=== keypad_scan_ctrl ===
## src/rtl/keypad_pkg.sv

```systemverilog
// keypad_pkg: shared states, row drive patterns, key map and column decode for the keypad scanner
package keypad_pkg;
  typedef enum logic [1:0] {SCAN, PRESS_DB, HELD, REL_DB} state_e;
  typedef struct packed {
    logic       valid;
    logic [1:0] idx;
  } col_hit_t;
  localparam logic [3:0] ROW_DRIVE [4] = '{4'b1110, 4'b1101, 4'b1011, 4'b0111};
  localparam logic [3:0] KEYMAP [4][4] = '{
    '{4'h1, 4'h2, 4'h3, 4'hA},
    '{4'h4, 4'h5, 4'h6, 4'hB},
    '{4'h7, 4'h8, 4'h9, 4'hC},
    '{4'hE, 4'h0, 4'hF, 4'hD}
  };
  // Valid only when exactly one column is pulled low; idx is that column
  function automatic col_hit_t onehot_low(input logic [3:0] col);
    col_hit_t h;
    logic [3:0] c;
    c = ~col;
    h.valid = (c != 4'd0) && ((c & (c - 4'd1)) == 4'd0);
    h.idx = c[0] ? 2'd0 : c[1] ? 2'd1 : c[2] ? 2'd2 : 2'd3;
    return h;
  endfunction
endpackage

```

## src/rtl/keypad_code_lut.sv

```systemverilog
// keypad_code_lut: row/column index to 4-bit keycode
module keypad_code_lut
  import keypad_pkg::*;
(
  input  logic [1:0] row_i,
  input  logic [1:0] col_i,
  output logic [3:0] code_o
);
  assign code_o = KEYMAP[row_i][col_i];
endmodule

```

## src/rtl/keypad_scan_ctrl.sv

```systemverilog
// keypad_scan_ctrl: row scanner with press/release debounce and two-digit key history
module keypad_scan_ctrl
  import keypad_pkg::*;
#(
  parameter int SCAN_DIV     = 4096,
  parameter int DEBOUNCE_CYC = 16
) (
  input  logic       clk,
  input  logic       reset,
  input  logic [3:0] col_sync,
  output logic [3:0] r_sel,
  output logic       key_valid,
  output logic [3:0] key_code,
  output logic [3:0] right,
  output logic [3:0] left
);
  localparam int DW = $clog2(SCAN_DIV);
  localparam int BW = $clog2(DEBOUNCE_CYC + 1);
  state_e          state_q, state_d;
  logic [1:0]      row_q, row_d, col_q, col_d;
  logic [3:0]      pat_q, pat_d;
  logic [DW-1:0]   dwell_q, dwell_d;
  logic [BW-1:0]   db_q, db_d, db_inc;
  logic [3:0]      r_sel_q, r_sel_d, key_code_q, key_code_d, right_q, right_d, left_q, left_d;
  logic            key_valid_q, key_valid_d, tick, db_done, accept;
  logic [3:0]      code;
  col_hit_t        hit;
  keypad_code_lut u_lut (.row_i(row_q), .col_i(col_q), .code_o(code));
  assign hit     = onehot_low(col_sync);
  assign tick    = dwell_q == DW'(SCAN_DIV - 1);
  assign db_inc  = db_q + 1'b1;
  assign db_done = db_inc == BW'(DEBOUNCE_CYC);
  assign accept  = (state_q == PRESS_DB) && (col_sync == pat_q) && db_done;
  always_ff @(posedge clk) begin
    if (reset) begin
      state_q     <= SCAN;
      row_q       <= 2'd0;
      col_q       <= 2'd0;
      pat_q       <= 4'hF;
      dwell_q     <= '0;
      db_q        <= '0;
      r_sel_q     <= ROW_DRIVE[0];
      key_valid_q <= 1'b0;
      key_code_q  <= 4'h0;
      right_q     <= 4'h0;
      left_q      <= 4'h0;
    end else begin
      state_q     <= state_d;
      row_q       <= row_d;
      col_q       <= col_d;
      pat_q       <= pat_d;
      dwell_q     <= dwell_d;
      db_q        <= db_d;
      r_sel_q     <= r_sel_d;
      key_valid_q <= key_valid_d;
      key_code_q  <= key_code_d;
      right_q     <= right_d;
      left_q      <= left_d;
    end
  end
  always_comb begin
    state_d = state_q;
    row_d   = row_q;
    col_d   = col_q;
    pat_d   = pat_q;
    dwell_d = dwell_q;
    db_d    = db_q;
    case (state_q)
      SCAN: begin
        dwell_d = tick ? '0 : dwell_q + 1'b1;
        if (tick && hit.valid) begin
          state_d = PRESS_DB;
          col_d   = hit.idx;
          pat_d   = col_sync;
          db_d    = '0;
        end else if (tick) row_d = row_q + 2'd1;
      end
      PRESS_DB: begin
        db_d = db_inc;
        if (col_sync != pat_q) begin
          state_d = SCAN;
          row_d   = row_q + 2'd1;
          dwell_d = '0;
          db_d    = '0;
        end else if (db_done) begin
          state_d = HELD;
          db_d    = '0;
        end
      end
      HELD: begin
        state_d = (col_sync == 4'hF) ? REL_DB : HELD;
        db_d    = '0;
      end
      REL_DB: begin
        db_d = db_inc;
        if (col_sync != 4'hF) begin
          state_d = HELD;
          db_d    = '0;
        end else if (db_done) begin
          state_d = SCAN;
          row_d   = row_q + 2'd1;
          dwell_d = '0;
          db_d    = '0;
        end
      end
      default: state_d = SCAN;
    endcase
  end
  always_comb begin
    r_sel_d     = ROW_DRIVE[row_d];
    key_valid_d = accept;
    key_code_d  = accept ? code : key_code_q;
    right_d     = accept ? code : right_q;
    left_d      = accept ? right_q : left_q;
  end
  assign r_sel     = r_sel_q;
  assign key_valid = key_valid_q;
  assign key_code  = key_code_q;
  assign right     = right_q;
  assign left      = left_q;
endmodule

```

## config.mk

```make
export PLATFORM = sky130hd
export DESIGN_NAME = keypad_scan_ctrl
export DESIGN_NICKNAME = d
export VERILOG_FILES = /design/src/rtl/keypad_pkg.sv /design/src/rtl/keypad_code_lut.sv /design/src/rtl/keypad_scan_ctrl.sv
export SDC_FILE = /design/constraint.sdc
export NUM_CORES = 1
export LEC_CHECK = 0
export CORE_MARGIN = 3
export CORE_UTILIZATION = 50
export CTS_CLUSTER_SIZE = 25
export DETAILED_ROUTE_END_ITERATION = 7
export PLACE_DENSITY = 0.72
export SYNTH_ARGS = -nofsm -noshare
export SYNTH_HDL_FRONTEND = slang
export SYNTH_SLANG_ARGS = --single-unit
```

## constraint.sdc

```tcl
create_clock -name clk -period 2.4 [get_ports clk]
set_clock_uncertainty 0.1 [all_clocks]
set_input_delay 0.36 -clock clk [delete_from_list [all_inputs] [get_ports clk]]
set_output_delay 0.36 -clock clk [all_outputs]
set_load 0.01 [all_outputs]
```

=== qddc ===
[config.mk]
export PLATFORM = sky130hd
export DESIGN_NAME = qddc
export DESIGN_NICKNAME = d
export VERILOG_FILES = /design/src/rtl/qddc.sv
export SDC_FILE = /design/constraint.sdc
export NUM_CORES = 2
export LEC_CHECK = 0
export CORE_MARGIN = 3
export CORE_UTILIZATION = 33
export DETAILED_ROUTE_END_ITERATION = 10
export PLACE_DENSITY = 0.49
export SLEW_MARGIN = 20
export SYNTH_ARGS = -nofsm -noshare
export SYNTH_HDL_FRONTEND = slang
export SYNTH_HIERARCHICAL = 1
export SYNTH_SLANG_ARGS = --single-unit
[constraint.sdc]
create_clock -name clk -period 26.5 [get_ports clk]
set_input_delay 2.65 -clock clk [delete_from_list [all_inputs] [get_ports clk]]
set_output_delay 2.65 -clock clk [all_outputs]
set_load 0.01 [all_outputs]
[src/rtl/qddc.sv]
// qddc: quadrature digital down-converter, 14-bit ADC I/Q -> CIC R=4 -> NCO mixer -> CIC R=32 -> 16-bit baseband at clk/128
// Ports: clk; reset (sync, active-high); in_i/in_q signed 14-bit ADC samples every clk;
//        lo_freq/lo_dir/lo_ns_en NCO controls; iq_swap swaps I/Q at the input register;
//        tuner_byp bypasses the mixer (tuner held in reset); out_i/out_q signed 16-bit baseband,
//        held between strobes; out_valid 1-clk strobe every 128 clks.

// qddc_cic: 3-stage CIC decimator slice; integrators advance on ien, combs on cen, dout = top 16 bits of last comb
module qddc_cic #(
    parameter int IW = 14,
    parameter int W  = 20
) (
    input  logic          clk,
    input  logic          reset,
    input  logic          ien,
    input  logic          cen,
    input  logic [IW-1:0] din,
    output logic [15:0]   dout
);
    logic [W-1:0] i1, i2, i3, d1, d2, d3, c1, c2, c3, y;
    // comb chain is combinational so the decimated output is not delayed by extra comb pipeline stages
    assign c1 = i3 - d1;
    assign c2 = c1 - d2;
    assign c3 = c2 - d3;
    assign dout = y[W-1 -: 16];
    always_ff @(posedge clk) begin
        if (reset) begin
            {i1, i2, i3, d1, d2, d3, y} <= '0;
        end else begin
            if (ien) begin
                i1 <= i1 + W'($signed(din));
                i2 <= i2 + i1;
                i3 <= i3 + i2;
            end
            if (cen) begin
                d1 <= i3;
                d2 <= c1;
                d3 <= c2;
                y  <= c3;
            end
        end
    end
endmodule

// ci_co_tuner: 8-phase NCO complex mixer; dir=0 multiplies by exp(-j*phase), dir=1 by exp(+j*phase)
module ci_co_tuner (
    input  logic        clk,
    input  logic        reset,
    input  logic [30:0] freq,
    input  logic        dir,
    input  logic        ns_en,
    input  logic [15:0] in_i,
    input  logic [15:0] in_q,
    output logic [15:0] out_i,
    output logic [15:0] out_q
);
    logic [30:0] ph, mi, mq;
    logic [15:0] lfsr;
    logic [2:0] k;
    logic signed [16:0] c, s;
    function automatic logic signed [16:0] cosv(input logic [2:0] a);
        logic signed [16:0] m;
        m = (a[1:0] == 2'd0) ? 17'sd32767 : (a[0] ? 17'sd23170 : 17'sd0);
        return (a >= 3'd3 && a <= 3'd5) ? -m : m;
    endfunction
    // LFSR dither on the phase below the octant boundary spreads the phase-truncation spurs
    assign k = 3'((ph + (ns_en ? {3'b0, lfsr, 12'b0} : 31'd0)) >> 28);
    assign c = cosv(k);
    assign s = dir ? -cosv(k + 3'd6) : cosv(k + 3'd6);
    // only bits [30:15] are kept, so modular 31-bit products are exact there
    assign mi = 31'($signed(in_i)) * 31'(c) + 31'($signed(in_q)) * 31'(s);
    assign mq = 31'($signed(in_q)) * 31'(c) - 31'($signed(in_i)) * 31'(s);
    always_ff @(posedge clk) begin
        if (reset) begin
            ph    <= '0;
            lfsr  <= 16'hace1;
            out_i <= '0;
            out_q <= '0;
        end else begin
            ph    <= ph + freq;
            lfsr  <= {lfsr[14:0], lfsr[15] ^ lfsr[13] ^ lfsr[12] ^ lfsr[10]};
            out_i <= 16'(mi >> 15);
            out_q <= 16'(mq >> 15);
        end
    end
endmodule

module qddc #(
    localparam int ISZ = 14,
    localparam int FSZ = 31,
    localparam int OSZ = 16
) (
    input  logic           clk,
    input  logic           reset,
    input  logic [ISZ-1:0] in_i,
    input  logic [ISZ-1:0] in_q,
    input  logic [FSZ-1:0] lo_freq,
    input  logic           lo_dir,
    input  logic           lo_ns_en,
    input  logic           iq_swap,
    input  logic           tuner_byp,
    output logic [OSZ-1:0] out_i,
    output logic [OSZ-1:0] out_q,
    output logic           out_valid
);
    logic [6:0] div;
    logic s1, s2;
    logic [ISZ-1:0] x_i, x_q;
    logic [OSZ-1:0] c1_i, c1_q, t_i, t_q, c2_i, c2_q;
    assign s1 = &div[1:0];
    assign s2 = &div;
    always_ff @(posedge clk) begin
        if (reset) begin
            {div, x_i, x_q, c2_i, c2_q, out_valid} <= '0;
        end else begin
            div       <= div + 7'd1;
            x_i       <= iq_swap ? in_q : in_i;
            x_q       <= iq_swap ? in_i : in_q;
            c2_i      <= tuner_byp ? c1_i : t_i;
            c2_q      <= tuner_byp ? c1_q : t_q;
            out_valid <= s2;
        end
    end
    qddc_cic #(.IW(ISZ), .W(20)) u_c1i (.clk, .reset, .ien(1'b1), .cen(s1), .din(x_i), .dout(c1_i));
    qddc_cic #(.IW(ISZ), .W(20)) u_c1q (.clk, .reset, .ien(1'b1), .cen(s1), .din(x_q), .dout(c1_q));
    ci_co_tuner u_tuner (
        .clk, .reset(reset | tuner_byp), .freq(lo_freq), .dir(lo_dir), .ns_en(lo_ns_en),
        .in_i(c1_i), .in_q(c1_q), .out_i(t_i), .out_q(t_q)
    );
    // the second CIC's last-comb register is the output register itself: it loads on the s2 edge
    qddc_cic #(.IW(OSZ), .W(31)) u_c2i (.clk, .reset, .ien(s1), .cen(s2), .din(c2_i), .dout(out_i));
    qddc_cic #(.IW(OSZ), .W(31)) u_c2q (.clk, .reset, .ien(s1), .cen(s2), .din(c2_q), .dout(out_q));
endmodule
=== axis_udp_gen_sched ===
**src/rtl/axis_udp_gen_pkg.sv**
```systemverilog
// Shared types and default widths for the AXI-Stream UDP generator blocks.
package axis_udp_gen_pkg;

  localparam int unsigned SCHED_LEN_WIDTH = 16;
  localparam int unsigned SCHED_CNT_WIDTH = 32;

  typedef enum logic [1:0] {
    IDLE = 2'd0,
    SEND = 2'd1,
    GAP  = 2'd2
  } sched_state_t;

endpackage

```
**src/rtl/axis_udp_gen_sched.sv**
```systemverilog
// Frame scheduler: sequences frame length, inter-frame gap, frame count and
// start/stop, producing per-beat qualifiers that honour downstream tready.
module axis_udp_gen_sched
  import axis_udp_gen_pkg::*;
#(
  parameter int unsigned LEN_WIDTH = SCHED_LEN_WIDTH,
  parameter int unsigned CNT_WIDTH = SCHED_CNT_WIDTH
) (
  input  logic                 clk_i,
  input  logic                 rst_n_i,
  input  logic                 start_i,
  input  logic                 stop_i,
  input  logic [LEN_WIDTH-1:0] frame_len_i,
  input  logic [LEN_WIDTH-1:0] gap_i,
  input  logic [CNT_WIDTH-1:0] frame_num_i,
  input  logic                 ready_i,
  output logic                 valid_o,
  output logic                 last_o,
  output logic                 sof_o,
  output logic                 gen_en_o,
  output logic [LEN_WIDTH-1:0] beat_idx_o,
  output logic [CNT_WIDTH-1:0] frame_idx_o,
  output logic                 busy_o,
  output logic                 done_o
);

  localparam logic [LEN_WIDTH-1:0] LEN_ONE = LEN_WIDTH'(1);
  localparam logic [CNT_WIDTH:0]   CNT_ONE = (CNT_WIDTH + 1)'(1);

  sched_state_t state_q, state_d;

  logic [LEN_WIDTH-1:0] len_q;
  logic [LEN_WIDTH-1:0] gap_q;
  logic [CNT_WIDTH-1:0] num_q;
  logic [LEN_WIDTH-1:0] beat_idx_q;
  logic [LEN_WIDTH-1:0] gap_cnt_q;
  logic [CNT_WIDTH-1:0] frame_idx_q;
  logic                 stop_pend_q;
  logic                 done_q;
  logic                 done_d;

  logic                 accept;
  logic                 last_beat;
  logic                 gap_end;
  logic                 num_hit;
  logic [CNT_WIDTH:0]   frame_next;

  // One extra bit keeps frame_idx+1 from wrapping before the num_q compare.
  always_comb begin
    frame_next = {1'b0, frame_idx_q} + CNT_ONE;
    accept     = (state_q == SEND) && ready_i;
    last_beat  = (beat_idx_q == (len_q - LEN_ONE));
    gap_end    = (gap_cnt_q == (gap_q - LEN_ONE));
    num_hit    = (num_q != '0) && (frame_next == {1'b0, num_q});
  end

  always_comb begin
    state_d = state_q;
    done_d  = 1'b0;
    case (state_q)
      IDLE: begin
        if (start_i && !stop_i) begin
          state_d = SEND;
        end
      end
      SEND: begin
        if (accept && last_beat) begin
          if (stop_pend_q || stop_i || num_hit) begin
            state_d = IDLE;
            done_d  = 1'b1;
          end else if (gap_q == '0) begin
            state_d = SEND;
          end else begin
            state_d = GAP;
          end
        end
      end
      GAP: begin
        if (stop_pend_q || stop_i) begin
          state_d = IDLE;
          done_d  = 1'b1;
        end else if (gap_end) begin
          state_d = SEND;
        end
      end
      default: begin
        state_d = IDLE;
      end
    endcase
  end

  always_ff @(posedge clk_i or negedge rst_n_i) begin
    if (!rst_n_i) begin
      state_q <= IDLE;
      done_q  <= 1'b0;
    end else begin
      state_q <= state_d;
      done_q  <= done_d;
    end
  end

  always_ff @(posedge clk_i or negedge rst_n_i) begin
    if (!rst_n_i) begin
      len_q       <= '0;
      gap_q       <= '0;
      num_q       <= '0;
      beat_idx_q  <= '0;
      gap_cnt_q   <= '0;
      frame_idx_q <= '0;
      stop_pend_q <= 1'b0;
    end else begin
      case (state_q)
        IDLE: begin
          if (start_i && !stop_i) begin
            len_q       <= (frame_len_i == '0) ? LEN_ONE : frame_len_i;
            gap_q       <= gap_i;
            num_q       <= frame_num_i;
            beat_idx_q  <= '0;
            gap_cnt_q   <= '0;
            frame_idx_q <= '0;
            stop_pend_q <= 1'b0;
          end
        end
        SEND: begin
          if (stop_i) begin
            stop_pend_q <= 1'b1;
          end
          if (accept) begin
            if (last_beat) begin
              beat_idx_q  <= '0;
              gap_cnt_q   <= '0;
              frame_idx_q <= frame_next[CNT_WIDTH-1:0];
            end else begin
              beat_idx_q <= beat_idx_q + LEN_ONE;
            end
          end
        end
        GAP: begin
          gap_cnt_q <= gap_cnt_q + LEN_ONE;
        end
        default: begin
          beat_idx_q <= '0;
        end
      endcase
    end
  end

  // Everything except gen_en_o comes from registers only, so tready has no
  // combinational path into the beat qualifiers.
  assign valid_o     = (state_q == SEND);
  assign sof_o       = (state_q == SEND) && (beat_idx_q == '0);
  assign last_o      = (state_q == SEND) && last_beat;
  assign gen_en_o    = valid_o && ready_i;
  assign beat_idx_o  = beat_idx_q;
  assign frame_idx_o = frame_idx_q;
  assign busy_o      = (state_q != IDLE);
  assign done_o      = done_q;

endmodule

```
**config.mk**
```make
export PLATFORM = sky130hd
export DESIGN_NAME = axis_udp_gen_sched
export DESIGN_NICKNAME = d
export VERILOG_FILES = /design/src/rtl/axis_udp_gen_pkg.sv /design/src/rtl/axis_udp_gen_sched.sv
export SDC_FILE = /design/constraint.sdc
export NUM_CORES = 1
export LEC_CHECK = 0
export CAP_MARGIN = 20
export CORE_MARGIN = 2
export CORE_UTILIZATION = 25
export CTS_BUF_LIST = sky130_fd_sc_hd__clkbuf_2 sky130_fd_sc_hd__clkbuf_4 sky130_fd_sc_hd__clkbuf_8
export DETAILED_ROUTE_END_ITERATION = 8
export PLACE_DENSITY_LB_ADDON = 0.05
export SLEW_MARGIN = 20
export SYNTH_ARGS = -nofsm -noshare
export SYNTH_HDL_FRONTEND = slang
export SYNTH_SLANG_ARGS = --single-unit
```
**constraint.sdc**
```tcl
create_clock -name clk_i -period 2.9 [get_ports clk_i]
set_input_delay 0.435 -clock clk_i [delete_from_list [all_inputs] [get_ports clk_i]]
set_output_delay 0.435 -clock clk_i [all_outputs]
set_load 0.02 [all_outputs]
```
Figure 1. I/O nets highlighted (qddc).
Bar = 200 um.
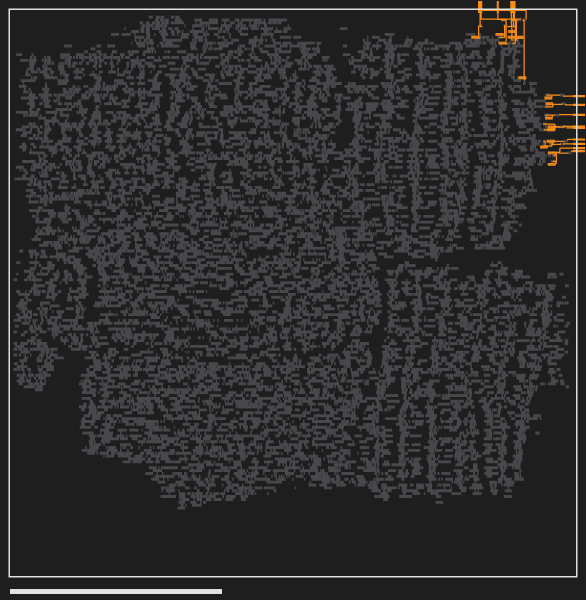
| colour | port | bits | direction | end cells | buffers | wire |
|---|---|---|---|---|---|---|
| orange | out_i | 16 | output | 16 | 16 | 621 um |

==> results.sh, qddc <==
# yosys + openroad results
export IMPL_outcome="finished clean"
export IMPL_p_total_mw=11.5
export IMPL_grt_pass1_wl_mm=374
export IMPL_mostFrequentLayoutCells="1811 x inv_1, 1090 x fa_1, 995 x nor2_1, 914 x ha_1, 823 x dfxtp_1"
export IMPL_seq_power_share_pct=12.0
export IMPL_min_to="u_tuner/lfsr[5]"
export IMPL_power_top_group="combinational cells"
export IMPL_crit_path_max_fanout=39
export IMPL_ios=98
export IMPL_rsz0062_at_grt="false"
export IMPL_topCellsByArea="fa_1 24%, dfxtp_1 18%, ha_1 12%"
export IMPL_clk_pin_slew_ns=0.06
export IMPL_switching_share_pct=49.5
export IMPL_worst_pin_slew_ns=1.26
export IMPL_path_common_cell="fa_1"
export IMPL_final_area_mm2=0.100
export IMPL_crit_path_end_kind="register"
export IMPL_ys_sh_mux_pct=5.60
export IMPL_drt_total_wl_mm=228
export IMPL_critical_path_depth=39
export IMPL_slowest_stage="a31oi_1"
export IMPL_max_stage_delay_ns=0.63
export IMPL_ff_type="dfxtp_1"
export IMPL_setup_ws_ns=12.12
export IMPL_warnings=45
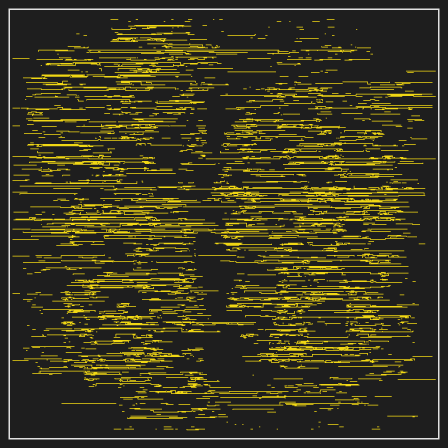
Figure 2: axis_udp_gen_sched, metal 1.
main direction: horizontal
longest straight run: 84.2 um
wire length on this layer: 14700 um

==> results.sh, axis_udp_gen_sched <==
# yosys + openroad results
export IMPL_gp_congestion=0.851
export IMPL_slew_headroom_pct=35.7
export IMPL_inverters=22
export IMPL_synth_flops=132
export IMPL_crit_buf_inv=2
export IMPL_power_density_mw_per_mm2=732
export IMPL_seq_share_pct=25.1
export IMPL_violations="hold timing, setup timing"
export IMPL_drt_pass1_iterations=5
export IMPL_finalHoldViolations=13
export IMPL_seq_power_share_pct=29.6
export IMPL_logic_family="simple AND/OR/NAND/NOR gates"
export IMPL_critical_path_depth=8
export IMPL_ff_type="dfrtp_1"
export IMPL_synth_xor_area_share_pct=10.8
export IMPL_crit_path_end_kind="primary output"
export IMPL_setup_ws_ns=-0.388
export IMPL_holdBufCountCts=0
export IMPL_cts_made_buffers=17
export IMPL_die_h_um=189
export IMPL_setup_viol=55
export IMPL_slew_violations=0
export IMPL_via_count=8108
export IMPL_cts_tree="done"
export IMPL_fp_nets=982
export IMPL_start_kind="register"
export IMPL_crit_path_max_fanout=3
export IMPL_portBuffers=122
export IMPL_nClkBuffers=20
export IMPL_ios=123
export IMPL_yosys_warnings=0
export IMPL_nonClkBufAreaFrac_pct=22.9
export IMPL_outcome="finished with violations"
export IMPL_hold_slack_ns=-0.0324
export IMPL_stdcell_count=1661
Figure 3. I/O nets highlighted (keypad_scan_ctrl).
Bar = 20 um.
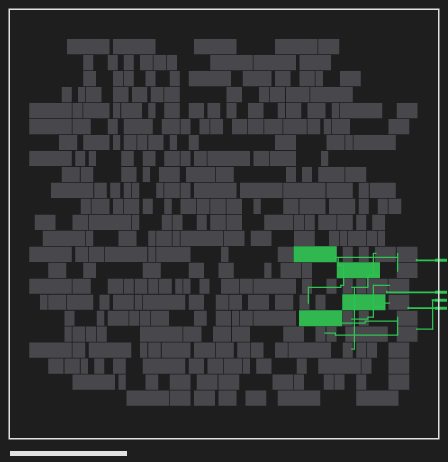
| colour | port | bits | direction | end cells | buffers | wire |
|---|---|---|---|---|---|---|
| green | right | 4 | output | 4 | 4 | 116 um |

Figure 4. Where the registers sit (keypad_scan_ctrl).
Other sequential cells in the stronger grey, the rest of the logic in the fainter grey.
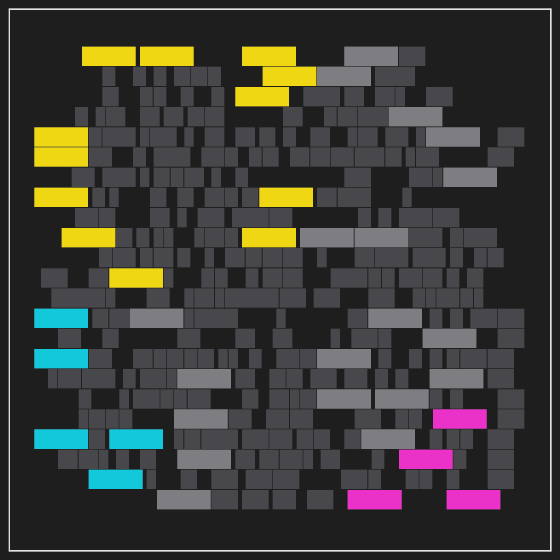
| colour | signal | sequential cells |
|---|---|---|
| cyan | db_q | 5 |
| magenta | left | 4 |
| yellow | dwell_q | 12 |
not coloured: 19

==> results.sh, keypad_scan_ctrl <==
# yosys + openroad results
export IMPL_drtIter0Drc=90
export IMPL_whs_path_depth=2
export IMPL_p_comb_uw=268
export IMPL_seq_power_share_pct=50.8
export IMPL_comb_power_share_pct=19.2
export IMPL_synth_flops=40
export IMPL_root_buffer="clkbuf_8"
export IMPL_ys_area_mm2=0.00224
export IMPL_fin_crit_ns=2.21
export IMPL_cts_made_buffers=5
export IMPL_top_cells_by_count="40 x dfxtp_1, 23 x a21oi_1, 22 x nand3_1"
export IMPL_chipArea_mm2=0.00531
export IMPL_outcome="finished clean"
export IMPL_first_global_vias=1870
export IMPL_logic_family="simple AND/OR/NAND/NOR gates"
export IMPL_pwr_share_clk_pct=30.0
export IMPL_switchingPower_uw=391
export IMPL_synth_cell_types=52
export IMPL_combGateArea_mm2=0.00132
export IMPL_post_place_ws_ns=-0.0919
export IMPL_top_area_cell="dfxtp_1"
export IMPL_highest_layer="met4"
export IMPL_stdcell_count=353
export IMPL_ios=23
export IMPL_fillers=347
export IMPL_ys_seq_share_pct=35.8
export IMPL_core_area_mm2=0.00414
export IMPL_top_register="dwell_q"
export IMPL_switching_share_pct=27.9
export IMPL_slowest_stage="dfxtp_1"
export IMPL_setup_ws_ns=0.191
export IMPL_syn_cell_area_mm2=0.00224
export IMPL_drt_pass1_iterations=5
export IMPL_gp_congestion=0.820
export IMPL_flops=40
export IMPL_hold_slack_ns=0.374
export IMPL_grtUsageMet1_pct=26.3

=== bsram_burst_reader ===
Figure 5. Where the registers sit (bsram_burst_reader).
Other sequential cells in the stronger grey, the rest of the logic in the fainter grey.
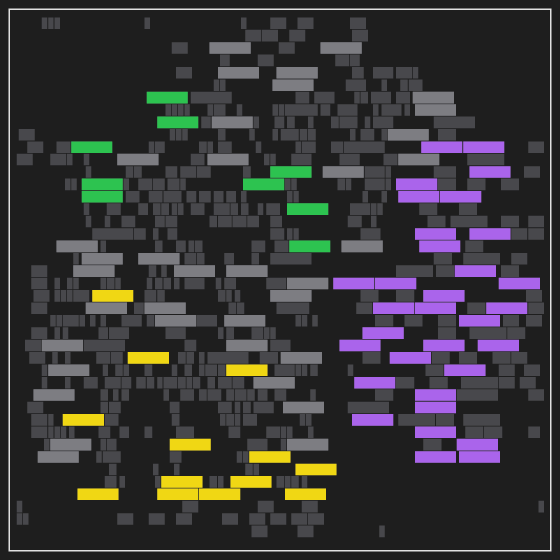

`src/rtl/bsram_rd_pkg.sv`:
```
// Shared constants and types for the BSRAM port-B burst reader.
// The optional checksum helper is used when RD_CHECKSUM_EN is defined.
package bsram_rd_pkg;

    localparam int BSRAM_ADDR_W = 13;
    localparam int BSRAM_DATA_W = 8;
    localparam logic [BSRAM_ADDR_W-1:0] BSRAM_MASK = 13'h1FFF;

    typedef enum logic [1:0] {
        IDLE  = 2'd0,
        ISSUE = 2'd1,
        DRAIN = 2'd2,
        DONE  = 2'd3
    } rd_state_e;

    // Modulo-256 running sum of streamed bytes.
    function automatic logic [BSRAM_DATA_W-1:0] csum8_add(
        input logic [BSRAM_DATA_W-1:0] acc,
        input logic [BSRAM_DATA_W-1:0] b
    );
        return acc + b;
    endfunction

endpackage

```
`src/rtl/bsram_burst_reader_rd_fifo.sv`:
```
// Small synchronous FIFO between the BSRAM read pipe and the valid/ready stream.
// Push and pop may coincide, also when full or empty; there is no empty bypass.
module rd_fifo
    import bsram_rd_pkg::*;
#(
    parameter int DATA_W = BSRAM_DATA_W,
    parameter int DEPTH  = 4
) (
    input  logic                       clk_i,
    input  logic                       rst_ni,
    input  logic                       push_i,
    input  logic [DATA_W-1:0]          push_data_i,
    input  logic                       pop_i,
    output logic [DATA_W-1:0]          pop_data_o,
    output logic [$clog2(DEPTH):0]     count_o,
    output logic                       empty_o,
    output logic                       full_o
);

    localparam int PW = $clog2(DEPTH);
    localparam int CW = PW + 1;

    logic [DATA_W-1:0] mem_q [DEPTH];
    logic [DATA_W-1:0] mem_d [DEPTH];
    logic [PW-1:0]     wr_ptr_q, wr_ptr_d, rd_ptr_q, rd_ptr_d;
    logic [CW-1:0]     count_q, count_d;
    logic              do_push_s, do_pop_s;

    // Pointer, count and storage next-state.
    always_comb begin
        mem_d     = mem_q;
        wr_ptr_d  = wr_ptr_q;
        rd_ptr_d  = rd_ptr_q;
        count_d   = count_q;
        do_pop_s  = pop_i && (count_q != '0);
        do_push_s = push_i && ((count_q != CW'(DEPTH)) || do_pop_s);
        if (do_push_s) begin
            mem_d[wr_ptr_q] = push_data_i;
            wr_ptr_d        = wr_ptr_q + PW'(1);
        end else begin
            wr_ptr_d = wr_ptr_q;
        end
        if (do_pop_s) begin
            rd_ptr_d = rd_ptr_q + PW'(1);
        end else begin
            rd_ptr_d = rd_ptr_q;
        end
        case ({do_push_s, do_pop_s})
            2'b10:   count_d = count_q + CW'(1);
            2'b01:   count_d = count_q - CW'(1);
            default: count_d = count_q;
        endcase
    end

    // FIFO state registers; storage is cleared so the head reads zero after reset.
    always_ff @(posedge clk_i or negedge rst_ni) begin
        if (!rst_ni) begin
            for (int i = 0; i < DEPTH; i++) begin
                mem_q[i] <= '0;
            end
            wr_ptr_q <= '0;
            rd_ptr_q <= '0;
            count_q  <= '0;
        end else begin
            mem_q    <= mem_d;
            wr_ptr_q <= wr_ptr_d;
            rd_ptr_q <= rd_ptr_d;
            count_q  <= count_d;
        end
    end

    assign pop_data_o = mem_q[rd_ptr_q];
    assign count_o    = count_q;
    assign empty_o    = (count_q == '0);
    assign full_o     = (count_q == CW'(DEPTH));

endmodule

```
`src/rtl/bsram_burst_reader.sv`:
```
// BSRAM port-B burst reader: issues sequential reads, absorbs RAM latency, streams bytes out.
// Optional feature macro RD_CHECKSUM_EN adds a per-burst 8-bit byte sum on checksum.
module bsram_burst_reader
    import bsram_rd_pkg::*;
#(
    parameter int ADDR_W       = BSRAM_ADDR_W,
    parameter int DATA_W       = BSRAM_DATA_W,
    parameter int LEN_W        = 9,
    parameter int READ_LATENCY = 2,
    parameter int FIFO_DEPTH   = 4
) (
    input  logic              MEMORY_CLK,
    input  logic              rst_n,
    input  logic              start,
    input  logic [ADDR_W-1:0] start_addr,
    input  logic [LEN_W-1:0]  burst_len,
    output logic              busy,
    output logic              done,
    output logic [ADDR_W-1:0] adb,
    output logic              ceb,
    output logic              oce,
    output logic              resetb,
    input  logic [DATA_W-1:0] dout,
    output logic              m_valid,
    output logic [DATA_W-1:0] m_data,
    input  logic              m_ready,
    output logic [DATA_W-1:0] checksum
);

    localparam int CW = $clog2(FIFO_DEPTH) + 1;
    localparam int FW = CW + 1;

    rd_state_e               state_q, state_d;
    logic [ADDR_W-1:0]       base_q, base_d, adb_q, adb_d;
    logic [LEN_W-1:0]        len_q, len_d, idx_q, idx_d;
    logic                    ceb_q, ceb_d, busy_q, busy_d, done_q, done_d;
    logic [READ_LATENCY-1:0] pipe_q, pipe_d;
    logic [READ_LATENCY:0]   pipe_ext_s;

    logic [CW-1:0]     fifo_count_s, inflight_s;
    logic [FW-1:0]     free_s;
    logic [DATA_W-1:0] fifo_head_s;
    logic              fifo_empty_s, fifo_full_s, push_s, pop_s;
    logic              credit_ok_s, drain_done_s, start_acc_s;

    assign push_s      = pipe_q[READ_LATENCY-1];
    assign pop_s       = !fifo_empty_s && m_ready;
    assign start_acc_s = (state_q == IDLE) && start;

    // Reads in flight: the one on the RAM port plus every bit in the latency pipe.
    always_comb begin
        inflight_s = CW'(ceb_q);
        for (int i = 0; i < READ_LATENCY; i++) begin
            inflight_s = inflight_s + CW'(pipe_q[i]);
        end
    end

    // A pop this edge frees a slot in time for a read issued now, keeping full throughput.
    assign free_s       = FW'(FIFO_DEPTH) - FW'(fifo_count_s) + FW'(pop_s);
    assign credit_ok_s  = (free_s > FW'(inflight_s)) && !(fifo_full_s && !pop_s);
    assign drain_done_s = !ceb_q && (pipe_q == '0) &&
                          ((fifo_count_s == '0) || ((fifo_count_s == CW'(1)) && pop_s));

    assign pipe_ext_s = {pipe_q, ceb_q};

    // Burst FSM next-state and read-port controls.
    always_comb begin
        state_d = state_q;
        base_d  = base_q;
        len_d   = len_q;
        idx_d   = idx_q;
        adb_d   = adb_q;
        ceb_d   = 1'b0;
        pipe_d  = pipe_ext_s[READ_LATENCY-1:0];
        case (state_q)
            IDLE: begin
                if (start) begin
                    base_d = start_addr;
                    len_d  = burst_len;
                    idx_d  = '0;
                    if (burst_len == '0) begin
                        state_d = DONE;
                    end else begin
                        state_d = ISSUE;
                    end
                end else begin
                    state_d = IDLE;
                end
            end
            ISSUE: begin
                if (credit_ok_s) begin
                    ceb_d = 1'b1;
                    adb_d = base_q + ADDR_W'(idx_q);
                    idx_d = idx_q + LEN_W'(1);
                    if ((idx_q + LEN_W'(1)) == len_q) begin
                        state_d = DRAIN;
                    end else begin
                        state_d = ISSUE;
                    end
                end else begin
                    ceb_d = 1'b0;
                end
            end
            DRAIN: begin
                if (drain_done_s) begin
                    state_d = DONE;
                end else begin
                    state_d = DRAIN;
                end
            end
            DONE:    state_d = IDLE;
            default: state_d = IDLE;
        endcase
        busy_d = (state_d != IDLE);
        done_d = (state_d == DONE);
    end

    // Control and read-port registers.
    always_ff @(posedge MEMORY_CLK or negedge rst_n) begin
        if (!rst_n) begin
            state_q <= IDLE;
            base_q  <= '0;
            len_q   <= '0;
            idx_q   <= '0;
            adb_q   <= '0;
            ceb_q   <= 1'b0;
            pipe_q  <= '0;
            busy_q  <= 1'b0;
            done_q  <= 1'b0;
        end else begin
            state_q <= state_d;
            base_q  <= base_d;
            len_q   <= len_d;
            idx_q   <= idx_d;
            adb_q   <= adb_d;
            ceb_q   <= ceb_d;
            pipe_q  <= pipe_d;
            busy_q  <= busy_d;
            done_q  <= done_d;
        end
    end

    rd_fifo #(
        .DATA_W (DATA_W),
        .DEPTH  (FIFO_DEPTH)
    ) u_fifo (
        .clk_i       (MEMORY_CLK),
        .rst_ni      (rst_n),
        .push_i      (push_s),
        .push_data_i (dout),
        .pop_i       (pop_s),
        .pop_data_o  (fifo_head_s),
        .count_o     (fifo_count_s),
        .empty_o     (fifo_empty_s),
        .full_o      (fifo_full_s)
    );

`ifdef RD_CHECKSUM_EN
    logic [DATA_W-1:0] csum_q, csum_d;

    // Sum restarts on an accepted start and holds once the burst has drained.
    always_comb begin
        if (start_acc_s) begin
            csum_d = '0;
        end else if (pop_s) begin
            csum_d = csum8_add(csum_q, fifo_head_s);
        end else begin
            csum_d = csum_q;
        end
    end

    // Checksum register.
    always_ff @(posedge MEMORY_CLK or negedge rst_n) begin
        if (!rst_n) begin
            csum_q <= '0;
        end else begin
            csum_q <= csum_d;
        end
    end

    assign checksum = csum_q;
`else
    logic unused_start_acc_s;
    assign unused_start_acc_s = start_acc_s;
    assign checksum           = '0;
`endif

    assign busy    = busy_q;
    assign done    = done_q;
    assign adb     = adb_q;
    assign ceb     = ceb_q;
    assign oce     = 1'b1;
    assign resetb  = 1'b0;
    assign m_valid = !fifo_empty_s;
    assign m_data  = fifo_head_s;

endmodule

```
`config.mk`:
```
export PLATFORM = sky130hd
export DESIGN_NAME = bsram_burst_reader
export DESIGN_NICKNAME = d
export VERILOG_FILES = /design/src/rtl/bsram_rd_pkg.sv /design/src/rtl/bsram_burst_reader_rd_fifo.sv /design/src/rtl/bsram_burst_reader.sv
export SDC_FILE = /design/constraint.sdc
export NUM_CORES = 1
export LEC_CHECK = 0
export CAP_MARGIN = 20
export CORE_UTILIZATION = 35
export CTS_CLUSTER_DIAMETER = 50
export DETAILED_ROUTE_END_ITERATION = 10
export REMOVE_ABC_BUFFERS = 1
export SLEW_MARGIN = 20
export SYNTH_ARGS = -nofsm -noshare
export SYNTH_HDL_FRONTEND = slang
export SYNTH_SLANG_ARGS = --single-unit
export TNS_END_PERCENT = 1
```
`constraint.sdc`:
```
create_clock -name MEMORY_CLK -period 8.45 [get_ports MEMORY_CLK]
set_input_delay 1.69 -clock MEMORY_CLK [delete_from_list [all_inputs] [get_ports MEMORY_CLK]]
set_output_delay 1.69 -clock MEMORY_CLK [all_outputs]
set_load 0.02 [all_outputs]
```
=== iterative_shift_unit ===
[config.mk]
export PLATFORM = sky130hd
export DESIGN_NAME = iterative_shift_unit
export DESIGN_NICKNAME = d
export VERILOG_FILES = /design/src/rtl/shift_pkg.sv /design/src/rtl/shift_decode.sv /design/src/rtl/iterative_shift_unit.sv
export SDC_FILE = /design/constraint.sdc
export NUM_CORES = 1
export LEC_CHECK = 0
export CORE_ASPECT_RATIO = 0.7
export CORE_MARGIN = 2
export CORE_UTILIZATION = 37
export DETAILED_ROUTE_END_ITERATION = 8
export GPL_TIMING_DRIVEN = 0
export PLACE_DENSITY = 0.76
export SLEW_MARGIN = 10
export SYNTH_ARGS = -nofsm -noshare
export SYNTH_HDL_FRONTEND = slang
export SYNTH_HIERARCHICAL = 1
export SYNTH_SLANG_ARGS = --single-unit
[constraint.sdc]
create_clock -name clk -period 2.2 [get_ports clk]
set_input_delay 0.66 -clock clk [delete_from_list [all_inputs] [get_ports clk]]
set_output_delay 0.66 -clock clk [all_outputs]
set_load 0.02 [all_outputs]
[src/rtl/shift_pkg.sv]
// -----------------------------------------------------------------------------
// shift_pkg
// Shared definitions for the iterative MIPS shift unit:
//   - R-type funct codes of the six shift instructions
//   - kind_t  : internal shift-kind encoding used by the datapath
//   - state_t : FSM state encoding of iterative_shift_unit
// Optional feature macro: ISU_ROTATE_EN (enables the rotate kind in the decoder
// and datapath; KIND_ROR stays in the encoding either way).
// -----------------------------------------------------------------------------
package shift_pkg;

  localparam logic [5:0] FUNCT_SLL  = 6'b000000;
  localparam logic [5:0] FUNCT_SRL  = 6'b000010;
  localparam logic [5:0] FUNCT_SRA  = 6'b000011;
  localparam logic [5:0] FUNCT_SLLV = 6'b000100;
  localparam logic [5:0] FUNCT_SRLV = 6'b000110;
  localparam logic [5:0] FUNCT_SRAV = 6'b000111;

  typedef enum logic [1:0] {
    KIND_SLL = 2'd0,
    KIND_SRL = 2'd1,
    KIND_SRA = 2'd2,
    KIND_ROR = 2'd3
  } kind_t;

  typedef enum logic [1:0] {
    S_IDLE  = 2'd0,
    S_SHIFT = 2'd1,
    S_DONE  = 2'd2
  } state_t;

endpackage

[src/rtl/shift_decode.sv]
// -----------------------------------------------------------------------------
// shift_decode
// Combinational decoder from raw MIPS R-type fields to a shift kind and amount.
// Ports:
//   funct  [5:0]    R-type funct field
//   shamt  [SW-1:0] immediate shift amount (sll/srl/sra)
//   rs_amt [SW-1:0] low bits of rs, variable shift amount (sllv/srlv/srav)
//   rot             rotate qualifier, only honoured when ISU_ROTATE_EN is defined
//   kind            decoded shift kind
//   amount [SW-1:0] number of one-bit steps
//   legal           funct is one of the six shift instructions
// Optional feature macro: ISU_ROTATE_EN (srl/srlv with rot=1 -> rotate right).
// -----------------------------------------------------------------------------
module shift_decode
  import shift_pkg::*;
#(
  parameter int SW = 5
) (
  input  logic [5:0]    funct,
  input  logic [SW-1:0] shamt,
  input  logic [SW-1:0] rs_amt,
  input  logic          rot,
  output kind_t         kind,
  output logic [SW-1:0] amount,
  output logic          legal
);

`ifndef ISU_ROTATE_EN
  // Rotate is compiled out, so the qualifier has no effect.
  logic w_unused_rot;
  assign w_unused_rot = rot;
`endif

  always_comb begin
    kind   = KIND_SLL;
    amount = shamt;
    legal  = 1'b1;
    case (funct)
      FUNCT_SLL:  kind = KIND_SLL;
      FUNCT_SRA:  kind = KIND_SRA;
      FUNCT_SRL: begin
        kind = KIND_SRL;
`ifdef ISU_ROTATE_EN
        if (rot) kind = KIND_ROR;
`endif
      end
      FUNCT_SLLV: begin
        kind   = KIND_SLL;
        amount = rs_amt;
      end
      FUNCT_SRAV: begin
        kind   = KIND_SRA;
        amount = rs_amt;
      end
      FUNCT_SRLV: begin
        kind   = KIND_SRL;
        amount = rs_amt;
`ifdef ISU_ROTATE_EN
        if (rot) kind = KIND_ROR;
`endif
      end
      default: legal = 1'b0;
    endcase
  end

endmodule

[src/rtl/iterative_shift_unit.sv]
// -----------------------------------------------------------------------------
// iterative_shift_unit
// Multi-cycle MIPS shift execution unit: decodes the shift class from raw
// instruction fields, then shifts the latched operand one bit per clock.
// Ports:
//   clk, reset            rising-edge clock, synchronous active-high reset
//   in_valid / in_ready   request handshake (in_ready only in IDLE)
//   funct, shamt, rot     instruction fields
//   rs_val, rt_val        operands (rs_val[SW-1:0] = variable amount)
//   out_valid / out_ready result handshake
//   result                shifted value (rt_val unchanged when illegal)
//   illegal               funct was not a shift, qualified by out_valid
//   busy                  state is not IDLE
//   dbg_state             current FSM state for observation
// Handshake: a transfer happens on a rising edge where valid && ready; once
// valid is raised the producer holds it and its data until that edge, and the
// result side keeps out_valid/result frozen until out_ready is seen.
// Optional feature macro: ISU_ROTATE_EN (rotr/rotrv via the rot qualifier).
// Latency: accept at cycle T -> out_valid at T+1+k (T+1 for k=0 or illegal).
// -----------------------------------------------------------------------------
module iterative_shift_unit
  import shift_pkg::*;
#(
  parameter int N  = 32,
  parameter int SW = 5
) (
  input  logic          clk,
  input  logic          reset,
  input  logic          in_valid,
  output logic          in_ready,
  input  logic [5:0]    funct,
  input  logic [SW-1:0] shamt,
  input  logic          rot,
  input  logic [N-1:0]  rs_val,
  input  logic [N-1:0]  rt_val,
  output logic          out_valid,
  input  logic          out_ready,
  output logic [N-1:0]  result,
  output logic          illegal,
  output logic          busy,
  output state_t        dbg_state
);

  localparam logic [SW-1:0] CNT_ONE = SW'(1);

  state_t        r_state;
  kind_t         r_kind;
  logic [SW-1:0] r_cnt;
  logic [N-1:0]  r_data;
  logic          r_out_valid;
  logic          r_illegal;

  kind_t         w_kind;
  logic [SW-1:0] w_amount;
  logic          w_legal;
  logic [N-1:0]  w_step;
  logic          w_unused_rs_hi;

  // Only the low SW bits of rs carry a shift amount.
  assign w_unused_rs_hi = ^rs_val[N-1:SW];

  shift_decode #(.SW(SW)) u_decode (
    .funct  (funct),
    .shamt  (shamt),
    .rs_amt (rs_val[SW-1:0]),
    .rot    (rot),
    .kind   (w_kind),
    .amount (w_amount),
    .legal  (w_legal)
  );

  // One-bit step of the latched operand.
  always_comb begin
    w_step = r_data;
    case (r_kind)
      KIND_SLL: w_step = {r_data[N-2:0], 1'b0};
      KIND_SRL: w_step = {1'b0, r_data[N-1:1]};
      KIND_SRA: w_step = {r_data[N-1], r_data[N-1:1]};
`ifdef ISU_ROTATE_EN
      KIND_ROR: w_step = {r_data[0], r_data[N-1:1]};
`endif
      default:  w_step = r_data;
    endcase
  end

  always_ff @(posedge clk) begin
    if (reset) begin
      r_state     <= S_IDLE;
      r_kind      <= KIND_SLL;
      r_cnt       <= '0;
      r_data      <= '0;
      r_out_valid <= 1'b0;
      r_illegal   <= 1'b0;
    end else begin
      case (r_state)
        S_IDLE: begin
          if (in_valid) begin
            r_data    <= rt_val;
            r_kind    <= w_kind;
            r_illegal <= ~w_legal;
            r_cnt     <= w_legal ? w_amount : '0;
            if (w_legal && (w_amount != '0)) begin
              r_state <= S_SHIFT;
            end else begin
              r_state     <= S_DONE;
              r_out_valid <= 1'b1;
            end
          end
        end
        S_SHIFT: begin
          r_data <= w_step;
          r_cnt  <= r_cnt - CNT_ONE;
          // Last step lands together with the move to DONE.
          if (r_cnt == CNT_ONE) begin
            r_state     <= S_DONE;
            r_out_valid <= 1'b1;
          end
        end
        S_DONE: begin
          if (out_ready) begin
            r_state     <= S_IDLE;
            r_out_valid <= 1'b0;
            r_illegal   <= 1'b0;
          end
        end
        default: r_state <= S_IDLE;
      endcase
    end
  end

  assign in_ready  = (r_state == S_IDLE);
  assign busy      = (r_state != S_IDLE);
  assign out_valid = r_out_valid;
  assign result    = r_data;
  assign illegal   = r_illegal;
  assign dbg_state = r_state;

endmodule
=== msg_streamer ===
File: src/rtl/msg_streamer.sv
// rtl/msg_streamer.sv - streams a fixed ROM message one character at a time over valid/ready
//
// Walks ROM indices 0..MSG_LEN-1, fetching each byte and presenting it to a sink
// until accepted. A pass ends on the last index or when the TERM byte is fetched.
// With loop=1 at pass end the walk restarts at index 0; otherwise done pulses.
//
// Optional build macro: MSG_STREAMER_SKIP_SPACE_EN - space bytes (8'h20) are
// skipped in FETCH instead of being presented.
//
// Ports:
//   clk        in   system clock, rising edge
//   rst        in   synchronous active-high reset
//   start      in   begin a pass (honoured in IDLE only)
//   loop       in   restart at index 0 after a pass (sampled at pass end)
//   rom_addr   out  registered ROM address (current index)
//   rom_data   in   combinational ROM read data for rom_addr
//   char_data  out  registered character being presented
//   char_valid out  char_data valid, held until char_ready
//   char_ready in   sink accept
//   busy       out  high outside IDLE
//   done       out  one-cycle pulse at end of a non-looping pass

module msg_streamer #(
    parameter int               ADDR_W  = 4,
    parameter int               DATA_W  = 8,
    parameter int               MSG_LEN = 12,
    parameter logic [DATA_W-1:0] TERM   = 8'h00
) (
    input  logic              clk,
    input  logic              rst,
    input  logic              start,
    input  logic              loop,
    output logic [ADDR_W-1:0] rom_addr,
    input  logic [DATA_W-1:0] rom_data,
    output logic [DATA_W-1:0] char_data,
    output logic              char_valid,
    input  logic              char_ready,
    output logic              busy,
    output logic              done
);

`ifdef MSG_STREAMER_SKIP_SPACE_EN
    localparam bit SKIP_SPACE = 1'b1;
`else
    localparam bit SKIP_SPACE = 1'b0;
`endif

    localparam logic [ADDR_W-1:0] LAST_IDX = ADDR_W'(MSG_LEN - 1);
    localparam logic [DATA_W-1:0] SPACE    = DATA_W'(8'h20);

    typedef enum logic [1:0] {
        S_IDLE,
        S_FETCH,
        S_PRESENT,
        S_END
    } state_t;

    state_t            state, state_d;
    logic [ADDR_W-1:0] index, index_d;
    logic [DATA_W-1:0] data_q, data_d;
    logic              valid_q, valid_d;

    // The index register drives the ROM directly, so rom_addr is always registered
    // and never moves while a character is being presented.
    assign rom_addr   = index;
    assign char_data  = data_q;
    assign char_valid = valid_q;
    assign busy       = (state != S_IDLE);

    always_ff @(posedge clk) begin
        if (rst) begin
            state   <= S_IDLE;
            index   <= '0;
            data_q  <= '0;
            valid_q <= 1'b0;
        end else begin
            state   <= state_d;
            index   <= index_d;
            data_q  <= data_d;
            valid_q <= valid_d;
        end
    end

    always_comb begin
        state_d = state;
        index_d = index;
        data_d  = data_q;
        valid_d = valid_q;
        done    = 1'b0;

        case (state)
            S_IDLE: begin
                if (start) begin
                    index_d = '0;
                    state_d = S_FETCH;
                end
            end

            S_FETCH: begin
                if (rom_data == TERM) begin
                    state_d = S_END;
                end else if (SKIP_SPACE && (rom_data == SPACE)) begin
                    // Skipped bytes consume an index but no handshake.
                    if (index == LAST_IDX) begin
                        state_d = S_END;
                    end else begin
                        index_d = index + ADDR_W'(1);
                    end
                end else begin
                    data_d  = rom_data;
                    valid_d = 1'b1;
                    state_d = S_PRESENT;
                end
            end

            S_PRESENT: begin
                // char_valid is always high here, so char_ready alone completes the handshake.
                if (char_ready) begin
                    valid_d = 1'b0;
                    if (index == LAST_IDX) begin
                        state_d = S_END;
                    end else begin
                        index_d = index + ADDR_W'(1);
                        state_d = S_FETCH;
                    end
                end
            end

            S_END: begin
                if (loop) begin
                    index_d = '0;
                    state_d = S_FETCH;
                end else begin
                    done    = 1'b1;
                    state_d = S_IDLE;
                end
            end

            default: begin
                state_d = S_IDLE;
            end
        endcase
    end

endmodule

File: config.mk
export PLATFORM = sky130hd
export DESIGN_NAME = msg_streamer
export DESIGN_NICKNAME = d
export VERILOG_FILES = /design/src/rtl/msg_streamer.sv
export SDC_FILE = /design/constraint.sdc
export NUM_CORES = 1
export LEC_CHECK = 0
export CORE_MARGIN = 2
export CORE_UTILIZATION = 30
export CTS_CLUSTER_SIZE = 30
export DETAILED_ROUTE_END_ITERATION = 6
export HOLD_SLACK_MARGIN = 0.05
export PLACE_DENSITY = 0.64
export SKIP_LAST_GASP = 1
export SYNTH_ARGS = -nofsm -noshare
export SYNTH_HDL_FRONTEND = slang
export SYNTH_SLANG_ARGS = --single-unit
File: constraint.sdc
create_clock -name clk -period 2.4 [get_ports clk]
set_clock_uncertainty 0.2 [all_clocks]
set_input_delay 0.6 -clock clk [delete_from_list [all_inputs] [get_ports clk]]
set_output_delay 0.6 -clock clk [all_outputs]
set_load 0.02 [all_outputs]
Figure 6. Metal 1 (bsram_burst_reader).
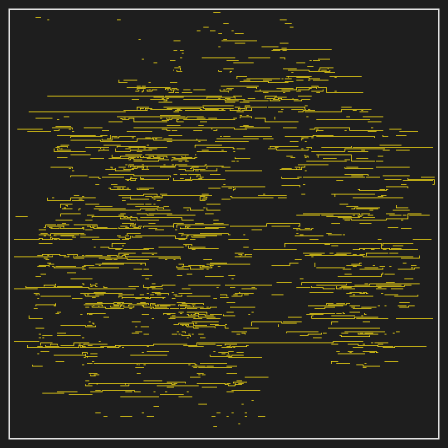
longest straight run: 37.7 um
main direction: horizontal
wire length on this layer: 4400 um

## Picture notes: Figure 5
| colour | signal | sequential cells |
|---|---|---|
| yellow | adb | 13 |
| green | len_q | 9 |
| purple | u_fifo.mem_q | 32 |
not coloured: 36
Seq power: 811 uW
Util after Layout: 43.2%

==> results.sh, bsram_burst_reader <==
# yosys + openroad results
export IMPL_outcome="finished clean"
export IMPL_synth_top_area_share_pct=47.4
export IMPL_ys_seq_share_pct=47.4
export IMPL_r2r_setup_slack_ns=4.17
export IMPL_synthAdderAreaFrac_pct=6.90
export IMPL_area_growth_pct=20.5
export IMPL_wl_met3_um=349
export IMPL_flops=90
export IMPL_ys_async_sr_fraction_pct=100
export IMPL_wl_met2_mm=5.10
export IMPL_nonClkBufAreaFrac_pct=10.4
export IMPL_clock_fmax_mhz=191
export IMPL_cts_tree="done"
export IMPL_drt_total_wl_mm=9.97
export IMPL_syn_cell_area_mm2=0.00475
export IMPL_antenna_left=0
export IMPL_drt_pass1_iterations=4
export IMPL_slowest_stage="a2111o_1"
export IMPL_ys_sh_mux_pct=12.5
export IMPL_ctsLongestPathBuffers=2
export IMPL_core_area_mm2=0.0132
export IMPL_top_cells_by_count="98 x nand2_1, 90 x dfrtp_1, 35 x mux2_2"
export IMPL_crit_path_end_kind="register"
export IMPL_via_count=3424
export IMPL_synth_xor_area_share_pct=3.87
export IMPL_signal_buffers=60
export IMPL_post_place_ws_ns=2.82
export IMPL_startpoint="m_ready"
export IMPL_rsz0062_at_grt="false"
export IMPL_fp_utilization_pct=35.9
export IMPL_logic_family="simple AND/OR/NAND/NOR gates"
export IMPL_comb_cells=330
export IMPL_rr_worst_depth=15
export IMPL_crit_buf_inv=3
export IMPL_switching_share_pct=40.4
export IMPL_critical_path_class="input port to register"
export IMPL_ff_type="dfrtp_1"
export IMPL_die_h_um=119
export IMPL_yosys_warnings=0
export IMPL_grt_pass1_wl_mm=17.3
export IMPL_clk_pin_slew_ns=0.06
export IMPL_top_area_cell_class="combinational gates"
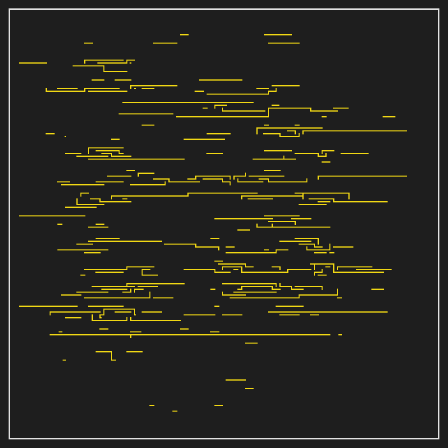
Figure 7: msg_streamer, metal 1.
longest straight run: 33.6 um
wire length on this layer: 709 um
main direction: horizontal
Vias: 629
GRT met1 Usage: 15.9%
WL final: 1.56 mm

==> results.sh, msg_streamer <==
# yosys + openroad results
export IMPL_final_core_util_pct=46.0
export IMPL_outcome="finished clean"
export IMPL_fillers=226
export IMPL_ys_cells=67
export IMPL_synth_flops=15
export IMPL_cts_sinks=15
export IMPL_grt_use_met3_pct=6.14
export IMPL_setup_viol=0
export IMPL_synth_top_area_share_pct=44.5
export IMPL_maxCapViolCount=0
export IMPL_top_cells_by_count="15 x dfxtp_1, 8 x a32o_1, 4 x nand2_1, 4 x nand3_1, 3 x nand2b_1"
export IMPL_syn_cell_area_um2=674
export IMPL_dp_hpwl_mm=1.21
export IMPL_p_leak_nw=0.372
export IMPL_clk_pin_slew_ns=0.08
export IMPL_crit_path_end_kind="primary output"
export IMPL_comb_cells=46
Figure 8. Where the registers sit (iterative_shift_unit).
Other sequential cells in the stronger grey, the rest of the logic in the fainter grey.
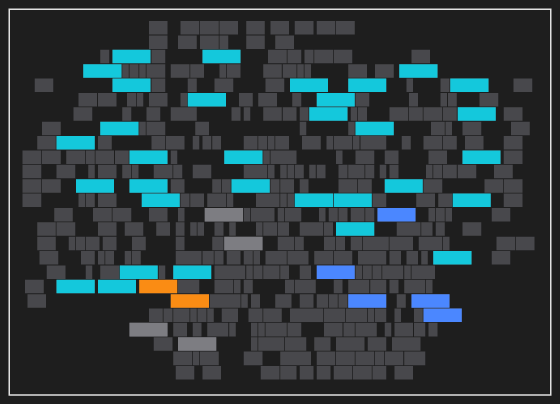
| colour | signal | sequential cells |
|---|---|---|
| orange | dbg_state | 2 |
| blue | r_cnt | 5 |
| cyan | result | 32 |

Figure 9. Routing congestion (iterative_shift_unit).
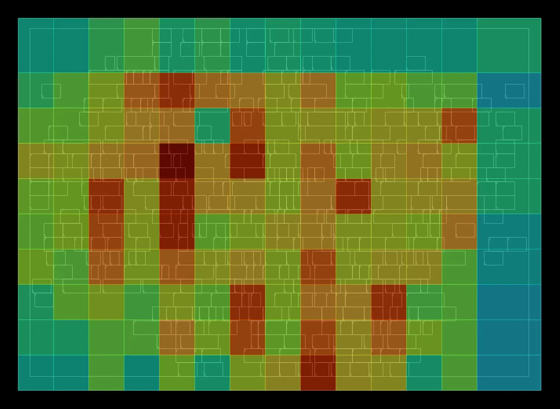
met2 usage: 35.2%
GRT met1 Usage: 32.4%

==> results.sh, iterative_shift_unit <==
# yosys + openroad results
export IMPL_largest_register_ff_count=32
export IMPL_topCellsByArea="dfxtp_1 34%, a221o_1 12%, o211ai_1 9.0%"
export IMPL_rows=25
export IMPL_p_int_mw=1.34
export IMPL_rr_worst_depth=7
export IMPL_fp_nets=379
export IMPL_antenna_left=0
export IMPL_via_count=2731
export IMPL_min_to="r_kind[0]"
export IMPL_die_w_um=102
export IMPL_cts_tree="done"
export IMPL_worst_pin_slew_ns=0.683
export IMPL_combGateArea_mm2=0.00149
export IMPL_outcome="finished clean"
export IMPL_logic_family="AND-OR/OR-AND gates"
export IMPL_pg_seq_uw=899
export IMPL_stdcell_count=487
export IMPL_top_cell="dfxtp_1"
export IMPL_start_kind="input port"
export IMPL_critPathTopFamily="simple AND/OR/NAND/NOR gates"
export IMPL_clk_pin_slew_ns=0.08
export IMPL_hp_start="r_kind[0]"
export IMPL_startpoint="funct[3]"
export IMPL_drt_pass1_iterations=5
export IMPL_syn_cell_area_mm2=0.00250
export IMPL_first_global_vias=2743
export IMPL_ys_async_sr_fraction_pct=0
export IMPL_area_growth_pct=46.2
export IMPL_synthAdderAreaFrac_pct=2.51

=== event_queue ===
[config.mk]
export PLATFORM = sky130hd
export DESIGN_NAME = event_queue
export DESIGN_NICKNAME = d
export VERILOG_FILES = /design/src/rtl/event_queue_pkg.sv /design/src/rtl/event_queue.sv
export SDC_FILE = /design/constraint.sdc
export NUM_CORES = 1
export LEC_CHECK = 0
export ABC_AREA = 1
export CORE_MARGIN = 1
export CORE_UTILIZATION = 25
export DETAILED_ROUTE_END_ITERATION = 8
export MAX_ROUTING_LAYER = met4
export SLEW_MARGIN = 15
export SYNTH_ARGS = -nofsm -noshare
export SYNTH_HDL_FRONTEND = slang
export SYNTH_SLANG_ARGS = --single-unit
[constraint.sdc]
create_clock -name clk -period 6.82 [get_ports clk]
set_clock_uncertainty 0.1 [all_clocks]
set_input_delay 1.705 -clock clk [delete_from_list [all_inputs] [get_ports clk]]
set_output_delay 1.705 -clock clk [all_outputs]
set_load 0.1 [all_outputs]
[src/rtl/event_queue_pkg.sv]
// Shared constants and helpers for the RTLola event queue.
package event_queue_pkg;

  localparam int DEFAULT_WIDTH = 64;
  localparam int DEFAULT_DEPTH = 5;

  // What a push does when every slot is already occupied.
  typedef enum logic {
    OVF_REJECT    = 1'b0,  // drop the incoming value
    OVF_OVERWRITE = 1'b1   // evict the oldest entry to make room
  } ovf_policy_e;

  // Bits needed to hold an entry count from 0 up to and including depth.
  function automatic int count_width(input int depth);
    return $clog2(depth + 1);
  endfunction

endpackage

[src/rtl/event_queue.sv]
// Shift-register FIFO buffering stream values between event arrival and
// evaluation. Slot 0 holds the newest entry, slot cursor-1 the oldest, and
// every slot at or beyond cursor reads zero so the window is clean for
// window-based lookups.
module event_queue
  import event_queue_pkg::*;
#(
  parameter int WIDTH     = DEFAULT_WIDTH,
  parameter int DEPTH     = DEFAULT_DEPTH,
  parameter bit OVERWRITE = 1'b0,
  localparam int CW       = count_width(DEPTH)
) (
  input  logic                    clk,
  input  logic                    rst,
  input  logic                    en,
  input  logic                    push,
  input  logic                    pop,
  input  logic                    flush,
  input  logic signed [WIDTH-1:0] data,
  output logic                    push_valid,
  output logic                    pop_valid,
  output logic signed [WIDTH-1:0] out,
  output logic                    overflow,
  output logic [DEPTH*WIDTH-1:0]  mem,
  output logic [CW-1:0]           cursor,
  output logic                    full,
  output logic                    empty
);

  localparam ovf_policy_e POLICY = ovf_policy_e'(OVERWRITE);

  typedef logic signed [WIDTH-1:0] word_t;

  word_t         slot   [DEPTH];
  word_t         slot_n [DEPTH];
  word_t         kept   [DEPTH];  // storage after the pop, before the push
  logic [CW-1:0] cnt;
  logic [CW-1:0] cnt_n;
  logic [CW-1:0] cnt_kept;        // count after the pop, before the push
  logic          push_valid_n;
  logic          pop_valid_n;
  logic          overflow_n;
  word_t         out_n;

  // Next storage, count and strobes: flush first, then pop, then push
  // judged against the post-pop count.
  always_comb begin
    // NOTE: every variable gets a default before any branch so no path
    // leaves one unassigned, which would otherwise infer a latch.
    kept         = slot;
    cnt_kept     = cnt;
    slot_n       = slot;
    cnt_n        = cnt;
    push_valid_n = 1'b0;
    pop_valid_n  = 1'b0;
    overflow_n   = 1'b0;
    out_n        = '0;

    if (flush) begin
      for (int i = 0; i < DEPTH; i++) slot_n[i] = '0;
      cnt_n = '0;
    end else begin
      if (pop && cnt != '0) begin
        // The oldest entry leaves and its slot is zeroed on the same edge.
        for (int i = 0; i < DEPTH; i++) begin
          if (CW'(i) == cnt - CW'(1)) begin
            out_n   = slot[i];
            kept[i] = '0;
          end
        end
        pop_valid_n = 1'b1;
        cnt_kept    = cnt - CW'(1);
      end

      slot_n = kept;
      cnt_n  = cnt_kept;

      // On a full queue under overwrite the shift naturally drops slot
      // DEPTH-1, which is the oldest entry, and the count stays at DEPTH.
      if (push && (cnt_kept < CW'(DEPTH) || POLICY == OVF_OVERWRITE)) begin
        slot_n[0] = data;
        for (int i = 1; i < DEPTH; i++) slot_n[i] = kept[i-1];
        push_valid_n = 1'b1;
        if (cnt_kept < CW'(DEPTH)) cnt_n = cnt_kept + CW'(1);
        else                       overflow_n = 1'b1;
      end
    end
  end

  // Storage, count and output registers; reset wins, then clock enable.
  always_ff @(posedge clk) begin
    // NOTE: the storage is reset too, because the whole window is an output
    // that must read zero in its unused slots straight out of reset.
    if (rst) begin
      for (int i = 0; i < DEPTH; i++) slot[i] <= '0;
      cnt        <= '0;
      push_valid <= 1'b0;
      pop_valid  <= 1'b0;
      overflow   <= 1'b0;
      out        <= '0;
    end else if (!en) begin
      push_valid <= 1'b0;
      pop_valid  <= 1'b0;
      overflow   <= 1'b0;
      out        <= '0;
    end else begin
      slot       <= slot_n;
      cnt        <= cnt_n;
      push_valid <= push_valid_n;
      pop_valid  <= pop_valid_n;
      overflow   <= overflow_n;
      out        <= out_n;
    end
  end

  // Flatten the storage into the debug / lookup window, slot 0 lowest.
  for (genvar g = 0; g < DEPTH; g++) begin : g_window
    assign mem[g*WIDTH +: WIDTH] = slot[g];
  end

  assign cursor = cnt;
  assign full   = (cnt == CW'(DEPTH));
  assign empty  = (cnt == '0);

endmodule

=== mux_share_arbiter ===
$ cat config.mk
export PLATFORM = sky130hd
export DESIGN_NAME = mux_share_arbiter
export DESIGN_NICKNAME = d
export VERILOG_FILES = /design/src/rtl/mux_share_arbiter.sv
export SDC_FILE = /design/constraint.sdc
export NUM_CORES = 1
export LEC_CHECK = 0
export ABC_AREA = 0
export ABC_CLOCK_PERIOD_IN_PS = 2600
export CAP_MARGIN = 20
export CORE_MARGIN = 1.5
export CORE_UTILIZATION = 44
export DETAILED_ROUTE_END_ITERATION = 10
export GPL_TIMING_DRIVEN = 0
export PLACE_DENSITY = 0.71
export SYNTH_ARGS = -nofsm -noshare
export SYNTH_HDL_FRONTEND = slang
export SYNTH_SLANG_ARGS = --single-unit
export TNS_END_PERCENT = 20
$ cat constraint.sdc
create_clock -name clk -period 2.6 [get_ports clk]
set_clock_uncertainty 0.15 [all_clocks]
set_input_delay 0.52 -clock clk [delete_from_list [all_inputs] [get_ports clk]]
set_output_delay 0.52 -clock clk [all_outputs]
set_load 0.005 [all_outputs]
$ cat src/rtl/mux_share_arbiter.sv
// Round-robin owner of the shared 2:1 registered mux between requesters A and B.
// Grants are capped at MAX_HOLD beats only while the other side is waiting.
module mux_share_arbiter #(
    parameter int WIDTH    = 8,
    parameter int MAX_HOLD = 4,
    parameter int CNT_W    = 16
) (
    input  logic             clk,
    input  logic             rst,
    input  logic             req_a,
    input  logic             req_b,
    input  logic [WIDTH-1:0] a,
    input  logic [WIDTH-1:0] b,
    output logic             gnt_a,
    output logic             gnt_b,
    output logic             sel,
    output logic [WIDTH-1:0] y,
    output logic             y_valid,
    output logic [CNT_W-1:0] beats_a,
    output logic [CNT_W-1:0] beats_b
);

    localparam int HW = (MAX_HOLD > 1) ? $clog2(MAX_HOLD) : 1;
    localparam logic [HW-1:0] HOLD_MAX = HW'(MAX_HOLD - 1);

    typedef enum logic [1:0] {
        IDLE,
        GRANT_A,
        GRANT_B
    } state_t;

    state_t        state;
    logic          last;
    logic [HW-1:0] hold_cnt;

    logic own_req;
    logic oth_req;
    logic at_cap;
    logic xfer;
    logic go_a;
    logic go_b;
    logic go_idle;
    logic hold_inc;

    always_comb begin
        own_req = 1'b0;
        oth_req = 1'b0;
        unique case (state)
            GRANT_A: begin
                own_req = req_a;
                oth_req = req_b;
            end
            GRANT_B: begin
                own_req = req_b;
                oth_req = req_a;
            end
            default: ;
        endcase
    end

    assign xfer   = own_req;
    assign at_cap = (hold_cnt == HOLD_MAX);

    // last=1 means B was served most recently, so A wins a tie.
    always_comb begin
        go_a     = 1'b0;
        go_b     = 1'b0;
        go_idle  = 1'b0;
        hold_inc = 1'b0;
        unique case (state)
            IDLE: begin
                go_a = req_a && (!req_b || last);
                go_b = req_b && !go_a;
            end
            GRANT_A: begin
                go_b     = oth_req && (!own_req || at_cap);
                go_idle  = !own_req && !oth_req;
                hold_inc = own_req && !go_b && !at_cap;
            end
            GRANT_B: begin
                go_a     = oth_req && (!own_req || at_cap);
                go_idle  = !own_req && !oth_req;
                hold_inc = own_req && !go_a && !at_cap;
            end
            default: go_idle = 1'b1;
        endcase
    end

    always_ff @(posedge clk or negedge rst) begin
        if (!rst) begin
            state    <= IDLE;
            last     <= 1'b1;
            hold_cnt <= '0;
            gnt_a    <= 1'b0;
            gnt_b    <= 1'b0;
            sel      <= 1'b0;
            y        <= '0;
            y_valid  <= 1'b0;
            beats_a  <= '0;
            beats_b  <= '0;
        end else begin
            y_valid <= xfer;
            if (xfer) begin
                y <= sel ? b : a;
                if (sel) beats_b <= beats_b + CNT_W'(1);
                else     beats_a <= beats_a + CNT_W'(1);
            end
            unique case (1'b1)
                go_a: begin
                    state    <= GRANT_A;
                    gnt_a    <= 1'b1;
                    gnt_b    <= 1'b0;
                    sel      <= 1'b0;
                    last     <= 1'b0;
                    hold_cnt <= '0;
                end
                go_b: begin
                    state    <= GRANT_B;
                    gnt_a    <= 1'b0;
                    gnt_b    <= 1'b1;
                    sel      <= 1'b1;
                    last     <= 1'b1;
                    hold_cnt <= '0;
                end
                go_idle: begin
                    state    <= IDLE;
                    gnt_a    <= 1'b0;
                    gnt_b    <= 1'b0;
                    sel      <= 1'b0;
                    hold_cnt <= '0;
                end
                hold_inc: hold_cnt <= hold_cnt + HW'(1);
                default: ;
            endcase
        end
    end

endmodule

=== input_arbiter_flat ===
<file path="src/rtl/input_arbiter_if.sv">
// input_arbiter_if
//   Bundles the per-port input requests/flits, the queue-side write port and
//   the arbiter status outputs of input_arbiter.
//   master : the arbiter side (drives acknowledges, queue write, status)
//   slave  : the surrounding logic (drives requests, flits, queue full)
//   Signals:
//     wr_ready_in  [N]          per-port request
//     data_i       [BUS_SIZE*N] per-port flits, port i at [i*BUS_SIZE +: BUS_SIZE]
//     is_full                   queue full
//     r_ready_out  [N]          one-hot acknowledge to the granted port
//     wr_req                    queue write strobe
//     data_o       [BUS_SIZE]   flit written to the queue
//     owner        [IDX_W]      current/last granted port
//     busy                      high while a write is in progress
interface input_arbiter_if #(
  parameter int DATA_SIZE = 32,
  parameter int ADDR_SIZE = 4,
  parameter int PORTS_NUM = 4
);
  localparam int N        = PORTS_NUM + 1;
  localparam int BUS_SIZE = DATA_SIZE + ADDR_SIZE + 1;
  localparam int IDX_W    = $clog2(N);

  logic [N-1:0]          wr_ready_in;
  logic [BUS_SIZE*N-1:0] data_i;
  logic                  is_full;
  logic [N-1:0]          r_ready_out;
  logic                  wr_req;
  logic [BUS_SIZE-1:0]   data_o;
  logic [IDX_W-1:0]      owner;
  logic                  busy;

  modport master (
    input  wr_ready_in, data_i, is_full,
    output r_ready_out, wr_req, data_o, owner, busy
  );

  modport slave (
    output wr_ready_in, data_i, is_full,
    input  r_ready_out, wr_req, data_o, owner, busy
  );
endinterface

</file>
<file path="src/rtl/input_arbiter.sv">
// input_arbiter
//   Round-robin arbiter sharing the single queue write port among PORTS_NUM
//   mesh ports plus the local port (index PORTS_NUM). A grant is decided in
//   IDLE from the current inputs and written in the following ACK cycle, so at
//   most one flit is accepted every two cycles. The current owner may keep the
//   port for up to BURST_MAX consecutive grants, after which the scan starts
//   from the port after it.
//   Ports:
//     clk    clock, all state on the rising edge
//     a_rst  asynchronous active-low reset
//     bus    input_arbiter_if master modport (requests, flits, queue write,
//            acknowledges, owner, busy)
module input_arbiter #(
  parameter int DATA_SIZE = 32,
  parameter int ADDR_SIZE = 4,
  parameter int PORTS_NUM = 4,
  parameter int BURST_MAX = 4
) (
  input  logic             clk,
  input  logic             a_rst,
  input_arbiter_if.master  bus
);
  localparam int N        = PORTS_NUM + 1;
  localparam int BUS_SIZE = DATA_SIZE + ADDR_SIZE + 1;
  localparam int IDX_W    = $clog2(N);
  localparam int CNT_W    = $clog2(BURST_MAX + 1);

  localparam logic [CNT_W-1:0] CNT_MAX   = CNT_W'(BURST_MAX);
  localparam logic [CNT_W-1:0] CNT_ONE   = CNT_W'(1);
  localparam logic [IDX_W-1:0] LOCAL_IDX = IDX_W'(PORTS_NUM);
  localparam logic [N-1:0]     ONE_HOT0  = N'(1);

  typedef enum logic {IDLE, ACK} state_t;

  state_t              state_reg;
  logic [IDX_W-1:0]    owner_reg;
  logic                owner_vld_reg;
  logic [CNT_W-1:0]    cnt_reg;
  logic [N-1:0]        r_ready_reg;
  logic                wr_req_reg;
  logic [BUS_SIZE-1:0] data_reg;
  logic                busy_reg;

  logic [BUS_SIZE-1:0] flit [N];
  logic                grant_ok;
  logic                keep_owner;
  logic [IDX_W-1:0]    win_idx;
  logic [IDX_W-1:0]    scan_pos;
  logic [CNT_W-1:0]    cnt_next;

  generate
    for (genvar gi = 0; gi < N; gi++) begin : g_unpack
      assign flit[gi] = bus.data_i[gi*BUS_SIZE +: BUS_SIZE];
    end
  endgenerate

  always_comb begin
    keep_owner = owner_vld_reg && bus.wr_ready_in[owner_reg] && (cnt_reg < CNT_MAX);
    win_idx    = owner_reg;
    scan_pos   = owner_reg;
    if (!keep_owner) begin
      // Walk from the farthest candidate (owner itself) to the nearest
      // (owner+1); the last hit is the first requester after the owner.
      for (int k = N; k >= 1; k--) begin
        scan_pos = IDX_W'((int'(owner_reg) + k) % N);
        if (bus.wr_ready_in[scan_pos]) begin
          win_idx = scan_pos;
        end
      end
    end
    grant_ok = !bus.is_full && (|bus.wr_ready_in);

    if (owner_vld_reg && (win_idx == owner_reg)) begin
      cnt_next = (cnt_reg == CNT_MAX) ? CNT_MAX : cnt_reg + CNT_ONE;
    end else begin
      cnt_next = CNT_ONE;
    end
  end

  always_ff @(posedge clk or negedge a_rst) begin
    if (!a_rst) begin
      state_reg     <= IDLE;
      owner_reg     <= LOCAL_IDX;
      owner_vld_reg <= 1'b0;
      cnt_reg       <= '0;
      r_ready_reg   <= '0;
      wr_req_reg    <= 1'b0;
      data_reg      <= '0;
      busy_reg      <= 1'b0;
    end else begin
      case (state_reg)
        IDLE: begin
          if (grant_ok) begin
            data_reg      <= flit[win_idx];
            r_ready_reg   <= ONE_HOT0 << win_idx;
            wr_req_reg    <= 1'b1;
            busy_reg      <= 1'b1;
            cnt_reg       <= cnt_next;
            owner_reg     <= win_idx;
            owner_vld_reg <= 1'b1;
            state_reg     <= ACK;
          end
        end
        ACK: begin
          // Requests are ignored here: the sender may still show the flit
          // that is being written right now.
          wr_req_reg  <= 1'b0;
          r_ready_reg <= '0;
          busy_reg    <= 1'b0;
          state_reg   <= IDLE;
        end
        default: state_reg <= IDLE;
      endcase
    end
  end

  assign bus.r_ready_out = r_ready_reg;
  assign bus.wr_req      = wr_req_reg;
  assign bus.data_o      = data_reg;
  assign bus.owner       = owner_reg;
  assign bus.busy        = busy_reg;
endmodule

</file>
<file path="src/flat_wrapper.sv">
// flat-port wrapper written by rule: the top's interface ports become plain ports
module input_arbiter_flat 
#(
  parameter int DATA_SIZE = 32,
  parameter int ADDR_SIZE = 4,
  parameter int PORTS_NUM = 4,
  parameter int BURST_MAX = 4
)
  (clk, a_rst, bus_wr_ready_in, bus_data_i, bus_is_full, bus_r_ready_out, bus_wr_req, bus_data_o, bus_owner, bus_busy);
  input_arbiter_if #(.DATA_SIZE(DATA_SIZE), .ADDR_SIZE(ADDR_SIZE), .PORTS_NUM(PORTS_NUM)) bus_i ();
  input  logic clk;
  input  logic a_rst;
  input wire logic [$bits(bus_i.wr_ready_in)-1:0] bus_wr_ready_in;
  input wire logic [$bits(bus_i.data_i)-1:0] bus_data_i;
  input wire logic [$bits(bus_i.is_full)-1:0] bus_is_full;
  output wire logic [$bits(bus_i.r_ready_out)-1:0] bus_r_ready_out;
  output wire logic [$bits(bus_i.wr_req)-1:0] bus_wr_req;
  output wire logic [$bits(bus_i.data_o)-1:0] bus_data_o;
  output wire logic [$bits(bus_i.owner)-1:0] bus_owner;
  output wire logic [$bits(bus_i.busy)-1:0] bus_busy;
  assign bus_i.wr_ready_in = bus_wr_ready_in;
  assign bus_i.data_i = bus_data_i;
  assign bus_i.is_full = bus_is_full;
  assign bus_r_ready_out = bus_i.r_ready_out;
  assign bus_wr_req = bus_i.wr_req;
  assign bus_data_o = bus_i.data_o;
  assign bus_owner = bus_i.owner;
  assign bus_busy = bus_i.busy;
  input_arbiter #(.DATA_SIZE(DATA_SIZE), .ADDR_SIZE(ADDR_SIZE), .PORTS_NUM(PORTS_NUM), .BURST_MAX(BURST_MAX)) u_core (.clk(clk), .a_rst(a_rst), .bus(bus_i));
endmodule
</file>
<file path="config.mk">
export PLATFORM = sky130hd
export DESIGN_NAME = input_arbiter_flat
export DESIGN_NICKNAME = d
export VERILOG_FILES = /design/src/rtl/input_arbiter_if.sv /design/src/rtl/input_arbiter.sv /design/src/flat_wrapper.sv
export SDC_FILE = /design/constraint.sdc
export NUM_CORES = 1
export LEC_CHECK = 0
export ABC_CLOCK_PERIOD_IN_PS = 7600
export CORE_MARGIN = 10
export CORE_UTILIZATION = 25
export DETAILED_ROUTE_END_ITERATION = 8
export PLACE_DENSITY_LB_ADDON = 0.1
export SLEW_MARGIN = 15
export SYNTH_ARGS = -nofsm -noshare
export SYNTH_HDL_FRONTEND = slang
export SYNTH_SLANG_ARGS = --single-unit
</file>
<file path="constraint.sdc">
create_clock -name clk -period 7.6 [get_ports clk]
set_input_delay 0.76 -clock clk [delete_from_list [all_inputs] [get_ports clk]]
set_output_delay 0.76 -clock clk [all_outputs]
set_load 0.005 [all_outputs]
</file>
=== idma_axil_read_mo ===
`config.mk`:
```
export PLATFORM = sky130hd
export DESIGN_NAME = idma_axil_read_mo
export DESIGN_NICKNAME = d
export VERILOG_FILES = /design/src/rtl/idma_axil_pkg.sv /design/src/rtl/fifo_v3.sv /design/src/rtl/idma_axil_read_mo.sv
export SDC_FILE = /design/constraint.sdc
export NUM_CORES = 1
export LEC_CHECK = 0
export ABC_AREA = 1
export CORE_MARGIN = 5
export CORE_UTILIZATION = 37
export DETAILED_ROUTE_END_ITERATION = 8
export GPL_ROUTABILITY_DRIVEN = 0
export MAX_ROUTING_LAYER = met4
export PLACE_DENSITY = 0.84
export SLEW_MARGIN = 40
export SYNTH_ARGS = -nofsm -noshare
export SYNTH_HDL_FRONTEND = slang
export SYNTH_SLANG_ARGS = --single-unit
```
`constraint.sdc`:
```
create_clock -name clk_i -period 4.1 [get_ports clk_i]
set_input_delay 0.615 -clock clk_i [delete_from_list [all_inputs] [get_ports clk_i]]
set_output_delay 0.615 -clock clk_i [all_outputs]
set_load 0.02 [all_outputs]
```
`src/rtl/idma_axil_pkg.sv`:
```
// Shared AXI-Lite iDMA types: response encodings and the read datapath descriptor.
package idma_axil_pkg;

  // Descriptor fields are sized for the widest supported bus (2048 bits);
  // narrower instances zero-extend into them.
  localparam int unsigned MaxOffW = 8;

  typedef enum logic [1:0] {
    RESP_OKAY   = 2'b00,
    RESP_EXOKAY = 2'b01,
    RESP_SLVERR = 2'b10,
    RESP_DECERR = 2'b11
  } axi_resp_e;

  typedef struct packed {
    logic [MaxOffW-1:0] offset;
    logic [MaxOffW-1:0] tailer;
    logic [MaxOffW-1:0] shift;
  } r_desc_t;

  function automatic logic resp_is_err(input logic [1:0] resp);
    return resp != 2'(RESP_OKAY);
  endfunction

endpackage

```
`src/rtl/fifo_v3.sv`:
```
// In-order FIFO with optional fall-through; synchronous active-high reset.
module fifo_v3 #(
  parameter bit          FALL_THROUGH = 1'b0,
  parameter int unsigned DATA_WIDTH   = 32,
  parameter int unsigned DEPTH        = 8
) (
  input  logic                  clk_i,
  input  logic                  rst_i,
  input  logic                  flush_i,
  output logic                  full_o,
  output logic                  empty_o,
  input  logic [DATA_WIDTH-1:0] data_i,
  input  logic                  push_i,
  output logic [DATA_WIDTH-1:0] data_o,
  input  logic                  pop_i
);

  localparam int unsigned AddrW = (DEPTH > 1) ? $clog2(DEPTH) : 1;
  localparam int unsigned CntW  = $clog2(DEPTH + 1);

  logic [AddrW-1:0]      rd_ptr_q, rd_ptr_d;
  logic [AddrW-1:0]      wr_ptr_q, wr_ptr_d;
  logic [CntW-1:0]       cnt_q, cnt_d;
  logic [DATA_WIDTH-1:0] mem_q [DEPTH];
  logic [DATA_WIDTH-1:0] mem_d [DEPTH];
  logic                  is_empty, is_full, store, do_pop;

  function automatic logic [AddrW-1:0] next_ptr(input logic [AddrW-1:0] ptr);
    return (ptr == AddrW'(DEPTH - 1)) ? '0 : ptr + AddrW'(1);
  endfunction

  assign is_empty = (cnt_q == '0);
  assign is_full  = (cnt_q == CntW'(DEPTH));
  // A fall-through push into an empty FIFO that is popped at once is never stored.
  assign store    = push_i & (~is_full | pop_i) & ~(FALL_THROUGH & is_empty & pop_i);
  assign do_pop   = pop_i & ~is_empty;

  assign full_o  = is_full;
  assign empty_o = is_empty & ~(FALL_THROUGH & push_i);
  assign data_o  = (FALL_THROUGH && is_empty) ? data_i : mem_q[rd_ptr_q];

  always_comb begin
    rd_ptr_d = rd_ptr_q;
    wr_ptr_d = wr_ptr_q;
    cnt_d    = cnt_q;
    mem_d    = mem_q;
    if (flush_i) begin
      rd_ptr_d = '0;
      wr_ptr_d = '0;
      cnt_d    = '0;
    end else begin
      if (store) begin
        mem_d[wr_ptr_q] = data_i;
        wr_ptr_d        = next_ptr(wr_ptr_q);
      end
      if (do_pop) begin
        rd_ptr_d = next_ptr(rd_ptr_q);
      end
      if (store && !do_pop) begin
        cnt_d = cnt_q + CntW'(1);
      end else if (!store && do_pop) begin
        cnt_d = cnt_q - CntW'(1);
      end
    end
  end

  always_ff @(posedge clk_i) begin
    if (rst_i) begin
      rd_ptr_q <= '0;
      wr_ptr_q <= '0;
      cnt_q    <= '0;
      mem_q    <= '{default: '0};
    end else begin
      rd_ptr_q <= rd_ptr_d;
      wr_ptr_q <= wr_ptr_d;
      cnt_q    <= cnt_d;
      mem_q    <= mem_d;
    end
  end

endmodule

```
`src/rtl/idma_axil_read_mo.sv`:
```
// AXI-Lite read task with multiple outstanding ARs; pairs queued r_dp descriptors
// in order with returning R beats and pushes realigned lanes into the byte buffer.
module idma_axil_read_mo
  import idma_axil_pkg::*;
#(
  parameter int unsigned DataWidth      = 64,
  parameter int unsigned AddrWidth      = 32,
  parameter int unsigned NumOutstanding = 4,
  parameter bit          DropOnError    = 1'b1,
  parameter int unsigned StrbWidth      = DataWidth / 8,
  parameter int unsigned OffW           = $clog2(StrbWidth)
) (
  input  logic                                  clk_i,
  input  logic                                  rst_i,
  input  logic [OffW-1:0]                       r_dp_offset_i,
  input  logic [OffW-1:0]                       r_dp_tailer_i,
  input  logic [OffW-1:0]                       r_dp_shift_i,
  input  logic                                  r_dp_valid_i,
  output logic                                  r_dp_ready_o,
  output logic [1:0]                            r_dp_resp_o,
  output logic                                  r_dp_first_o,
  output logic                                  r_dp_last_o,
  output logic                                  r_dp_valid_o,
  input  logic                                  r_dp_ready_i,
  input  logic [AddrWidth-1:0]                  ar_addr_i,
  input  logic [2:0]                            ar_prot_i,
  input  logic                                  ar_valid_i,
  output logic                                  ar_ready_o,
  output logic [AddrWidth-1:0]                  m_ar_addr_o,
  output logic [2:0]                            m_ar_prot_o,
  output logic                                  m_ar_valid_o,
  input  logic                                  m_ar_ready_i,
  input  logic [DataWidth-1:0]                  m_r_data_i,
  input  logic [1:0]                            m_r_resp_i,
  input  logic                                  m_r_valid_i,
  output logic                                  m_r_ready_o,
  output logic [DataWidth-1:0]                  buffer_in_o,
  output logic [StrbWidth-1:0]                  buffer_in_valid_o,
  input  logic [StrbWidth-1:0]                  buffer_in_ready_i,
  output logic                                  busy_o,
  output logic [$clog2(NumOutstanding+1)-1:0]   outstanding_o
);

  localparam int unsigned CntW = $clog2(NumOutstanding + 1);

  logic [CntW-1:0]        cnt_q, cnt_d;
  logic                   resp_valid_q, resp_valid_d;
  logic [1:0]             resp_q, resp_d;

  r_desc_t                desc_in, desc_head;
  logic                   fifo_full, fifo_empty, fifo_push;
  logic                   slot_avail, ar_hs, r_hs, drop_beat;
  logic                   in_ready, slot_free;
  logic [StrbWidth-1:0]   lo_mask, hi_mask, am, mask_in;
  logic [2*StrbWidth-1:0] rot;

  // AR pass-through, throttled by the registered in-flight count.
  assign slot_avail   = (cnt_q < CntW'(NumOutstanding));
  assign m_ar_valid_o = ar_valid_i & slot_avail;
  assign ar_ready_o   = m_ar_ready_i & slot_avail;
  assign m_ar_addr_o  = ar_addr_i;
  assign m_ar_prot_o  = ar_prot_i;
  assign ar_hs        = ar_valid_i & ar_ready_o;

  always_comb begin
    desc_in        = '0;
    desc_in.offset = MaxOffW'(r_dp_offset_i);
    desc_in.tailer = MaxOffW'(r_dp_tailer_i);
    desc_in.shift  = MaxOffW'(r_dp_shift_i);
  end

  assign r_dp_ready_o = ~fifo_full;
  assign fifo_push    = r_dp_valid_i & r_dp_ready_o;

  fifo_v3 #(
    .FALL_THROUGH ( 1'b0             ),
    .DATA_WIDTH   ( $bits(r_desc_t)  ),
    .DEPTH        ( NumOutstanding   )
  ) i_desc_fifo (
    .clk_i   ( clk_i      ),
    .rst_i   ( rst_i      ),
    .flush_i ( 1'b0       ),
    .full_o  ( fifo_full  ),
    .empty_o ( fifo_empty ),
    .data_i  ( desc_in    ),
    .push_i  ( fifo_push  ),
    .data_o  ( desc_head  ),
    .pop_i   ( r_hs       )
  );

  // Lane mask of the head descriptor, rotated right by shift into buffer lanes.
  always_comb begin
    lo_mask = {StrbWidth{1'b1}} << desc_head.offset;
    hi_mask = {StrbWidth{1'b1}};
    if (desc_head.tailer != '0) begin
      hi_mask = {StrbWidth{1'b1}} >> (StrbWidth - 32'(desc_head.tailer));
    end
    am      = lo_mask & hi_mask;
    rot     = {am, am} >> desc_head.shift;
    mask_in = rot[StrbWidth-1:0];
  end

  assign in_ready    = &(buffer_in_ready_i | ~mask_in);
  assign slot_free   = ~resp_valid_q | r_dp_ready_i;
  assign m_r_ready_o = ~fifo_empty & in_ready & slot_free;
  assign r_hs        = m_r_valid_i & m_r_ready_o;
  assign drop_beat   = DropOnError & resp_is_err(m_r_resp_i);

  assign buffer_in_o       = m_r_data_i;
  assign buffer_in_valid_o = (r_hs && !drop_beat) ? mask_in : '0;

  always_comb begin
    cnt_d        = cnt_q;
    resp_valid_d = resp_valid_q;
    resp_d       = resp_q;
    case ({ar_hs, r_hs})
      2'b10:   cnt_d = cnt_q + CntW'(1);
      2'b01:   cnt_d = cnt_q - CntW'(1);
      default: cnt_d = cnt_q;
    endcase
    // A reload wins over a drain so back-to-back beats keep the slot full.
    if (r_hs) begin
      resp_valid_d = 1'b1;
      resp_d       = m_r_resp_i;
    end else if (r_dp_ready_i) begin
      resp_valid_d = 1'b0;
    end
  end

  always_ff @(posedge clk_i) begin
    if (rst_i) begin
      cnt_q        <= '0;
      resp_valid_q <= 1'b0;
      resp_q       <= '0;
    end else begin
      cnt_q        <= cnt_d;
      resp_valid_q <= resp_valid_d;
      resp_q       <= resp_d;
    end
  end

  assign r_dp_valid_o  = resp_valid_q;
  assign r_dp_resp_o   = resp_q;
  assign r_dp_first_o  = 1'b1;
  assign r_dp_last_o   = 1'b1;
  assign busy_o        = (cnt_q != '0) | ~fifo_empty | resp_valid_q;
  assign outstanding_o = cnt_q;

  r_beat_without_desc_a : assert property (
    @(posedge clk_i) disable iff (rst_i) !(m_r_valid_i && fifo_empty)
  );

endmodule

```
Figure 10. Clock network drawn from the DEF (idma_axil_read_mo).
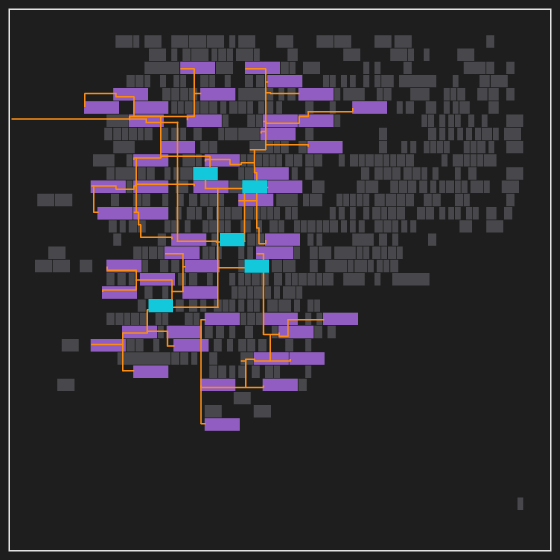
[cyan] cells driving clock nets | count: 5
[purple] flip-flops | count: 49
[orange] clock wires | length: 558 um
routed clock nets: 6
Final Skew: 0.0101 ns
Clk power: 361 uW

==> results.sh, idma_axil_read_mo <==
# yosys + openroad results
export IMPL_outcome="finished clean"
export IMPL_ys_sh_simple_pct=31.7
export IMPL_grt_use_met3_pct=5.35
export IMPL_cts_sinks=49
export IMPL_peakVddDrop_mv=0.165
export IMPL_die_w_um=111
export IMPL_ios=245
export IMPL_synth_flops=49
export IMPL_top_area_cell_class="combinational gates"
export IMPL_p_total_mw=1.57
export IMPL_top_cell="nand2_1"
export IMPL_taps=136
export IMPL_hold_slack_ns=0.457
export IMPL_ys_seq_share_pct=25.9
export IMPL_portBuffers=44
export IMPL_grtUsageMet1_pct=18.5
export IMPL_seq_share_pct=26.4
export IMPL_setup_ws_ns=0.358
export IMPL_worstSetupEndpoint="buffer_in_valid_o[0]"
export IMPL_synth_top_area_share_pct=25.9
export IMPL_max_stage_delay_ns=0.39
export IMPL_antenna_found_initial=0
export IMPL_core_area_mm2=0.0101
export IMPL_layout_drive_gt1_share_pct=9.85
export IMPL_drt_total_wl_mm=8.85
export IMPL_power_top_group="combinational cells"
export IMPL_antenna_cells=0
export IMPL_rsz0062_at_grt="false"
export IMPL_post_cts_buffers=1
export IMPL_slew_violations=0
export IMPL_signal_buffers=55
export IMPL_dp_hpwl_mm=6.77
export IMPL_clk_pin_slew_ns=0.09
export IMPL_ys_async_sr_fraction_pct=0
export IMPL_cts_made_buffers=5
export IMPL_clock_area_share_pct=3.23
export IMPL_die_h_um=111
export IMPL_fin_setup_tns_ns=0
export IMPL_ys_area_mm2=0.00379
export IMPL_critical_path_class="register to primary output"
export IMPL_required_ns=3.48
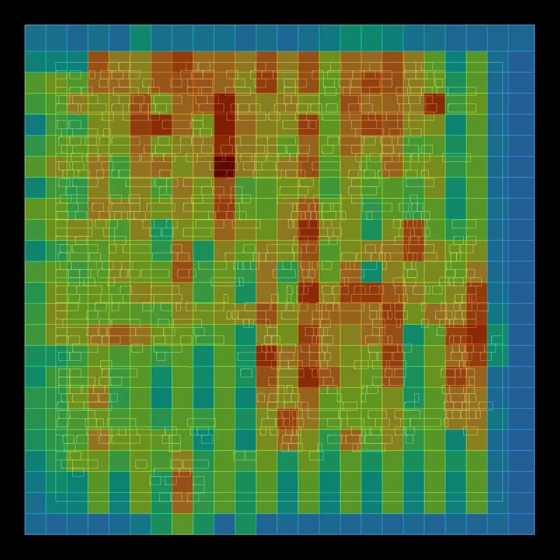
Figure 11: input_arbiter_flat, routing congestion.
Total GRT Usage: 15.5%
GRT met1 Usage: 17.9%
GR met3 Demand/Resource: 3.91%
GRT Max-Usage Layer: met2
met2 usage: 28.4%

==> results.sh, input_arbiter_flat <==
# yosys + openroad results
export IMPL_outcome="finished clean"
export IMPL_ff_latch_area_mm2=0.00128
export IMPL_ys_area_mm2=0.00543
export IMPL_grt_max_degree=52
export IMPL_comb_cells=397
export IMPL_holdBufCountCts=0
export IMPL_die_w_um=167
export IMPL_power_top_group="combinational cells"
export IMPL_ctsLongestPathBuffers=2
export IMPL_gr_total_overflow=0
export IMPL_top_area_cell_class="combinational gates"
export IMPL_start_kind="register"
export IMPL_post_place_ws_ns=1.17
export IMPL_antenna_left=0
export IMPL_worst_pin_slew_ns=0.751
export IMPL_edf_count=0
export IMPL_synth_xor_area_share_pct=3.04
export IMPL_chipArea_mm2=0.0280
export IMPL_startpoint="u_core.bus.owner[1]"
export IMPL_root_buffer="clkbuf_16"
export IMPL_hp_class="register to register"
export IMPL_ys_seq_share_pct=23.5
export IMPL_p_int_mw=3.01
export IMPL_antenna_found_initial=2
export IMPL_warnings=40
export IMPL_crit_buf_inv=1
export IMPL_gp_congestion=0.875
export IMPL_nNetsFinal=946
export IMPL_top_cell="dfrtp_1"
export IMPL_p_total_mw=5.65
export IMPL_worstSetupEndpoint="u_core.bus.data_o[33]"
export IMPL_core_area_mm2=0.0212
export IMPL_seq_share_pct=15.6
export IMPL_topCellsByArea="dfrtp_1 23%, mux4_2 18%, a221o_1 7.0%"
export IMPL_yosys_warnings=0
export IMPL_slew_headroom_pct=49.7
export IMPL_rr_startpoint="u_core.bus.owner[1]"
export IMPL_peakVddDrop_mv=0.700
export IMPL_cts_made_buffers=5
export IMPL_ff_type="dfrtp_1"
export IMPL_finalHoldViolations=0
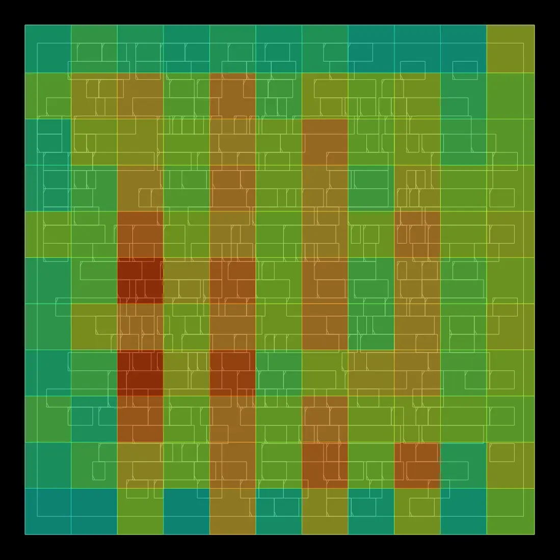
Figure 12: mux_share_arbiter, routing congestion.
Total GRT Usage: 17.1%
Util after Layout: 61.5%

==> results.sh, mux_share_arbiter <==
# yosys + openroad results
export IMPL_outcome="finished clean"
export IMPL_core_area_mm2=0.00514
export IMPL_peakVddDrop_mv=0.451
export IMPL_ff_type="dfrtp_1"
export IMPL_power_top_group="registers"
export IMPL_mostFrequentLayoutCell="clkdlybuf4s50_1"
export IMPL_comb_power_share_pct=39.8
export IMPL_combGateArea_mm2=0.00108
export IMPL_drtIter0Drc=60
export IMPL_clkLatencyLatePin_ns=0.30
export IMPL_post_cts_buffers=0
export IMPL_chipArea_mm2=0.00580
export IMPL_fp_nets=234
export IMPL_drc=0
export IMPL_r2r_setup_slack_ns=0.40
export IMPL_synthCells=208
export IMPL_switchingPower_uw=829
export IMPL_die_w_um=76.2
export IMPL_cts_tree="done"
export IMPL_comb_cells=145
export IMPL_fillers=469
export IMPL_crit_buf_inv=3
export IMPL_pwr_group_clock_uw=453
export IMPL_met1_length_mm=2.16
export IMPL_gr_total_overflow=0
export IMPL_synth_xor_area_share_pct=11.2
export IMPL_setup_viol=0
Figure 13. Routing congestion (event_queue).
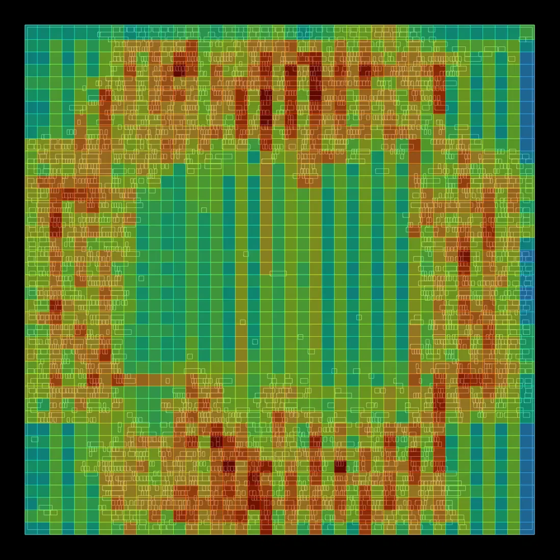
met2 usage: 31.1%
Util after Layout: 33.7%

Figure 14. Metal 1 (event_queue).
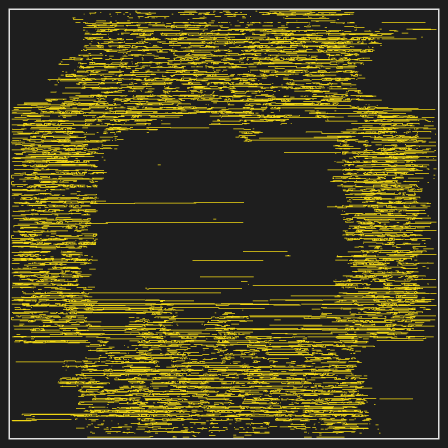
main direction: horizontal
longest straight run: 91.1 um

==> results.sh, event_queue <==
# yosys + openroad results
export IMPL_outcome="finished clean"
export IMPL_topCellsByArea="dfxtp_1 39%, nand2_1 23%, nand3_1 15%"
export IMPL_die_h_um=284
export IMPL_final_area_mm2=0.0266
export IMPL_setup_ws_ns=2.24
export IMPL_ff_type="dfxtp_1"
export IMPL_antenna_cells=8
export IMPL_clkLatencyLatePin_ns=0.59
export IMPL_ys_sh_aoi_pct=8.59
export IMPL_grtUsageMet1_pct=26.0
export IMPL_rr_startpoint="cursor[0]"
export IMPL_first_global_vias=20000
export IMPL_syn_area_per_cell_um2=6.22
export IMPL_largest_register_ff_count=320
export IMPL_critPathTopFamily="buffers and inverters"
export IMPL_postCtsResizedCells=0
export IMPL_pwr_group_clock_mw=2.65


==> layout pictures side by side <==
I/O nets highlighted.
shot_01.png
Bar = 20 um.
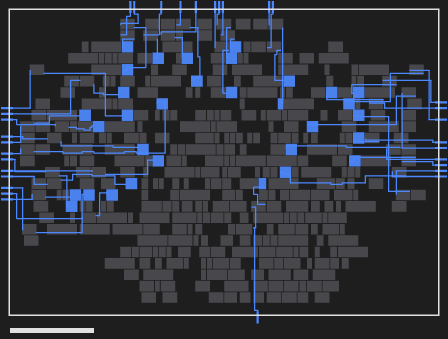
shot_02.png
Bar = 20 um.
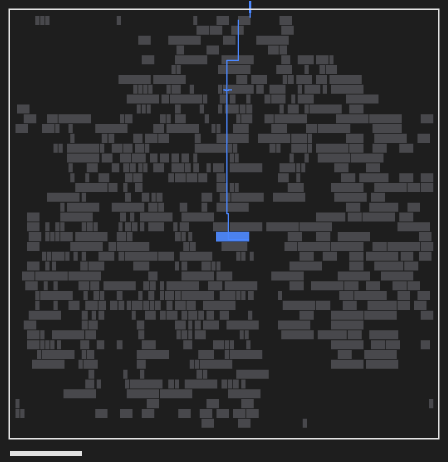
shot_03.png
Bar = 20 um.
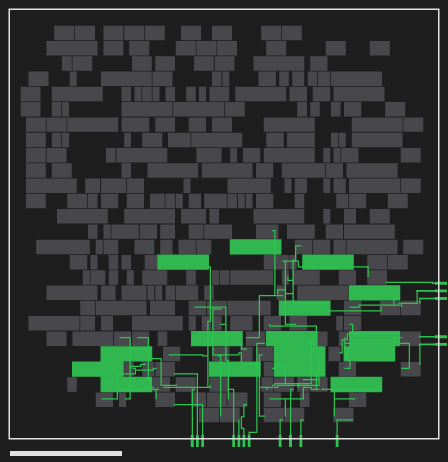
shot_04.png
Bar = 50 um.
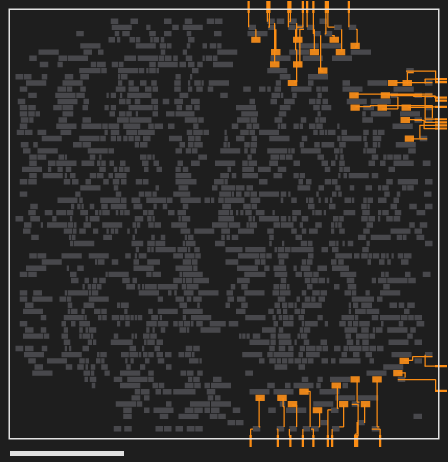
shot_05.png
Bar = 20 um.
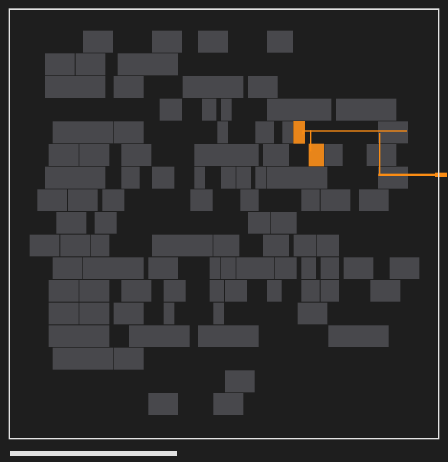
shot_06.png
Bar = 100 um.
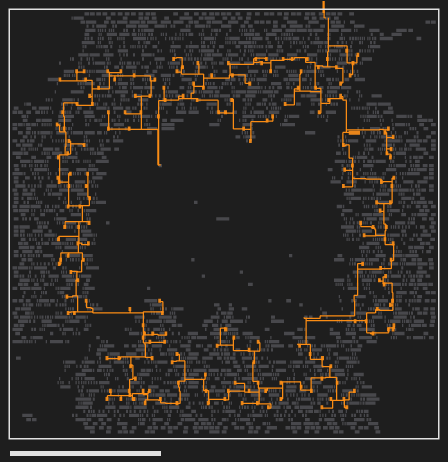
| from | picture |
|---|---|
| msg_streamer | shot_05.png |
| iterative_shift_unit | shot_01.png |
| bsram_burst_reader | shot_02.png |
| mux_share_arbiter | shot_03.png |
| axis_udp_gen_sched | shot_04.png |
| event_queue | shot_06.png |
- smallest die: shot_05.png
- most cells: shot_06.png

Key to shot_04.png:
| colour | port | bits | direction | end cells | buffers | wire |
|---|---|---|---|---|---|---|
| orange | frame_num_i | 32 | input | 32 | 32 | 726 um |


## Gallery

Where the registers sit.
Other sequential cells in the stronger grey, the rest of the logic in the fainter grey.
image #1
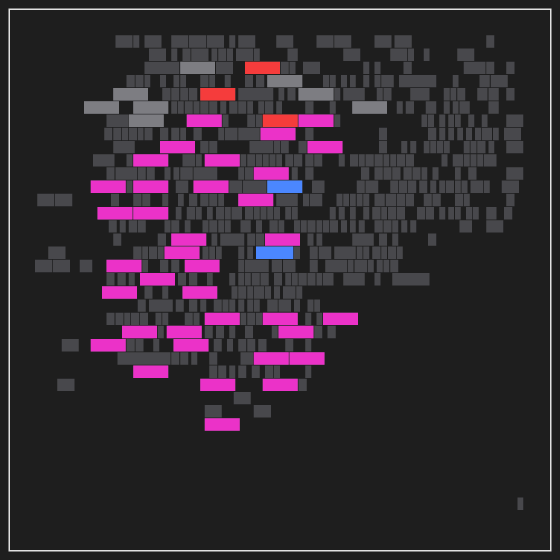
image #2
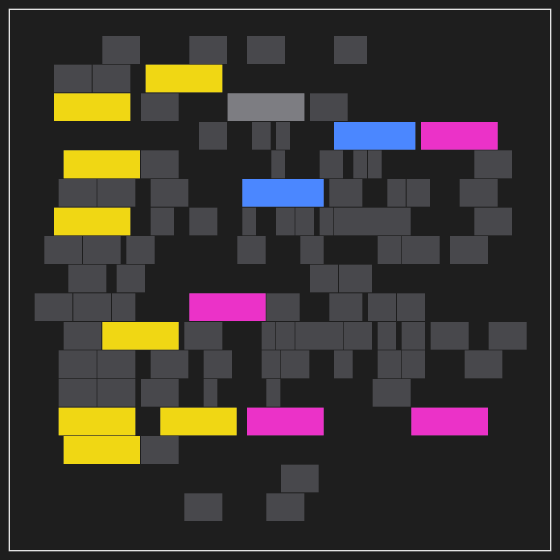
image #3
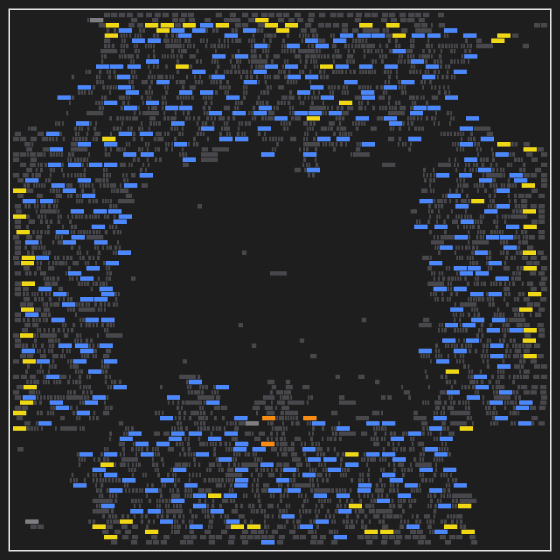
image #4
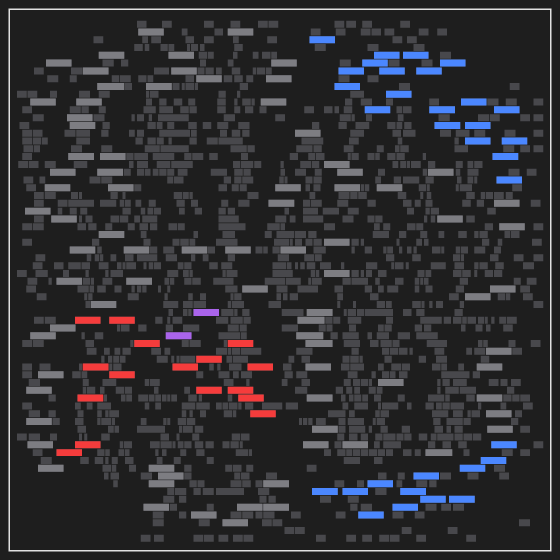
image #5
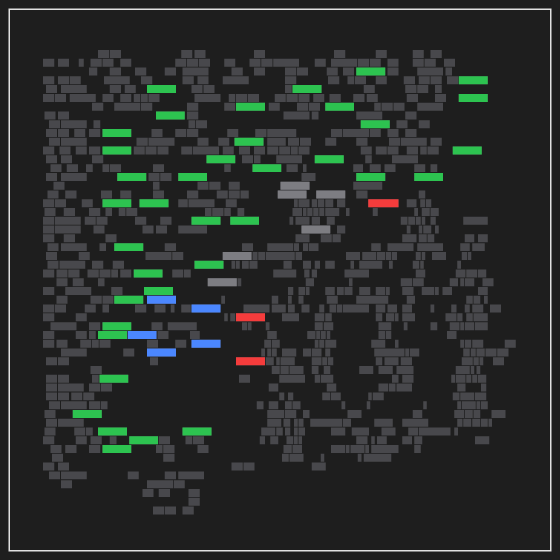
image #6
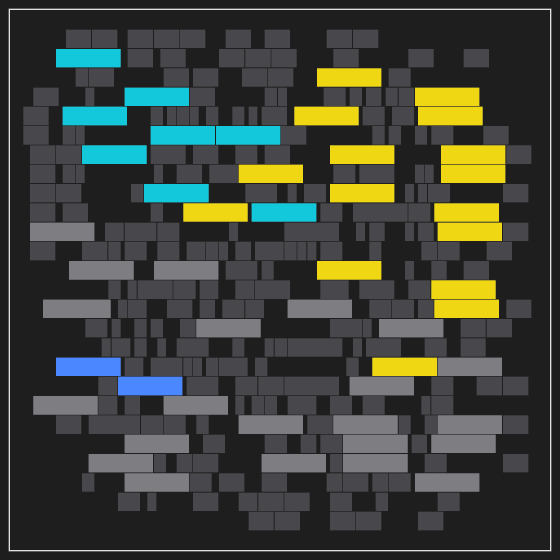
Image #5 comes from input_arbiter_flat.
Image #6 comes from mux_share_arbiter.
Image #2 comes from msg_streamer.
Image #1 comes from idma_axil_read_mo.
Image #3 comes from event_queue.
Image #4 comes from axis_udp_gen_sched.
The one with the fewest sequential cells is image #2.

Key to image #3:
| colour | signal | sequential cells |
|---|---|---|
| yellow | out | 64 |
| blue | mem | 320 |
| orange | cursor | 3 |
not coloured: 3

Power figures rest on the tool's default switching activity, not on a simulated workload.
